# control_unit

**control_unit: cell area per tile**

The die is cut into 7 by 7 equal tiles; black is low, pale yellow is high, 0 to 100% covered.
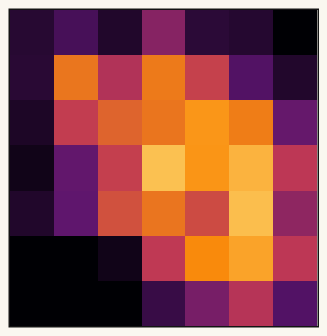

--- src/rtl/cpu_pkg.sv ---
// Shared opcodes, ALU codes, FSM states and control bundle for the
// control unit slice (see control_unit.sv for the port list).
package cpu_pkg;

  localparam logic [4:0] OP_LD   = 5'h00;
  localparam logic [4:0] OP_LDI  = 5'h01;
  localparam logic [4:0] OP_ST   = 5'h02;
  localparam logic [4:0] OP_ADD  = 5'h03;
  localparam logic [4:0] OP_SUB  = 5'h04;
  localparam logic [4:0] OP_AND  = 5'h05;
  localparam logic [4:0] OP_OR   = 5'h06;
  localparam logic [4:0] OP_SHR  = 5'h07;
  localparam logic [4:0] OP_SHL  = 5'h08;
  localparam logic [4:0] OP_ROR  = 5'h09;
  localparam logic [4:0] OP_ROL  = 5'h0A;
  localparam logic [4:0] OP_ADDI = 5'h0B;
  localparam logic [4:0] OP_ANDI = 5'h0C;
  localparam logic [4:0] OP_ORI  = 5'h0D;
  localparam logic [4:0] OP_MUL  = 5'h0E;
  localparam logic [4:0] OP_DIV  = 5'h0F;
  localparam logic [4:0] OP_BRZR = 5'h12;
  localparam logic [4:0] OP_JR   = 5'h13;
  localparam logic [4:0] OP_IN   = 5'h15;
  localparam logic [4:0] OP_OUT  = 5'h16;
  localparam logic [4:0] OP_MFHI = 5'h17;
  localparam logic [4:0] OP_MFLO = 5'h18;
  localparam logic [4:0] OP_NOP  = 5'h19;
  localparam logic [4:0] OP_HALT = 5'h1A;

  localparam logic [4:0] ALU_ADD = 5'h03;
  localparam logic [4:0] ALU_AND = 5'h05;
  localparam logic [4:0] ALU_OR  = 5'h06;

  typedef enum logic [3:0] {
    S_RESET, S_T0, S_T1, S_T2, S_T3,
    S_T4, S_T5, S_T6, S_T7, S_HALT
  } state_t;

  typedef enum logic [3:0] {
    C_ALU_R, C_ALU_I, C_LD, C_LDI, C_ST,
    C_BR, C_ONE_STEP, C_MULDIV, C_ILLEGAL
  } iclass_t;

  typedef struct packed {
    logic       hi_in;
    logic       lo_in;
    logic       z_in;
    logic       pc_in;
    logic       mdr_in;
    logic       mar_in;
    logic       y_in;
    logic       oport_in;
    logic       ir_in;
    logic       hi_out;
    logic       lo_out;
    logic       zhi_out;
    logic       zlo_out;
    logic       pc_out;
    logic       mdr_out;
    logic       iport_out;
    logic       c_out;
    logic       gra;
    logic       grb;
    logic       grc;
    logic       r_in;
    logic       r_out;
    logic       ba_out;
    logic       con_in;
    logic       mem_read;
    logic       mem_write;
    logic       run;
    logic [4:0] alu;
  } ctrl_t;

  function automatic logic [4:0] imm_alu(input logic [4:0] op);
    logic [4:0] r;
    r = ALU_ADD;
    if (op == OP_ANDI) r = ALU_AND;
    if (op == OP_ORI)  r = ALU_OR;
    return r;
  endfunction

endpackage

--- src/rtl/cu_decode.sv ---
// Opcode -> instruction class, purely combinational.
// Ports: opcode (IR[31:27]) in, iclass out. Macro: CONTROL_UNIT_MUL_DIV_EN.
module cu_decode
  import cpu_pkg::*;
(
  input  logic [4:0] opcode,
  output iclass_t    iclass
);

  always_comb begin
    iclass = C_ILLEGAL;
    unique case (1'b1)
      (opcode >= OP_ADD && opcode <= OP_ROL):
        iclass = C_ALU_R;
      (opcode >= OP_ADDI && opcode <= OP_ORI):
        iclass = C_ALU_I;
      (opcode == OP_LD):   iclass = C_LD;
      (opcode == OP_LDI):  iclass = C_LDI;
      (opcode == OP_ST):   iclass = C_ST;
      (opcode == OP_BRZR): iclass = C_BR;
      (opcode == OP_JR),
      (opcode >= OP_IN && opcode <= OP_NOP):
        iclass = C_ONE_STEP;
`ifdef CONTROL_UNIT_MUL_DIV_EN
      (opcode == OP_MUL || opcode == OP_DIV):
        iclass = C_MULDIV;
`endif
      default: iclass = C_ILLEGAL;
    endcase
  end

endmodule

--- src/rtl/control_unit.sv ---
// Moore control unit: fetch T0-T2, execute T3-T7, HALT until clear.
// Ports: clock, clear (async low), opcode, ConOut, stop in; DataPath
// strobes, ALUCode, run out. Macro CONTROL_UNIT_MUL_DIV_EN adds mul/div.
module control_unit
  import cpu_pkg::*;
#(
  parameter logic [4:0] INC_CODE = 5'b11111
) (
  input  logic       clock,
  input  logic       clear,
  input  logic [4:0] opcode,
  input  logic       ConOut,
  input  logic       stop,
  output logic       HiIn,
  output logic       LoIn,
  output logic       ZIn,
  output logic       PCIn,
  output logic       MDRIn,
  output logic       MARIn,
  output logic       YIn,
  output logic       OPortIn,
  output logic       IRIn,
  output logic       HiOut,
  output logic       LoOut,
  output logic       ZHiOut,
  output logic       ZLoOut,
  output logic       PCOut,
  output logic       MDROut,
  output logic       IPortOut,
  output logic       COut,
  output logic       Gra,
  output logic       Grb,
  output logic       Grc,
  output logic       RIn,
  output logic       ROut,
  output logic       BAOut,
  output logic       Conin,
  output logic       memread,
  output logic       memwrite,
  output logic [4:0] ALUCode,
  output logic       run
);

  state_t  state;
  iclass_t iclass;
  ctrl_t   c;

  cu_decode u_decode (
    .opcode (opcode),
    .iclass (iclass)
  );

  always_ff @(posedge clock or negedge clear) begin
    if (!clear) begin
      state <= S_RESET;
    end else begin
      unique case (state)
        S_RESET: state <= S_T0;
        S_T0:    state <= stop ? S_HALT : S_T1;
        S_T1:    state <= S_T2;
        S_T2:    state <= S_T3;
        S_T3: begin
          if (iclass == C_ILLEGAL)
            state <= S_HALT;
          else if (iclass == C_ONE_STEP)
            state <= S_T0;
          else
            state <= S_T4;
        end
        S_T4:    state <= S_T5;
        S_T5: begin
          if (iclass == C_ALU_R || iclass == C_ALU_I ||
              iclass == C_LDI)
            state <= S_T0;
          else
            state <= S_T6;
        end
        S_T6: begin
          if (iclass == C_LD || iclass == C_ST)
            state <= S_T7;
          else
            state <= S_T0;
        end
        S_T7:    state <= S_T0;
        S_HALT:  state <= S_HALT;
        default: state <= S_HALT;
      endcase
    end
  end

  always_comb begin
    c = '0;
    c.run = (state != S_RESET) && (state != S_HALT);
    case (state)
      S_T0: begin
        c.pc_out = 1'b1;
        c.mar_in = 1'b1;
        c.z_in   = 1'b1;
        c.alu    = INC_CODE;
      end
      S_T1: begin
        c.zlo_out  = 1'b1;
        c.pc_in    = 1'b1;
        c.mem_read = 1'b1;
        c.mdr_in   = 1'b1;
      end
      S_T2: begin
        c.mdr_out = 1'b1;
        c.ir_in   = 1'b1;
      end
      S_T3: begin
        case (iclass)
          C_ALU_R, C_ALU_I: begin
            c.grb = 1'b1; c.r_out = 1'b1; c.y_in = 1'b1;
          end
          C_LD, C_LDI, C_ST: begin
            c.grb = 1'b1; c.ba_out = 1'b1; c.y_in = 1'b1;
          end
          C_BR: begin
            c.gra = 1'b1; c.r_out = 1'b1; c.con_in = 1'b1;
          end
          C_ONE_STEP: begin
            case (opcode)
              OP_JR: begin
                c.gra = 1'b1; c.r_out = 1'b1; c.pc_in = 1'b1;
              end
              OP_IN: begin
                c.iport_out = 1'b1; c.gra = 1'b1; c.r_in = 1'b1;
              end
              OP_OUT: begin
                c.gra = 1'b1; c.r_out = 1'b1; c.oport_in = 1'b1;
              end
              OP_MFHI: begin
                c.hi_out = 1'b1; c.gra = 1'b1; c.r_in = 1'b1;
              end
              OP_MFLO: begin
                c.lo_out = 1'b1; c.gra = 1'b1; c.r_in = 1'b1;
              end
              default: ;
            endcase
          end
`ifdef CONTROL_UNIT_MUL_DIV_EN
          C_MULDIV: begin
            c.gra = 1'b1; c.r_out = 1'b1; c.y_in = 1'b1;
          end
`endif
          default: ;
        endcase
      end
      S_T4: begin
        case (iclass)
          C_ALU_R: begin
            c.grc = 1'b1; c.r_out = 1'b1; c.z_in = 1'b1;
            c.alu = opcode;
          end
          C_ALU_I: begin
            c.c_out = 1'b1; c.z_in = 1'b1;
            c.alu = imm_alu(opcode);
          end
          C_LD, C_LDI, C_ST: begin
            c.c_out = 1'b1; c.z_in = 1'b1; c.alu = ALU_ADD;
          end
          C_BR: begin
            c.pc_out = 1'b1; c.y_in = 1'b1;
          end
`ifdef CONTROL_UNIT_MUL_DIV_EN
          C_MULDIV: begin
            c.grb = 1'b1; c.r_out = 1'b1; c.z_in = 1'b1;
            c.alu = opcode;
          end
`endif
          default: ;
        endcase
      end
      S_T5: begin
        case (iclass)
          C_ALU_R, C_ALU_I, C_LDI: begin
            c.zlo_out = 1'b1; c.gra = 1'b1; c.r_in = 1'b1;
          end
          C_LD, C_ST: begin
            c.zlo_out = 1'b1; c.mar_in = 1'b1;
          end
          C_BR: begin
            c.c_out = 1'b1; c.z_in = 1'b1; c.alu = ALU_ADD;
          end
`ifdef CONTROL_UNIT_MUL_DIV_EN
          C_MULDIV: begin
            c.zlo_out = 1'b1; c.lo_in = 1'b1;
          end
`endif
          default: ;
        endcase
      end
      S_T6: begin
        case (iclass)
          C_LD: begin
            c.mem_read = 1'b1; c.mdr_in = 1'b1;
          end
          C_ST: begin
            c.gra = 1'b1; c.r_out = 1'b1; c.mdr_in = 1'b1;
          end
          C_BR: begin
            // PC only reloads when the branch condition holds.
            c.zlo_out = 1'b1; c.pc_in = ConOut;
          end
`ifdef CONTROL_UNIT_MUL_DIV_EN
          C_MULDIV: begin
            c.zhi_out = 1'b1; c.hi_in = 1'b1;
          end
`endif
          default: ;
        endcase
      end
      S_T7: begin
        case (iclass)
          C_LD: begin
            c.mdr_out = 1'b1; c.gra = 1'b1; c.r_in = 1'b1;
          end
          C_ST: c.mem_write = 1'b1;
          default: ;
        endcase
      end
      default: ;
    endcase
  end

  assign HiIn     = c.hi_in;
  assign LoIn     = c.lo_in;
  assign ZIn      = c.z_in;
  assign PCIn     = c.pc_in;
  assign MDRIn    = c.mdr_in;
  assign MARIn    = c.mar_in;
  assign YIn      = c.y_in;
  assign OPortIn  = c.oport_in;
  assign IRIn     = c.ir_in;
  assign HiOut    = c.hi_out;
  assign LoOut    = c.lo_out;
  assign ZHiOut   = c.zhi_out;
  assign ZLoOut   = c.zlo_out;
  assign PCOut    = c.pc_out;
  assign MDROut   = c.mdr_out;
  assign IPortOut = c.iport_out;
  assign COut     = c.c_out;
  assign Gra      = c.gra;
  assign Grb      = c.grb;
  assign Grc      = c.grc;
  assign RIn      = c.r_in;
  assign ROut     = c.r_out;
  assign BAOut    = c.ba_out;
  assign Conin    = c.con_in;
  assign memread  = c.mem_read;
  assign memwrite = c.mem_write;
  assign ALUCode  = c.alu;
  assign run      = c.run;

endmodule

--- config.mk ---
export PLATFORM = sky130hd
export DESIGN_NAME = control_unit
export DESIGN_NICKNAME = d
export VERILOG_FILES = /design/src/rtl/cpu_pkg.sv /design/src/rtl/cu_decode.sv /design/src/rtl/control_unit.sv
export SDC_FILE = /design/constraint.sdc
export NUM_CORES = 1
export LEC_CHECK = 0
export CORE_AREA = 2 2 70 72
export DETAILED_ROUTE_END_ITERATION = 10
export DIE_AREA = 0 0 72 74
export GPL_ROUTABILITY_DRIVEN = 0
export SETUP_SLACK_MARGIN = 0.4
export SLEW_MARGIN = 40
export SYNTH_ARGS = -nofsm -noshare
export SYNTH_HDL_FRONTEND = slang
export SYNTH_HIERARCHICAL = 1
export SYNTH_SLANG_ARGS = --single-unit
export TNS_END_PERCENT = 100
--- constraint.sdc ---
create_clock -name clock -period 4 [get_ports clock]
set_clock_uncertainty 0.05 [all_clocks]
set_input_delay 0.8 -clock clock [delete_from_list [all_inputs] [get_ports clock]]
set_output_delay 0.8 -clock clock [all_outputs]
set_load 0.02 [all_outputs]
# waxwing_trace_buf

==> config.mk <==
export PLATFORM = sky130hd
export DESIGN_NAME = waxwing_trace_buf
export DESIGN_NICKNAME = d
export VERILOG_FILES = /design/src/rtl/waxwing_trace_buf.sv
export SDC_FILE = /design/constraint.sdc
export NUM_CORES = 1
export LEC_CHECK = 0
export CORE_MARGIN = 1.5
export CORE_UTILIZATION = 60
export CTS_CLUSTER_DIAMETER = 200
export DETAILED_ROUTE_END_ITERATION = 6
export MAX_ROUTING_LAYER = met4
export PLACE_DENSITY = 0.79
export SYNTH_ARGS = -nofsm -noshare
export SYNTH_HDL_FRONTEND = slang
export SYNTH_SLANG_ARGS = --single-unit
==> constraint.sdc <==
create_clock -name clk -period 5.8 [get_ports clk]
set_clock_uncertainty 0.15 [all_clocks]
set_input_delay 0.87 -clock clk [delete_from_list [all_inputs] [get_ports clk]]
set_output_delay 0.87 -clock clk [all_outputs]
set_load 0.1 [all_outputs]
==> src/rtl/waxwing_trace_buf.sv <==
// -----------------------------------------------------------------------------
// waxwing_trace_buf
//
// Trigger-centred trace capture buffer. Once armed, every qualified sample is
// written into a circular buffer; the oldest entry is overwritten when the
// buffer is full. A qualified trigger starts a post-trigger window of
// POST_TRIG further samples. After that window the buffer freezes and the
// captured history can be popped oldest-first.
//
// Parameters
//   WIDTH      bits per captured sample
//   DEPTH      buffer entries (power of two, >= 4)
//   POST_TRIG  samples kept after the trigger sample (< DEPTH)
//
// Ports
//   clk           rising-edge clock
//   reset         synchronous active-high reset
//   sample_in     sample to capture
//   sample_valid  sample_in qualifies this cycle
//   arm           start a new capture (from IDLE or DONE)
//   trig_in       trigger condition, only honoured with sample_valid
//   rd_en         pop the oldest captured entry (DONE only)
//   rd_data       popped sample, registered
//   rd_valid      one-cycle pulse qualifying rd_data
//   state         0 IDLE, 1 ARMED, 2 POST, 3 DONE
//   done          high while state is DONE
//   count         unread entries held
//   trig_idx      readout position of the trigger sample, valid in DONE
// -----------------------------------------------------------------------------
module waxwing_trace_buf #(
    parameter int WIDTH     = 32,
    parameter int DEPTH     = 16,
    parameter int POST_TRIG = 4
) (
    input  logic                       clk,
    input  logic                       reset,
    input  logic [WIDTH-1:0]           sample_in,
    input  logic                       sample_valid,
    input  logic                       arm,
    input  logic                       trig_in,
    input  logic                       rd_en,
    output logic [WIDTH-1:0]           rd_data,
    output logic                       rd_valid,
    output logic [1:0]                 state,
    output logic                       done,
    output logic [$clog2(DEPTH):0]     count,
    output logic [$clog2(DEPTH)-1:0]   trig_idx
);

    localparam int AW = $clog2(DEPTH);

    localparam logic [AW:0]   CNT_FULL  = (AW+1)'(DEPTH);
    localparam logic [AW-1:0] POST_LOAD = AW'(POST_TRIG);
    localparam logic [AW-1:0] TRIG_OFS  = AW'(POST_TRIG + 1);

    typedef enum logic [1:0] {
        S_IDLE  = 2'd0,
        S_ARMED = 2'd1,
        S_POST  = 2'd2,
        S_DONE  = 2'd3
    } state_t;

    state_t            state_q;
    logic [AW-1:0]     wr_ptr;
    logic [AW-1:0]     rd_ptr;
    logic [AW-1:0]     post_cnt;
    logic [WIDTH-1:0]  mem [DEPTH];

    logic              capturing;
    logic              write_en;
    logic [AW-1:0]     wr_ptr_inc;
    logic [AW:0]       count_inc;
    logic [AW-1:0]     rd_ptr_done;
    logic [AW-1:0]     trig_idx_done;

    assign state = state_q;
    assign done  = (state_q == S_DONE);

    // Values as they will stand after this cycle's write. On DONE entry the
    // final sample is written in the same cycle, so the read pointer and the
    // trigger position are derived from these post-write values. When the
    // buffer is full count_inc[AW-1:0] is zero and rd_ptr_done lands on the
    // oldest surviving entry, which is the slot about to be overwritten next.
    always_comb begin
        capturing     = (state_q == S_ARMED) || (state_q == S_POST);
        write_en      = !reset && capturing && sample_valid;
        wr_ptr_inc    = wr_ptr + AW'(1);
        count_inc     = (count == CNT_FULL) ? count : count + (AW+1)'(1);
        rd_ptr_done   = wr_ptr_inc - count_inc[AW-1:0];
        trig_idx_done = count_inc[AW-1:0] - TRIG_OFS;
    end

    // Sample storage is not reset; stale contents are unreachable because
    // count is cleared whenever a new capture starts or reset is applied.
    always_ff @(posedge clk) begin
        if (write_en) begin
            mem[wr_ptr] <= sample_in;
        end
    end

    always_ff @(posedge clk) begin
        if (reset) begin
            state_q  <= S_IDLE;
            wr_ptr   <= '0;
            rd_ptr   <= '0;
            post_cnt <= '0;
            count    <= '0;
            trig_idx <= '0;
            rd_data  <= '0;
            rd_valid <= 1'b0;
        end else begin
            rd_valid <= 1'b0;
            case (state_q)
                S_IDLE: begin
                    if (arm) begin
                        state_q <= S_ARMED;
                        count   <= '0;
                        wr_ptr  <= '0;
                    end
                end

                S_ARMED: begin
                    if (sample_valid) begin
                        wr_ptr <= wr_ptr_inc;
                        count  <= count_inc;
                        if (trig_in) begin
                            if (POST_TRIG == 0) begin
                                state_q  <= S_DONE;
                                rd_ptr   <= rd_ptr_done;
                                trig_idx <= trig_idx_done;
                            end else begin
                                state_q  <= S_POST;
                                post_cnt <= POST_LOAD;
                            end
                        end
                    end
                end

                // Only qualified samples advance the post-trigger window.
                S_POST: begin
                    if (sample_valid) begin
                        wr_ptr   <= wr_ptr_inc;
                        count    <= count_inc;
                        post_cnt <= post_cnt - AW'(1);
                        if (post_cnt == AW'(1)) begin
                            state_q  <= S_DONE;
                            rd_ptr   <= rd_ptr_done;
                            trig_idx <= trig_idx_done;
                        end
                    end
                end

                // arm takes priority over a pop issued in the same cycle.
                S_DONE: begin
                    if (arm) begin
                        state_q <= S_ARMED;
                        count   <= '0;
                        wr_ptr  <= '0;
                    end else if (rd_en && (count != '0)) begin
                        rd_data  <= mem[rd_ptr];
                        rd_valid <= 1'b1;
                        count    <= count - (AW+1)'(1);
                        rd_ptr   <= rd_ptr + AW'(1);
                    end
                end

                default: state_q <= S_IDLE;
            endcase
        end
    end

endmodule


==> gallery <==
Signal wires on met3.
panel A
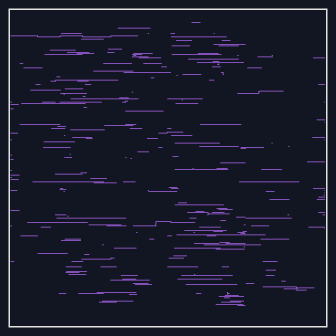
panel B
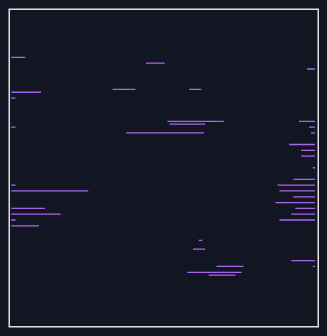
For waxwing_trace_buf, see panel A.
For control_unit, see panel B.

**control_unit: placed standard cells**

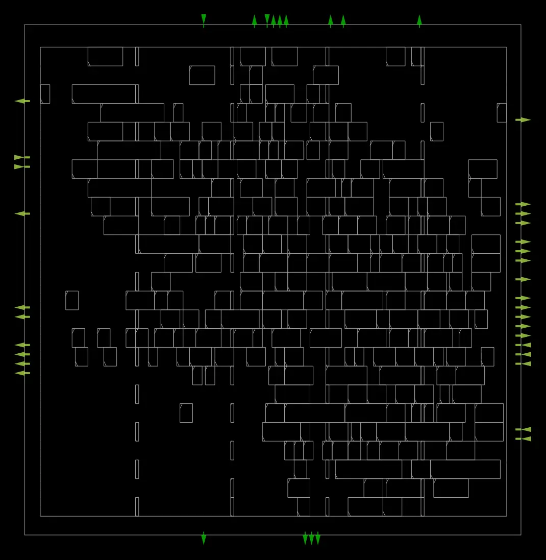
total core area: 4600 um^2
fillers: 480
register share of the cell area: 4.83%

## Picture notes: 'cell area per tile' of control_unit
mean over tiles	38%
emptiest ninth of the die	lower left
fullest tile	87%
densest ninth of the die	centre
nearly empty tiles	12%

==> results.cfg, control_unit <==
; physical design summary
[status]
status = complete, no violations

[final_layout]
final-nonclk-buf-share_pct = 34.9
instances_no_fill = 301
n_all_inverters = 5
drive_gt1_share_pct = 51.0
num_antenna_cells = 0

[clock_network]
cts.path.max_buffers = 2
post-cts-setup-buffers = 15

[timing]
period_used_pct = 89.8
final_hold_viol_count = 0

[synth]
ys_sh_xor_pct = 1.59

[route]
maxUsedRoutingLayer = met4

[critical_path]
max_stage_delay_ns = 0.54
crit_fanout = 7
timing.critical_path.max_delay_family = AND-OR/OR-AND gates

[floorplan]
ios = 41
control_unit: path summary, 6_finish.rpt:
| path | start | to | slack (ns) |
|---|---|---|---|
| worst min-delay path | clear | state[2] | 0.74 |
| worst max-delay path | opcode[1] | Gra | 0.41 |
| max in group asynchronous | clear | state[3] | 3.00 |
| worst max register to register | state[0] | state[3] | 2.26 |
| worst min register to register | state[3] | state[1] | 0.74 |
| min in group clock | state[3] | state[1] | 0.74 |
control_unit: where the power goes:
part	internal, uW	total, uW	switching (uW)
clock	64.0	83.0	19.0
sequential	40.8	40.8	0
combinational	86.0	164	78.1
total	191	288	97.2
**waxwing_trace_buf: register map, names as in the netlist**

Other sequential cells in the stronger grey, the rest of the logic in the fainter grey.
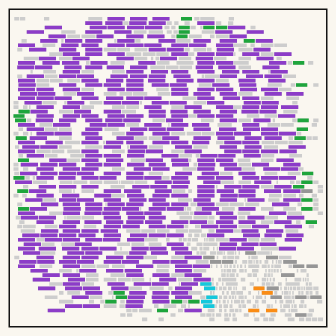
colour	netlist name	placed flops
purple	mem	512
orange	trig_idx	4
cyan	count	5
green	rd_data	32
not coloured	15

==> results.cfg, waxwing_trace_buf <==
; physical design summary
[final_layout]
seq_share_pct = 65.9
n_all_inverters = 16
seq_cells = 568
largest_registers = mem x512, rd_data x32, count x5

[synth]
synthAoiAreaFrac_pct = 2.74
async_reset_ff_share_pct = 0
synth_seq_share_pct = 75.0
synth_top_area_share_pct = 69.9
ys_cells = 1019
synth.most_common_cell = edfxtp_1
ff_type = edfxtp_1
ys_sh_xor_pct = 0.518

[min_path]
hp-start = rd_data[23]
hold_class = flop to flop

[critical_path]
crit_fanout = 9
cp-endpoint = done
rr_startpoint = state[0]
crit_cells = 2

[flow_run]
drv_cap = 0

[grt]
grt_pass1_vias = 10800

[floorplan]
taps = 461
rows = 69

[timing]
finalMaxSlewViolations = 0
worst_pin_slew_ns = 1.20
layout_setup_ws_ns = 2.15

[placed_design]
place_congestion = 0.805
placed_cell_area_um2 = 23300
placed_cells_incl_taps = 1521

[clock_network]
h-tree-depth = 2
post-cts-setup-buffers = 0
path_clk_slew_ns = 0.06

[pwr]
peakVddDrop_uv = 249
p_leak_uw = 0.00772
p_seq_uw = 4660
power.clock.fraction_pct = 36.0

[status]
status = complete, no violations

[route]
wl_met1_mm = 18.2
first_iter_violations = 1063
[waxwing_trace_buf: cell usage in the layout, fill, tap and decap left out, types with 4 or more instances in the layout]
cell type        count
nor3_1               6
or3_1                8
nor3_2               4
buf_4               14
mux4_1               4
nand2b_1             6
inv_1               16
a21oi_1             20
clkinv_1             6
clkbuf_16           55
clkbuf_1            15
a22o_1              32
xnor2_1              8
nor2_1              22
dfxtp_1             52
a211oi_1             5
edfxtp_1           512
nand2_1             21
clkinv_2            14
nor2_4              12
ha_1                18
o21ai_0              7
xor2_1               5
clkbuf_8             5
clkdlybuf4s50_1     82
mux4_2             156

# ft600_fifo_responder

**ft600_fifo_responder: register map, names as in the netlist**

Other sequential cells in the stronger grey, the rest of the logic in the fainter grey.
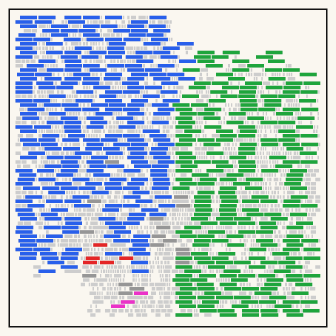

==> config.mk <==
export PLATFORM = sky130hd
export DESIGN_NAME = ft600_fifo_responder
export DESIGN_NICKNAME = d
export VERILOG_FILES = /design/src/rtl/ft600_pkg.sv /design/src/rtl/ft_sync_fifo.sv /design/src/rtl/ft600_fifo_responder.sv
export SDC_FILE = /design/constraint.sdc
export NUM_CORES = 1
export LEC_CHECK = 0
export ABC_AREA = 1
export CAP_MARGIN = 20
export CORE_MARGIN = 3
export CORE_UTILIZATION = 65
export CTS_BUF_LIST = sky130_fd_sc_hd__clkbuf_4 sky130_fd_sc_hd__clkbuf_8
export DETAILED_ROUTE_END_ITERATION = 7
export GPL_TIMING_DRIVEN = 0
export PLACE_DENSITY = 0.84
export SYNTH_ARGS = -nofsm -noshare
export SYNTH_HDL_FRONTEND = slang
export SYNTH_SLANG_ARGS = --single-unit
export TNS_END_PERCENT = 10
==> constraint.sdc <==
create_clock -name i_ft_clk -period 6.24 [get_ports i_ft_clk]
set_input_delay 1.56 -clock i_ft_clk [delete_from_list [all_inputs] [get_ports i_ft_clk]]
set_output_delay 1.56 -clock i_ft_clk [all_outputs]
set_load 0.01 [all_outputs]
==> src/rtl/ft600_pkg.sv <==
// rtl/ft600_pkg.sv - shared widths, command opcodes and error bit indices for the FT600 blocks
package ft600_pkg;

  localparam int DATA_W = 16;
  localparam int BE_W   = DATA_W / 8;

  localparam logic [7:0] CMD_LEN_LO   = 8'd1;
  localparam logic [7:0] CMD_LEN_HI   = 8'd2;
  localparam logic [7:0] CMD_WR_CNT   = 8'd3;
  localparam logic [7:0] CMD_LOOPBACK = 8'd7;
  localparam logic [7:0] CMD_LED      = 8'd8;
  localparam logic [7:0] CMD_ADC      = 8'd10;

  localparam int ERR_UNDERRUN   = 0;
  localparam int ERR_OVERFLOW   = 1;
  localparam int ERR_CONTENTION = 2;
  localparam int ERR_W          = 3;

endpackage

==> src/rtl/ft_sync_fifo.sv <==
// rtl/ft_sync_fifo.sv - first-word-fall-through synchronous queue with level/full/empty
module ft_sync_fifo #(
  parameter int WIDTH = 16,
  parameter int DEPTH = 16
) (
  input  logic                     clk,
  input  logic                     rst,
  input  logic                     push,
  input  logic [WIDTH-1:0]         push_data,
  input  logic                     pop,
  output logic [WIDTH-1:0]         head,
  output logic [$clog2(DEPTH):0]   level,
  output logic                     full,
  output logic                     empty
);

  localparam int AW = $clog2(DEPTH);

  logic [WIDTH-1:0] mem [DEPTH];
  logic [AW:0]      wr_ptr;
  logic [AW:0]      rd_ptr;
  logic             do_push;
  logic             do_pop;

  // Extra pointer MSB distinguishes full from empty when the low bits match.
  assign empty   = (wr_ptr == rd_ptr);
  assign full    = (wr_ptr[AW] != rd_ptr[AW]) && (wr_ptr[AW-1:0] == rd_ptr[AW-1:0]);
  assign level   = wr_ptr - rd_ptr;
  assign head    = mem[rd_ptr[AW-1:0]];
  assign do_push = push & ~full;
  assign do_pop  = pop & ~empty;

  // Storage array; contents are only meaningful between rd_ptr and wr_ptr.
  always_ff @(posedge clk) begin
    if (do_push) mem[wr_ptr[AW-1:0]] <= push_data;
  end

  // Pointers wrap naturally; reset empties the queue at once.
  always_ff @(posedge clk or posedge rst) begin
    if (rst) begin
      wr_ptr <= '0;
      rd_ptr <= '0;
    end else begin
      if (do_push) wr_ptr <= wr_ptr + 1'b1;
      if (do_pop)  rd_ptr <= rd_ptr + 1'b1;
    end
  end

endmodule

==> src/rtl/ft600_fifo_responder.sv <==
// rtl/ft600_fifo_responder.sv - FT600 chip-side responder for the 245 synchronous FIFO bus
module ft600_fifo_responder #(
  parameter int DATA_W = 16,
  parameter int BE_W   = DATA_W / 8,
  parameter int DEPTH  = 16
) (
  input  logic                   i_ft_clk,
  input  logic                   rst,
  input  logic                   i_ft_oe_n,
  input  logic                   i_ft_rd_n,
  input  logic                   i_ft_wr_n,
  input  logic [DATA_W-1:0]      i_ft_data,
  input  logic [BE_W-1:0]        i_ft_be,
  output logic [DATA_W-1:0]      o_ft_data,
  output logic [BE_W-1:0]        o_ft_be,
  output logic                   o_ft_drive,
  output logic                   o_ft_rxf_n,
  output logic                   o_ft_txe_n,
  input  logic                   i_h2f_valid,
  output logic                   o_h2f_ready,
  input  logic [DATA_W-1:0]      i_h2f_data,
  output logic                   o_f2h_valid,
  input  logic                   i_f2h_ready,
  output logic [DATA_W-1:0]      o_f2h_data,
  output logic [BE_W-1:0]        o_f2h_be,
  output logic [$clog2(DEPTH):0] o_h2f_level,
  output logic [$clog2(DEPTH):0] o_f2h_level,
  output logic [2:0]             o_err
);

  import ft600_pkg::*;

  localparam int LW = $clog2(DEPTH) + 1;

  logic [DATA_W-1:0]      h2f_head;
  logic                   h2f_full;
  logic                   h2f_empty;
  logic                   h2f_push;
  logic                   h2f_pop;
  logic [BE_W+DATA_W-1:0] f2h_head;
  logic                   f2h_full;
  logic                   f2h_empty;
  logic                   f2h_push;
  logic                   f2h_pop;
  logic                   contention;
  logic [LW-1:0]          h2f_level_nxt;
  logic [LW-1:0]          f2h_level_nxt;
  logic [2:0]             err_set;

  // Write is refused whenever it collides with a read strobe or with the responder driving the bus.
  assign contention = ~i_ft_wr_n & (~i_ft_rd_n | ~i_ft_oe_n);
  assign h2f_push   = i_h2f_valid & o_h2f_ready;
  assign h2f_pop    = ~i_ft_rd_n & ~i_ft_oe_n & ~o_ft_rxf_n;
  assign f2h_push   = ~i_ft_wr_n & ~o_ft_txe_n & ~contention;
  assign f2h_pop    = o_f2h_valid & i_f2h_ready;

  assign o_h2f_ready = ~h2f_full;
  assign o_f2h_valid = ~f2h_empty;
  assign o_ft_drive  = ~i_ft_oe_n;
  assign o_ft_data   = h2f_empty ? '0 : h2f_head;
  assign o_ft_be     = h2f_empty ? '0 : {BE_W{1'b1}};
  assign o_f2h_data  = f2h_head[DATA_W-1:0];
  assign o_f2h_be    = f2h_head[BE_W+DATA_W-1:DATA_W];

  ft_sync_fifo #(.WIDTH(DATA_W), .DEPTH(DEPTH)) u_h2f (
    .clk       (i_ft_clk),
    .rst       (rst),
    .push      (h2f_push),
    .push_data (i_h2f_data),
    .pop       (h2f_pop),
    .head      (h2f_head),
    .level     (o_h2f_level),
    .full      (h2f_full),
    .empty     (h2f_empty)
  );

  ft_sync_fifo #(.WIDTH(BE_W + DATA_W), .DEPTH(DEPTH)) u_f2h (
    .clk       (i_ft_clk),
    .rst       (rst),
    .push      (f2h_push),
    .push_data ({i_ft_be, i_ft_data}),
    .pop       (f2h_pop),
    .head      (f2h_head),
    .level     (o_f2h_level),
    .full      (f2h_full),
    .empty     (f2h_empty)
  );

  // Post-edge occupancy and the protocol violations seen at this edge.
  always_comb begin
    h2f_level_nxt = o_h2f_level + LW'(h2f_push) - LW'(h2f_pop);
    f2h_level_nxt = o_f2h_level + LW'(f2h_push) - LW'(f2h_pop);
    err_set = '0;
    err_set[ERR_UNDERRUN]   = ~i_ft_rd_n & o_ft_rxf_n;
    err_set[ERR_OVERFLOW]   = ~i_ft_wr_n & o_ft_txe_n;
    err_set[ERR_CONTENTION] = contention;
  end

  // Registered bus flags track the queues after this edge; errors are sticky until reset.
  always_ff @(posedge i_ft_clk or posedge rst) begin
    if (rst) begin
      o_ft_rxf_n <= 1'b1;
      o_ft_txe_n <= 1'b0;
      o_err      <= '0;
    end else begin
      o_ft_rxf_n <= (h2f_level_nxt == '0);
      o_ft_txe_n <= (f2h_level_nxt == LW'(DEPTH));
      o_err      <= o_err | err_set;
    end
  end

endmodule

# rf_write_buffer_flat

===== src/rtl/rf_write_buffer_if.sv =====
// rtl/rf_write_buffer_if.sv - request, drain, forwarding and status signals of rf_write_buffer
interface rf_write_buffer_if #(
    parameter int DEPTH = 4,
    parameter int AW    = 5,
    parameter int DW    = 32
);
    localparam int CW = $clog2(DEPTH) + 1;

    logic          in_valid;
    logic          in_ready;
    logic [AW-1:0] in_addr;
    logic [DW-1:0] in_data;
    logic          rf_grant;
    logic          rf_write_enabled;
    logic [AW-1:0] rf_write_addr;
    logic [DW-1:0] rf_write_data;
    logic [AW-1:0] lookup_addr_s;
    logic [AW-1:0] lookup_addr_t;
    logic          hit_s;
    logic          hit_t;
    logic [DW-1:0] fwd_data_s;
    logic [DW-1:0] fwd_data_t;
    logic [CW-1:0] count;
    logic          empty;
    logic          full;

    modport master (
        output in_valid, in_addr, in_data, rf_grant, lookup_addr_s, lookup_addr_t,
        input  in_ready, rf_write_enabled, rf_write_addr, rf_write_data,
        input  hit_s, hit_t, fwd_data_s, fwd_data_t, count, empty, full
    );

    modport slave (
        input  in_valid, in_addr, in_data, rf_grant, lookup_addr_s, lookup_addr_t,
        output in_ready, rf_write_enabled, rf_write_addr, rf_write_data,
        output hit_s, hit_t, fwd_data_s, fwd_data_t, count, empty, full
    );
endinterface


===== src/rtl/rf_write_buffer.sv =====
// rtl/rf_write_buffer.sv - write-back FIFO in front of rf_32 with youngest-entry read forwarding
module rf_write_buffer #(
    parameter int DEPTH = 4,
    parameter int AW    = 5,
    parameter int DW    = 32
) (
    input  logic                clock,
    input  logic                reset_n,
    rf_write_buffer_if.slave    bus
);
    localparam int PW = $clog2(DEPTH);
    localparam int CW = PW + 1;

    logic [PW-1:0] rd_ptr_q, rd_ptr_d;
    logic [PW-1:0] wr_ptr_q, wr_ptr_d;
    logic [CW-1:0] count_q, count_d;
    logic [DEPTH-1:0] valid_q, valid_d;
    logic [AW-1:0] addr_q [DEPTH];
    logic [AW-1:0] addr_d [DEPTH];
    logic [DW-1:0] data_q [DEPTH];
    logic [DW-1:0] data_d [DEPTH];

    logic empty;
    logic full;
    logic push;
    logic pop;

    assign empty = (count_q == '0);
    assign full  = (count_q == CW'(DEPTH));
    assign push  = bus.in_valid && !full && (bus.in_addr != '0);
    assign pop   = !empty && bus.rf_grant;

    assign bus.in_ready         = !full;
    assign bus.empty            = empty;
    assign bus.full             = full;
    assign bus.count            = count_q;
    assign bus.rf_write_enabled = pop;
    assign bus.rf_write_addr    = empty ? '0 : addr_q[rd_ptr_q];
    assign bus.rf_write_data    = empty ? '0 : data_q[rd_ptr_q];

    always_comb begin
        rd_ptr_d = rd_ptr_q;
        wr_ptr_d = wr_ptr_q;
        count_d  = count_q;
        valid_d  = valid_q;
        addr_d   = addr_q;
        data_d   = data_q;
        // The head slot is cleared before the new entry is written, so a push into
        // the slot vacated this cycle is never lost.
        if (pop) begin
            valid_d[rd_ptr_q] = 1'b0;
            rd_ptr_d          = rd_ptr_q + PW'(1);
        end
        if (push) begin
            valid_d[wr_ptr_q] = 1'b1;
            addr_d[wr_ptr_q]  = bus.in_addr;
            data_d[wr_ptr_q]  = bus.in_data;
            wr_ptr_d          = wr_ptr_q + PW'(1);
        end
        if (push && !pop) begin
            count_d = count_q + CW'(1);
        end else if (pop && !push) begin
            count_d = count_q - CW'(1);
        end
    end

    always_ff @(posedge clock) begin
        if (!reset_n) begin
            rd_ptr_q <= '0;
            wr_ptr_q <= '0;
            count_q  <= '0;
            valid_q  <= '0;
        end else begin
            rd_ptr_q <= rd_ptr_d;
            wr_ptr_q <= wr_ptr_d;
            count_q  <= count_d;
            valid_q  <= valid_d;
        end
    end

    always_ff @(posedge clock) begin
        addr_q <= addr_d;
        data_q <= data_d;
    end

    // Walk oldest to youngest so a later match overrides an earlier one.
    logic [PW-1:0] idx;
    always_comb begin
        idx            = '0;
        bus.hit_s      = 1'b0;
        bus.hit_t      = 1'b0;
        bus.fwd_data_s = '0;
        bus.fwd_data_t = '0;
        for (int i = 0; i < DEPTH; i++) begin
            idx = rd_ptr_q + PW'(i);
            if (valid_q[idx] && (bus.lookup_addr_s != '0) && (addr_q[idx] == bus.lookup_addr_s)) begin
                bus.hit_s      = 1'b1;
                bus.fwd_data_s = data_q[idx];
            end
            if (valid_q[idx] && (bus.lookup_addr_t != '0) && (addr_q[idx] == bus.lookup_addr_t)) begin
                bus.hit_t      = 1'b1;
                bus.fwd_data_t = data_q[idx];
            end
        end
    end
endmodule


===== src/flat_wrapper.sv =====
// flat-port wrapper written by rule: the top's interface ports become plain ports
module rf_write_buffer_flat 
#(
    parameter int DEPTH = 4,
    parameter int AW    = 5,
    parameter int DW    = 32
)
  (clock, reset_n, bus_in_valid, bus_in_addr, bus_in_data, bus_rf_grant, bus_lookup_addr_s, bus_lookup_addr_t, bus_in_ready, bus_rf_write_enabled, bus_rf_write_addr, bus_rf_write_data, bus_hit_s, bus_hit_t, bus_fwd_data_s, bus_fwd_data_t, bus_count, bus_empty, bus_full);
  rf_write_buffer_if #(.DEPTH(DEPTH), .AW(AW), .DW(DW)) bus_i ();
  input  logic clock;
  input  logic reset_n;
  input wire logic [$bits(bus_i.in_valid)-1:0] bus_in_valid;
  input wire logic [$bits(bus_i.in_addr)-1:0] bus_in_addr;
  input wire logic [$bits(bus_i.in_data)-1:0] bus_in_data;
  input wire logic [$bits(bus_i.rf_grant)-1:0] bus_rf_grant;
  input wire logic [$bits(bus_i.lookup_addr_s)-1:0] bus_lookup_addr_s;
  input wire logic [$bits(bus_i.lookup_addr_t)-1:0] bus_lookup_addr_t;
  output wire logic [$bits(bus_i.in_ready)-1:0] bus_in_ready;
  output wire logic [$bits(bus_i.rf_write_enabled)-1:0] bus_rf_write_enabled;
  output wire logic [$bits(bus_i.rf_write_addr)-1:0] bus_rf_write_addr;
  output wire logic [$bits(bus_i.rf_write_data)-1:0] bus_rf_write_data;
  output wire logic [$bits(bus_i.hit_s)-1:0] bus_hit_s;
  output wire logic [$bits(bus_i.hit_t)-1:0] bus_hit_t;
  output wire logic [$bits(bus_i.fwd_data_s)-1:0] bus_fwd_data_s;
  output wire logic [$bits(bus_i.fwd_data_t)-1:0] bus_fwd_data_t;
  output wire logic [$bits(bus_i.count)-1:0] bus_count;
  output wire logic [$bits(bus_i.empty)-1:0] bus_empty;
  output wire logic [$bits(bus_i.full)-1:0] bus_full;
  assign bus_i.in_valid = bus_in_valid;
  assign bus_i.in_addr = bus_in_addr;
  assign bus_i.in_data = bus_in_data;
  assign bus_i.rf_grant = bus_rf_grant;
  assign bus_i.lookup_addr_s = bus_lookup_addr_s;
  assign bus_i.lookup_addr_t = bus_lookup_addr_t;
  assign bus_in_ready = bus_i.in_ready;
  assign bus_rf_write_enabled = bus_i.rf_write_enabled;
  assign bus_rf_write_addr = bus_i.rf_write_addr;
  assign bus_rf_write_data = bus_i.rf_write_data;
  assign bus_hit_s = bus_i.hit_s;
  assign bus_hit_t = bus_i.hit_t;
  assign bus_fwd_data_s = bus_i.fwd_data_s;
  assign bus_fwd_data_t = bus_i.fwd_data_t;
  assign bus_count = bus_i.count;
  assign bus_empty = bus_i.empty;
  assign bus_full = bus_i.full;
  rf_write_buffer #(.DEPTH(DEPTH), .AW(AW), .DW(DW)) u_core (.clock(clock), .reset_n(reset_n), .bus(bus_i));
endmodule

===== config.mk =====
export PLATFORM = sky130hd
export DESIGN_NAME = rf_write_buffer_flat
export DESIGN_NICKNAME = d
export VERILOG_FILES = /design/src/rtl/rf_write_buffer_if.sv /design/src/rtl/rf_write_buffer.sv /design/src/flat_wrapper.sv
export SDC_FILE = /design/constraint.sdc
export NUM_CORES = 1
export LEC_CHECK = 0
export ABC_AREA = 1
export CORE_MARGIN = 10
export CORE_UTILIZATION = 35
export DETAILED_ROUTE_END_ITERATION = 16
export PLACE_DENSITY = 0.58
export SLEW_MARGIN = 20
export SYNTH_ARGS = -nofsm -noshare
export SYNTH_HDL_FRONTEND = slang
export SYNTH_SLANG_ARGS = --single-unit

===== constraint.sdc =====
create_clock -name clock -period 7.1 [get_ports clock]
set_clock_uncertainty 0.05 [all_clocks]
set_input_delay 1.42 -clock clock [delete_from_list [all_inputs] [get_ports clock]]
set_output_delay 1.42 -clock clock [all_outputs]
set_load 0.01 [all_outputs]

# nand_cmd_addr_seq

==> config.mk <==
export PLATFORM = sky130hd
export DESIGN_NAME = nand_cmd_addr_seq
export DESIGN_NICKNAME = d
export VERILOG_FILES = /design/src/rtl/nand_cmd_addr_seq.sv
export SDC_FILE = /design/constraint.sdc
export NUM_CORES = 1
export LEC_CHECK = 0
export CAP_MARGIN = 20
export CELL_PAD_IN_SITES_DETAIL_PLACEMENT = 1
export CELL_PAD_IN_SITES_GLOBAL_PLACEMENT = 1
export CORE_MARGIN = 3
export CORE_UTILIZATION = 40
export CTS_CLUSTER_DIAMETER = 40
export CTS_CLUSTER_SIZE = 20
export DETAILED_ROUTE_END_ITERATION = 16
export GPL_ROUTABILITY_DRIVEN = 0
export PLACE_DENSITY_LB_ADDON = 0.12
export SKIP_CTS_REPAIR_TIMING = 1
export SYNTH_ARGS = -nofsm -noshare
export SYNTH_HDL_FRONTEND = slang
export SYNTH_SLANG_ARGS = --single-unit
==> constraint.sdc <==
create_clock -name clk -period 2.9 [get_ports clk]
set_input_delay 0.29 -clock clk [delete_from_list [all_inputs] [get_ports clk]]
set_output_delay 0.29 -clock clk [all_outputs]
set_load 0.02 [all_outputs]
==> src/rtl/nand_cmd_addr_seq.sv <==
// NAND command/address phase sequencer: CMD1, 0-5 address bytes, optional
// CMD2, optional tWB + R/B# wait, then a one-cycle done pulse.
module nand_cmd_addr_seq #(
    parameter int TWP = 2,
    parameter int TWH = 2,
    parameter int TWB = 4
) (
    input  logic        clk,
    input  logic        rst,
    input  logic        start,
    input  logic [7:0]  cmd1,
    input  logic [7:0]  cmd2,
    input  logic        has_cmd2,
    input  logic [1:0]  addr_mode,
    input  logic        wait_rb,
    input  logic [15:0] addr_column,
    input  logic [23:0] addr_row,
    input  logic        rb_n,
    output logic        busy,
    output logic        done,
    output logic        cle,
    output logic        ale,
    output logic        we_n,
    output logic [7:0]  dq_out,
    output logic        dq_oe
);

    typedef enum logic [2:0] {
        S_IDLE,
        S_CMD1,
        S_ADDR,
        S_CMD2,
        S_TWB,
        S_RB,
        S_DONE
    } state_t;

    localparam int BUS  = TWP + TWH;
    localparam int CMAX = (BUS > TWB) ? BUS : TWB;
    localparam int CW   = $clog2(CMAX + 1);

    localparam logic [CW-1:0] BUS_LAST = CW'(BUS - 1);
    localparam logic [CW-1:0] TWB_LAST = CW'(TWB - 1);
    localparam logic [CW-1:0] TWP_CNT  = CW'(TWP);

    state_t        state, state_d;
    logic [CW-1:0] cnt, cnt_d;
    logic [2:0]    bcnt, bcnt_d;

    logic [7:0]  cmd1_q, cmd2_q;
    logic        has_cmd2_q, wait_rb_q;
    logic [1:0]  mode_q;
    logic [15:0] col_q;
    logic [23:0] row_q;

    logic        accept;
    logic        bus_d;
    logic [2:0]  addr_last;
    logic [2:0]  addr_pos;
    logic [7:0]  addr_byte;
    logic [7:0]  dq_d;
    state_t      after_addr, after_cmd1;

    assign accept = start && (state == S_IDLE);

    // Operand latch: captured once per accepted request, held until next one.
    always_ff @(posedge clk or posedge rst) begin
        if (rst) begin
            cmd1_q     <= 8'h00;
            cmd2_q     <= 8'h00;
            has_cmd2_q <= 1'b0;
            wait_rb_q  <= 1'b0;
            mode_q     <= 2'b00;
            col_q      <= 16'h0000;
            row_q      <= 24'h000000;
        end else if (accept) begin
            cmd1_q     <= cmd1;
            cmd2_q     <= cmd2;
            has_cmd2_q <= has_cmd2;
            wait_rb_q  <= wait_rb;
            mode_q     <= addr_mode;
            col_q      <= addr_column;
            row_q      <= addr_row;
        end
    end

    // Address byte lookup and successor states for the optional phases.
    always_comb begin
        addr_last = 3'd0;
        case (mode_q)
            2'b01:   addr_last = 3'd4;
            2'b10:   addr_last = 3'd2;
            2'b11:   addr_last = 3'd1;
            default: addr_last = 3'd0;
        endcase
        addr_pos = (mode_q == 2'b10) ? (bcnt_d + 3'd2) : bcnt_d;
        addr_byte = 8'h00;
        case (addr_pos)
            3'd0:    addr_byte = col_q[7:0];
            3'd1:    addr_byte = col_q[15:8];
            3'd2:    addr_byte = row_q[7:0];
            3'd3:    addr_byte = row_q[15:8];
            3'd4:    addr_byte = row_q[23:16];
            default: addr_byte = 8'h00;
        endcase
        if (has_cmd2_q)
            after_addr = S_CMD2;
        else if (wait_rb_q)
            after_addr = S_TWB;
        else
            after_addr = S_DONE;
        after_cmd1 = (mode_q != 2'b00) ? S_ADDR : after_addr;
    end

    // Next-state logic: phase counter paces bus cycles and the tWB delay.
    always_comb begin
        state_d = state;
        cnt_d   = cnt;
        bcnt_d  = bcnt;
        case (state)
            S_IDLE: begin
                cnt_d  = '0;
                bcnt_d = 3'd0;
                if (start)
                    state_d = S_CMD1;
            end
            S_CMD1: begin
                if (cnt == BUS_LAST) begin
                    cnt_d   = '0;
                    state_d = after_cmd1;
                end else begin
                    cnt_d = cnt + 1'b1;
                end
            end
            S_ADDR: begin
                if (cnt == BUS_LAST) begin
                    cnt_d = '0;
                    if (bcnt == addr_last)
                        state_d = after_addr;
                    else
                        bcnt_d = bcnt + 3'd1;
                end else begin
                    cnt_d = cnt + 1'b1;
                end
            end
            S_CMD2: begin
                if (cnt == BUS_LAST) begin
                    cnt_d   = '0;
                    state_d = wait_rb_q ? S_TWB : S_DONE;
                end else begin
                    cnt_d = cnt + 1'b1;
                end
            end
            S_TWB: begin
                if (cnt == TWB_LAST) begin
                    cnt_d   = '0;
                    state_d = S_RB;
                end else begin
                    cnt_d = cnt + 1'b1;
                end
            end
            S_RB: begin
                if (rb_n)
                    state_d = S_DONE;
            end
            S_DONE: begin
                state_d = S_IDLE;
            end
            default: begin
                state_d = S_IDLE;
                cnt_d   = '0;
                bcnt_d  = 3'd0;
            end
        endcase
    end

    // Output byte for the bus cycle being entered; CMD1 uses the live input
    // on the accept edge because the latch loads on that same edge.
    always_comb begin
        bus_d = (state_d == S_CMD1) || (state_d == S_ADDR) ||
                (state_d == S_CMD2);
        dq_d  = 8'h00;
        case (state_d)
            S_CMD1:  dq_d = (state == S_IDLE) ? cmd1 : cmd1_q;
            S_ADDR:  dq_d = addr_byte;
            S_CMD2:  dq_d = cmd2_q;
            default: dq_d = 8'h00;
        endcase
    end

    // State register and registered pin outputs.
    always_ff @(posedge clk or posedge rst) begin
        if (rst) begin
            state  <= S_IDLE;
            cnt    <= '0;
            bcnt   <= 3'd0;
            busy   <= 1'b0;
            done   <= 1'b0;
            cle    <= 1'b0;
            ale    <= 1'b0;
            we_n   <= 1'b1;
            dq_out <= 8'h00;
            dq_oe  <= 1'b0;
        end else begin
            state  <= state_d;
            cnt    <= cnt_d;
            bcnt   <= bcnt_d;
            busy   <= (state_d != S_IDLE);
            done   <= (state_d == S_DONE);
            cle    <= (state_d == S_CMD1) || (state_d == S_CMD2);
            ale    <= (state_d == S_ADDR);
            we_n   <= !(bus_d && (cnt_d < TWP_CNT));
            dq_out <= dq_d;
            dq_oe  <= bus_d;
        end
    end

endmodule

# coherence_bus_ctrl

**config.mk**
```make
export PLATFORM = sky130hd
export DESIGN_NAME = coherence_bus_ctrl
export DESIGN_NICKNAME = d
export VERILOG_FILES = /design/src/rtl/coherence_bus_ctrl_pkg.sv /design/src/rtl/coherence_bus_ctrl_req_latch.sv /design/src/rtl/coherence_bus_ctrl.sv
export SDC_FILE = /design/constraint.sdc
export NUM_CORES = 1
export LEC_CHECK = 0
export ABC_AREA = 1
export CAP_MARGIN = 20
export CORE_MARGIN = 4
export CORE_UTILIZATION = 30
export DETAILED_ROUTE_END_ITERATION = 10
export MAX_ROUTING_LAYER = met4
export PLACE_DENSITY = 0.66
export SLEW_MARGIN = 20
export SYNTH_ARGS = -nofsm -noshare
export SYNTH_HDL_FRONTEND = slang
export SYNTH_SLANG_ARGS = --single-unit
```
**constraint.sdc**
```tcl
create_clock -name clk -period 3.6 [get_ports clk]
set_input_delay 0.9 -clock clk [delete_from_list [all_inputs] [get_ports clk]]
set_output_delay 0.9 -clock clk [all_outputs]
set_load 0.02 [all_outputs]
```
**src/rtl/coherence_bus_ctrl_pkg.sv**
```systemverilog
// Shared types for the two-core MSI snoop bus controller.
// The optional statistics counters are enabled with the COH_BUS_STATS_EN macro.
package coherence_bus_ctrl_pkg;

  typedef enum logic [1:0] {
    OP_NONE    = 2'd0,
    OP_RD_MISS = 2'd1,
    OP_WR_MISS = 2'd2,
    OP_INVAL   = 2'd3
  } coh_op_t;

  typedef enum logic [2:0] {
    ST_IDLE   = 3'd0,
    ST_SNOOP  = 3'd1,
    ST_RESP   = 3'd2,
    ST_MEM_WB = 3'd3,
    ST_MEM_RD = 3'd4,
    ST_DONE   = 3'd5
  } bus_state_t;

  localparam int STAT_W = 16;

  function automatic logic [STAT_W-1:0] sat_inc(input logic [STAT_W-1:0] v);
    return (&v) ? v : v + 1'b1;
  endfunction

endpackage

```
**src/rtl/coherence_bus_ctrl_req_latch.sv**
```systemverilog
// Per-core request latch: holds one outstanding miss/invalidate with its address.
// A pulse arriving in the clearing (DONE) cycle re-arms the latch with the new request.
module coh_req_latch
  import coherence_bus_ctrl_pkg::*;
#(
  parameter int ADDR_W = 13
) (
  input  logic              clk,
  input  logic              rst_n,
  input  logic              rd_i,
  input  logic              wr_i,
  input  logic              inv_i,
  input  logic [ADDR_W-1:0] addr_i,
  input  logic              clr_i,
  output logic              pending_o,
  output coh_op_t           op_o,
  output logic [ADDR_W-1:0] addr_o
);

  logic              pend_q, pend_d;
  coh_op_t           op_q, op_d;
  logic [ADDR_W-1:0] addr_q, addr_d;

  always_comb begin
    pend_d = pend_q;
    op_d   = op_q;
    addr_d = addr_q;
    if (clr_i) pend_d = 1'b0;
    // A pulse is only accepted when the slot is free or being freed this cycle.
    if ((rd_i || wr_i || inv_i) && (!pend_q || clr_i)) begin
      pend_d = 1'b1;
      addr_d = addr_i;
      if (wr_i)      op_d = OP_WR_MISS;
      else if (rd_i) op_d = OP_RD_MISS;
      else           op_d = OP_INVAL;
    end
  end

  always_ff @(posedge clk or negedge rst_n) begin
    if (!rst_n) begin
      pend_q <= 1'b0;
      op_q   <= OP_NONE;
      addr_q <= '0;
    end else begin
      pend_q <= pend_d;
      op_q   <= op_d;
      addr_q <= addr_d;
    end
  end

  assign pending_o = pend_q;
  assign op_o      = op_q;
  assign addr_o    = addr_q;

endmodule

```
**src/rtl/coherence_bus_ctrl.sv**
```systemverilog
// Snoop-bus responder for a two-core MSI system: arbitrates core requests, snoops the peer,
// fills from peer or memory, writes back dirty peer data. Optional stats: COH_BUS_STATS_EN.
module coherence_bus_ctrl
  import coherence_bus_ctrl_pkg::*;
#(
  parameter int ADDR_W = 13,
  parameter int DATA_W = 16
) (
  input  logic              clk,
  input  logic              rst_n,
  input  logic [1:0]        rd_miss,
  input  logic [1:0]        wr_miss,
  input  logic [1:0]        inval,
  input  logic [ADDR_W-1:0] req_addr_0,
  input  logic [ADDR_W-1:0] req_addr_1,
  output logic [1:0]        snoop_search,
  output logic [ADDR_W-1:0] snoop_addr,
  output logic [1:0]        snoop_op,
  input  logic              snoop_found_0,
  input  logic              snoop_found_1,
  input  logic              snoop_dirty_0,
  input  logic              snoop_dirty_1,
  input  logic [DATA_W-1:0] snoop_data_0,
  input  logic [DATA_W-1:0] snoop_data_1,
  output logic              mem_re,
  output logic              mem_we,
  output logic [ADDR_W-1:0] mem_addr,
  output logic [DATA_W-1:0] mem_wdata,
  input  logic [DATA_W-1:0] mem_rdata,
  input  logic              mem_rdy,
  output logic [1:0]        done,
  output logic [DATA_W-1:0] fill_data,
  output logic [15:0]       peer_fills,
  output logic [15:0]       mem_fills,
  output logic [2:0]        dbg_state_o
);

  logic [1:0]        pend;
  logic [1:0]        clr;
  coh_op_t           lop   [2];
  logic [ADDR_W-1:0] laddr [2];
  logic [ADDR_W-1:0] core_addr [2];

  assign core_addr[0] = req_addr_0;
  assign core_addr[1] = req_addr_1;

  for (genvar c = 0; c < 2; c++) begin : g_latch
    coh_req_latch #(.ADDR_W(ADDR_W)) u_latch (
      .clk       (clk),
      .rst_n     (rst_n),
      .rd_i      (rd_miss[c]),
      .wr_i      (wr_miss[c]),
      .inv_i     (inval[c]),
      .addr_i    (core_addr[c]),
      .clr_i     (clr[c]),
      .pending_o (pend[c]),
      .op_o      (lop[c]),
      .addr_o    (laddr[c])
    );
  end

  bus_state_t        state_q, state_d;
  logic              core_q, core_d;
  logic              rr_q, rr_d;
  logic              served_q, served_d;
  coh_op_t           op_q, op_d;
  logic [ADDR_W-1:0] addr_q, addr_d;
  logic [DATA_W-1:0] fill_q, fill_d;
  logic              from_mem_q, from_mem_d;

  logic              peer_found, peer_dirty, pick;
  logic [DATA_W-1:0] peer_data;

  // The peer of core c is core !c.
  assign peer_found = core_q ? snoop_found_0 : snoop_found_1;
  assign peer_dirty = core_q ? snoop_dirty_0 : snoop_dirty_1;
  assign peer_data  = core_q ? snoop_data_0  : snoop_data_1;

  // Until the first completion there is no last-served core, so core 0 wins a tie.
  assign pick = (&pend) ? (served_q ? ~rr_q : 1'b0) : pend[1];

  always_comb begin
    state_d      = state_q;
    core_d       = core_q;
    rr_d         = rr_q;
    served_d     = served_q;
    op_d         = op_q;
    addr_d       = addr_q;
    fill_d       = fill_q;
    from_mem_d   = from_mem_q;
    clr          = 2'b00;
    snoop_search = 2'b00;
    mem_re       = 1'b0;
    mem_we       = 1'b0;
    done         = 2'b00;
    unique case (state_q)
      ST_IDLE: begin
        if (|pend) begin
          core_d  = pick;
          op_d    = lop[pick];
          addr_d  = laddr[pick];
          state_d = ST_SNOOP;
        end
      end
      ST_SNOOP: begin
        snoop_search[~core_q] = 1'b1;
        state_d               = ST_RESP;
      end
      ST_RESP: begin
        from_mem_d = 1'b0;
        if (op_q == OP_INVAL) begin
          fill_d  = '0;
          state_d = ST_DONE;
        end else if (peer_found) begin
          fill_d  = peer_data;
          state_d = peer_dirty ? ST_MEM_WB : ST_DONE;
        end else begin
          from_mem_d = 1'b1;
          state_d    = ST_MEM_RD;
        end
      end
      ST_MEM_WB: begin
        mem_we = 1'b1;
        if (mem_rdy) state_d = ST_DONE;
      end
      ST_MEM_RD: begin
        mem_re = 1'b1;
        if (mem_rdy) begin
          fill_d  = mem_rdata;
          state_d = ST_DONE;
        end
      end
      ST_DONE: begin
        done[core_q] = 1'b1;
        clr[core_q]  = 1'b1;
        rr_d         = core_q;
        served_d     = 1'b1;
        state_d      = ST_IDLE;
      end
      default: state_d = ST_IDLE;
    endcase
  end

  always_ff @(posedge clk or negedge rst_n) begin
    if (!rst_n) begin
      state_q    <= ST_IDLE;
      core_q     <= 1'b0;
      rr_q       <= 1'b0;
      served_q   <= 1'b0;
      op_q       <= OP_NONE;
      addr_q     <= '0;
      fill_q     <= '0;
      from_mem_q <= 1'b0;
    end else begin
      state_q    <= state_d;
      core_q     <= core_d;
      rr_q       <= rr_d;
      served_q   <= served_d;
      op_q       <= op_d;
      addr_q     <= addr_d;
      fill_q     <= fill_d;
      from_mem_q <= from_mem_d;
    end
  end

  // Snoop op/addr stay registered from SNOOP until the next transaction is picked.
  assign snoop_addr  = addr_q;
  assign snoop_op    = op_q;
  assign mem_addr    = (state_q == ST_MEM_WB || state_q == ST_MEM_RD) ? addr_q : '0;
  assign mem_wdata   = (state_q == ST_MEM_WB) ? fill_q : '0;
  assign fill_data   = (state_q == ST_DONE) ? fill_q : '0;
  assign dbg_state_o = state_q;

`ifdef COH_BUS_STATS_EN
  logic [STAT_W-1:0] peer_cnt_q, mem_cnt_q;

  always_ff @(posedge clk or negedge rst_n) begin
    if (!rst_n) begin
      peer_cnt_q <= '0;
      mem_cnt_q  <= '0;
    end else if (state_q == ST_DONE && op_q != OP_INVAL) begin
      if (from_mem_q) mem_cnt_q  <= sat_inc(mem_cnt_q);
      else            peer_cnt_q <= sat_inc(peer_cnt_q);
    end
  end

  assign peer_fills = peer_cnt_q;
  assign mem_fills  = mem_cnt_q;
`else
  assign peer_fills = '0;
  assign mem_fills  = '0;
`endif

endmodule
```

==> gallery <==
Placed standard cells.
(a)
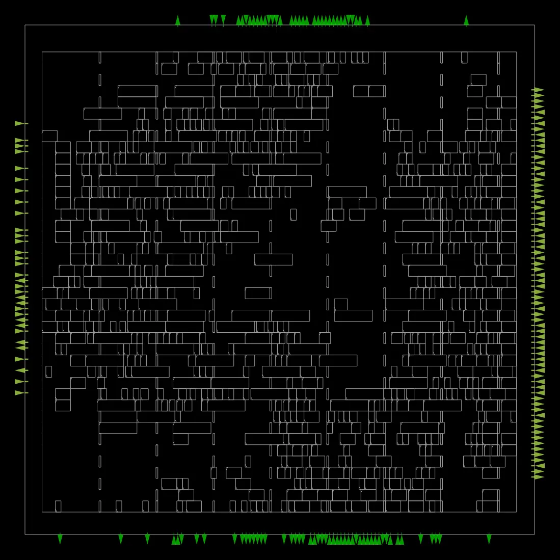
(b)
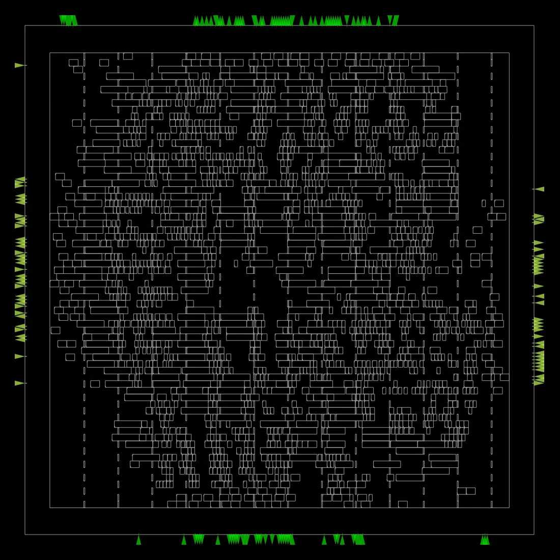
(c)
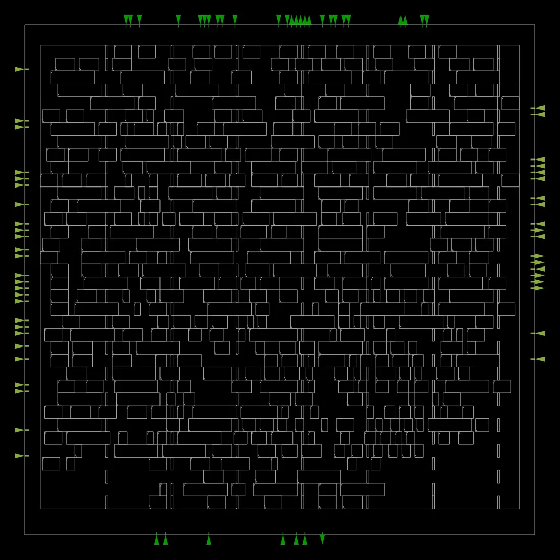
(d)
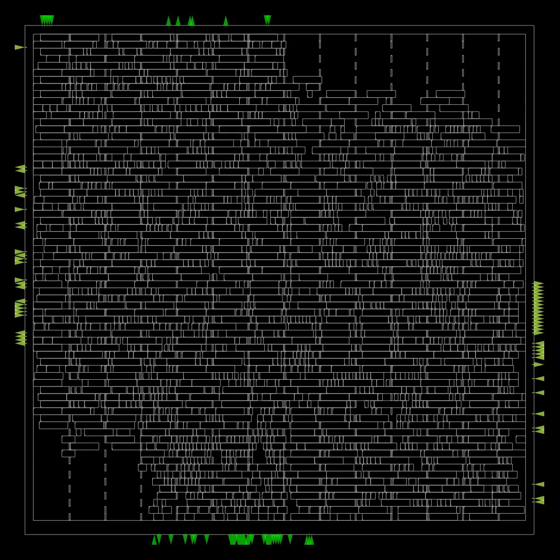
- ft600_fifo_responder = (d)
- rf_write_buffer_flat = (b)
- coherence_bus_ctrl = (a)
- nand_cmd_addr_seq = (c)

**nand_cmd_addr_seq: nets reached from selected ports**

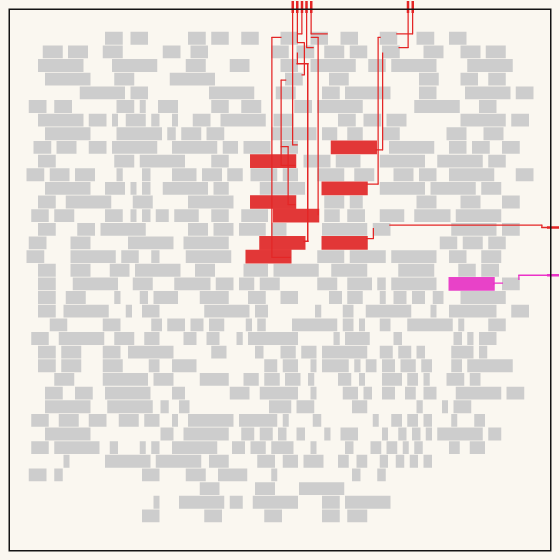
colour	port	direction	edge	end cells	wire
red	dq_out	output	7 top, 1 right	8	331 um
magenta	dq_oe	output	right	1	8.80 um

==> results.cfg, nand_cmd_addr_seq <==
; physical design summary
[timing]
layout_setup_ws_ns = 0.231
period_used_pct = 92.0
finalSetupViolations = 0
finalMaxSlewViolations = 0

[grt]
use_met2_pct = 30.2
grt_max_degree = 50

[critical_path]
arrival_ns = 2.92
startpoint_type = flop
path_cells = ha_1 -> nor2b_1 -> nand2_1 -> o2111ai_1 -> o41ai_4 -> buf_4 -> and4b_1 -> or3b_4 -> o221ai_2
timing.critical_path.max_delay_family = simple AND/OR/NAND/NOR gates

[route]
route.met2.wl_mm = 4.88
viasPerCell = 5.36
first_pass_iters = 4
vias = 2983
maxUsedRoutingLayer = met4
ant_nets = 0

[synth]
ys_seq_elements = 83
ys_sh_adder_pct = 0.606
synthAoiAreaFrac_pct = 12.2
post-synth-top-area-cell = dfrtp_1

[clock_network]
cts_tree = built
cts_buffers = 9
h-tree-depth = 3

[final_layout]
lay_top_count = dfrtp_1
instances_no_fill = 557

[floorplan]
rows = 36
design.core.area_um2 = 9910
die_area_um2 = 11600

[min_path]
hold_class = input pin to asynchronous set/reset pin

[flow_run]
drv_cap = 0

[status]
status = complete, no violations

[placed_design]
dpl.hpwl_mm = 7.65
[nand_cmd_addr_seq: where the power goes]
part           switching [uW]  total [uW]  internal [uW]  leakage (uW)
clock                     441         760            319     0.0000795
sequential                337        2070           1740      0.000998
combinational            1470        2990           1520       0.00108
[nand_cmd_addr_seq: area by class of cell]
| type | instances | area (um^2) |
|---|---|---|
| fillers | 1029 | 4550 |
| clock inverters | 6 | 48.8 |
| flip-flops and latches | 83 | 2080 |
| repair buffers | 95 | 968 |
| well taps | 133 | 166 |
| inverters | 5 | 20.0 |
| multi-input cells | 225 | 1950 |
| clock buffers | 10 | 128 |
**coherence_bus_ctrl: nets reached from selected ports**

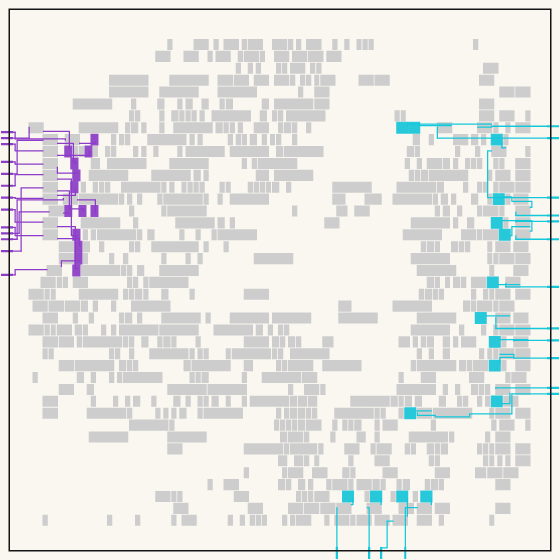
colour	port	direction	edge	end cells	wire
purple	req_addr_0	input	left	13	259 um
cyan	snoop_data_1	input	12 right, 4 bottom	16	317 um

==> results.cfg, coherence_bus_ctrl <==
; physical design summary
[timing]
worst_pin_slew_ns = 1.02

[clock_network]
cts.path.max_buffers = 2
h-tree-depth = 3
post-cts-setup-buffers = 0

[synth]
syn_area_um2 = 4000
post-synth-top-area-cell = dfrtp_1
synth_seq_share_pct = 43.2

[critical_path]
startpoint_type = flop
arrival_ns = 2.40

[status]
status = complete, no violations

[route]
wl_met3_um = 839
wl_met1_mm = 5.21

[final_layout]
n_all_inverters = 59

[placed_design]
io_buffers = 155

[flow_run]
drv_cap = 0
## coherence_bus_ctrl: stage by stage
stage	worst slack (ns)	hold slack [ns]	area (um^2)	total power [uW]
global placement	0.709	0.433	5520	3740
floorplan	1.25	0.419	4120	2960
global route	0.109	0.483	5820	5070
detailed placement	0.645	0.443	5520	3800
finish	0.300	0.452	5820	4630
CTS	0.286	0.457	5820	4690
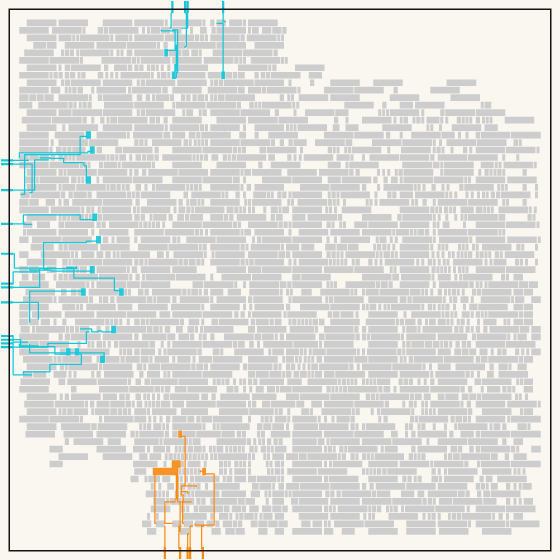
**Above:** ft600_fifo_responder (nets reached from selected ports).
colour	port	direction	edge	end cells	wire
orange	o_f2h_level	output	bottom	5	192 um
cyan	o_f2h_data	output	12 left, 4 top	16	659 um

**ft600_fifo_responder: signal wires on met3**

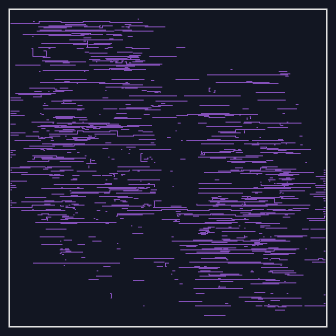
nets with wire on the layer	405
share of all routed wire	11%
longest straight run	57.0 um

## Picture notes: 'register map, names as in the netlist' of ft600_fifo_responder
colour	netlist name	placed flops
blue	u_f2h.mem	288
magenta	o_err	3
green	u_h2f.mem	256
red	u_f2h.wr_ptr	5

==> results.cfg, ft600_fifo_responder <==
; physical design summary
[final_layout]
final_area_um2 = 27200
num_antenna_cells = 0

[flow_run]
drv_cap = 0

[clock_network]
clock_latency_ns = 0.66
cts_buffers = 87
h-tree-depth = 3
cts.path.max_buffers = 3
cts_resized = 0

[pwr]
switching_power_uw = 5560
powerClk_uw = 3000

[critical_path]
ff2ff_setup_slack_ns = 2.17
arrival_ns = 4.05
worst_setup_path_end_kind = output port
crit_start = u_h2f.rd_ptr[2]

[synth]
avgSynthCellArea_um2 = 12.0
syn_area_um2 = 23600

[timing]
holdWs_ns = 0.459
finalMaxSlewViolations = 0

[route]
ant_nets = 0
wl_per_cell_um = 22.8

[status]
status = complete, no violations

[placed_design]
place_congestion = 0.897
ft600_fifo_responder: cell usage after synthesis, types with 16 or more instances:
cell | count | area (um^2)
a21oi_1 | 20 | 100
buf_2 | 27 | 135
buf_4 | 16 | 120
clkbuf_1 | 53 | 199
dfrtp_1 | 24 | 601
edfxtp_1 | 544 | 16300
ha_1 | 28 | 350
inv_1 | 62 | 233
inv_2 | 16 | 60.1
nand2_1 | 203 | 762
nand3_1 | 80 | 400
nor2_1 | 461 | 1730
o211ai_1 | 52 | 390
o21ai_0 | 272 | 1360
o22ai_1 | 36 | 225
xor2_1 | 17 | 149
**rf_write_buffer_flat: nets reached from selected ports**

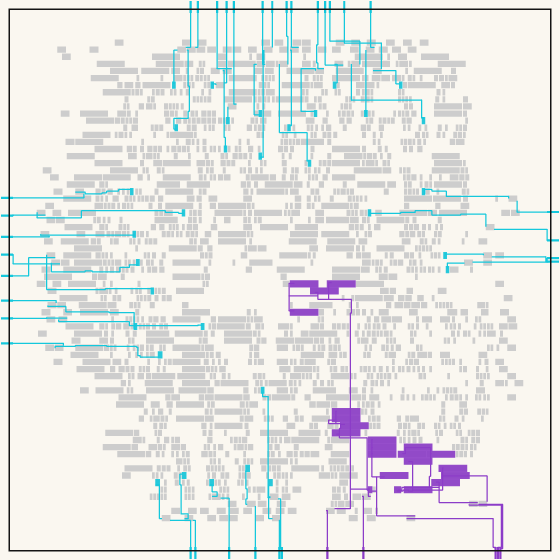
colour	port	direction	edge	end cells	wire
cyan	bus_fwd_data_s	output	14 top, 8 left, 6 bottom, 4 right	32	1,650 um
purple	bus_in_addr	input	bottom	22	528 um

==> results.cfg, rf_write_buffer_flat <==
; physical design summary
[route]
wl_met3_mm = 3.11
first_pass_iters = 6
maxUsedRoutingLayer = met5

[timing]
final_hold_viol_count = 0
finalSetupViolations = 0
final.min_clock_period_ns = 6.30

[final_layout]
drive_gt1_share_pct = 7.96
buffers = 187
seq_share_pct = 31.7
top_register = u_core.data_q
final-nonclk-buf-share_pct = 12.5
regArea_um2 = 4670
largest_class = combinational gates
instances_no_fill = 2290

[synth]
avgSynthCellArea_um2 = 7.06
ys_sh_xor_pct = 0.501
yosys-top-cells-area = edfxtp_1, nand2_1, nand3_1
ys_seq_elements = 159
ys_cells = 1732
synth_top_area_share_pct = 36.3
synth_seq_share_pct = 38.1
synthCells = 1732
ys_sh_adder_pct = 1.08
top_logic_kind = simple AND/OR/NAND/NOR gates
synthAoiAreaFrac_pct = 9.48
synth.most_common_cell = nand2_1

[pwr]
p_comb_uw = 3290

[grt]
busiest_layer = met2
grtUsageTotal_pct = 19.9
use_met2_pct = 32.8

[flow_run]
warning_count = 34

[floorplan]
design.core.area_um2 = 34500
fp_util_pct = 35.4

[critical_path]
slowest_stage = dfxtp_4
crit_fanout = 54

[status]
status = complete, no violations

[placed_design]
dpl.hpwl_mm = 29.1
==> rf_write_buffer_flat: worst paths after layout <==
check	slack, ns	startpoint	cells after the start	endpoint
worst max-delay path	0.80	u_core.rd_ptr_q[0]	14	bus_fwd_data_s[6]
worst min-delay path	0.44	u_core.valid_q[1]	2	u_core.valid_q[1]
worst max register to register	4.48	u_core.bus.count[0]	7	u_core.addr_q[19]
worst min register to register	0.44	u_core.valid_q[1]	2	u_core.valid_q[1]


## Gallery

Register map, names as in the netlist.
Other sequential cells in the stronger grey, the rest of the logic in the fainter grey.
image #1
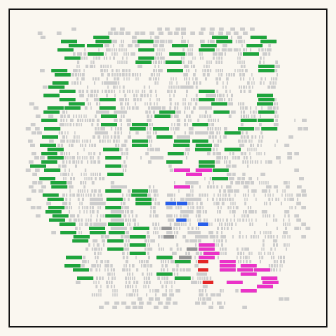
image #2
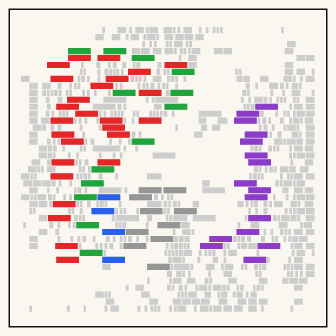
image #3
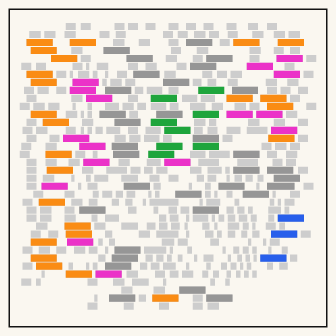
The one with the fewest cells is image #3.
The one with the most cells is image #1.
- coherence_bus_ctrl = image #2
- rf_write_buffer_flat = image #1
- nand_cmd_addr_seq = image #3


==> layout pictures side by side <==
Wiring heat map.
shot_01.png
The die is cut into 22 by 22 equal tiles; black is low, pale yellow is high, scaled to the fullest tile. Values are wire area over tile area, all layers added.
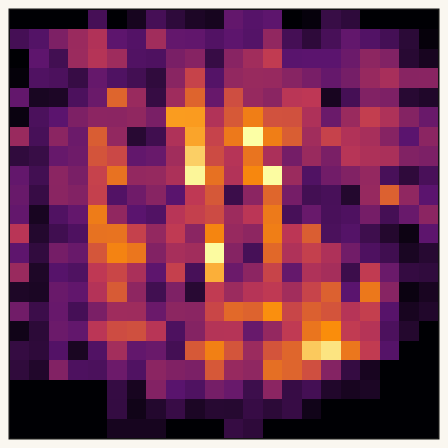
shot_02.png
The die is cut into 21 by 21 equal tiles; black is low, pale yellow is high, scaled to the fullest tile. Values are wire area over tile area, all layers added.
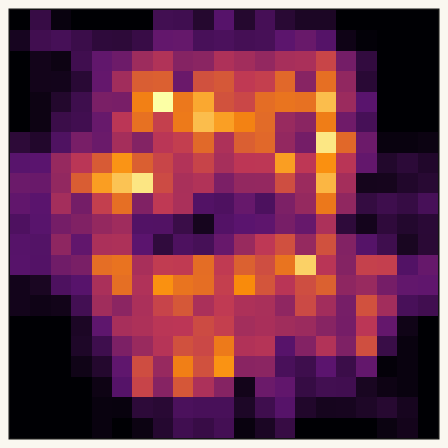
shot_03.png
The die is cut into 14 by 15 equal tiles; black is low, pale yellow is high, scaled to the fullest tile. Values are wire area over tile area, all layers added.
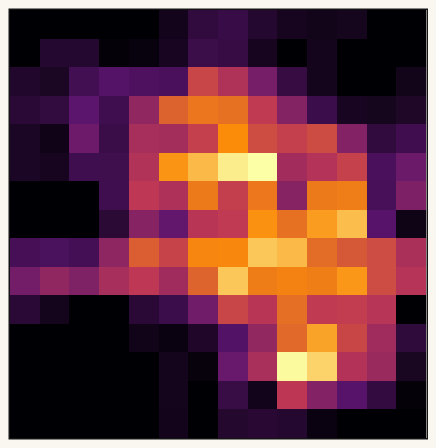
shot_04.png
The die is cut into 39 by 39 equal tiles; black is low, pale yellow is high, scaled to the fullest tile. Values are wire area over tile area, all layers added.
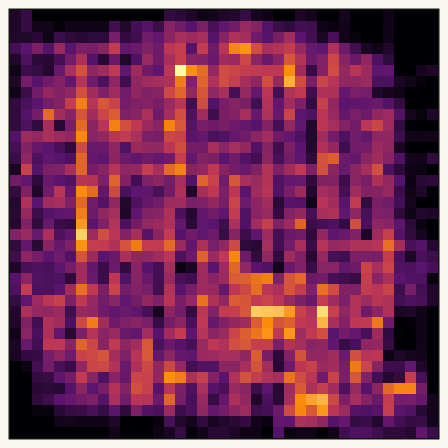
shot_05.png
The die is cut into 25 by 25 equal tiles; black is low, pale yellow is high, scaled to the fullest tile. Values are wire area over tile area, all layers added.
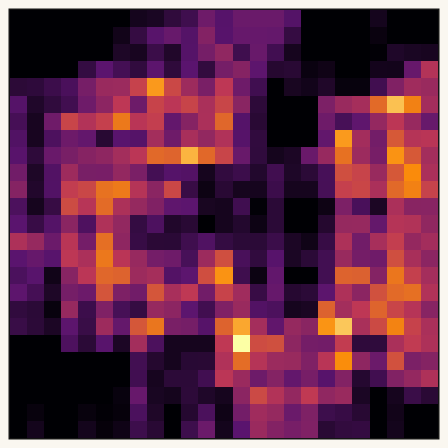
shot_03.png comes from control_unit.
shot_01.png comes from nand_cmd_addr_seq.
shot_04.png comes from waxwing_trace_buf.
shot_05.png comes from coherence_bus_ctrl.
shot_02.png comes from rf_write_buffer_flat.

Key to shot_03.png:
tiles over half the peak	25%
fullest tile	0.48
densest ninth of the die	centre
emptiest ninth of the die	lower left
nearly empty tiles	23%
mean over tiles	0.13

No activity file was given, so power comes from the tool's default toggle rates.
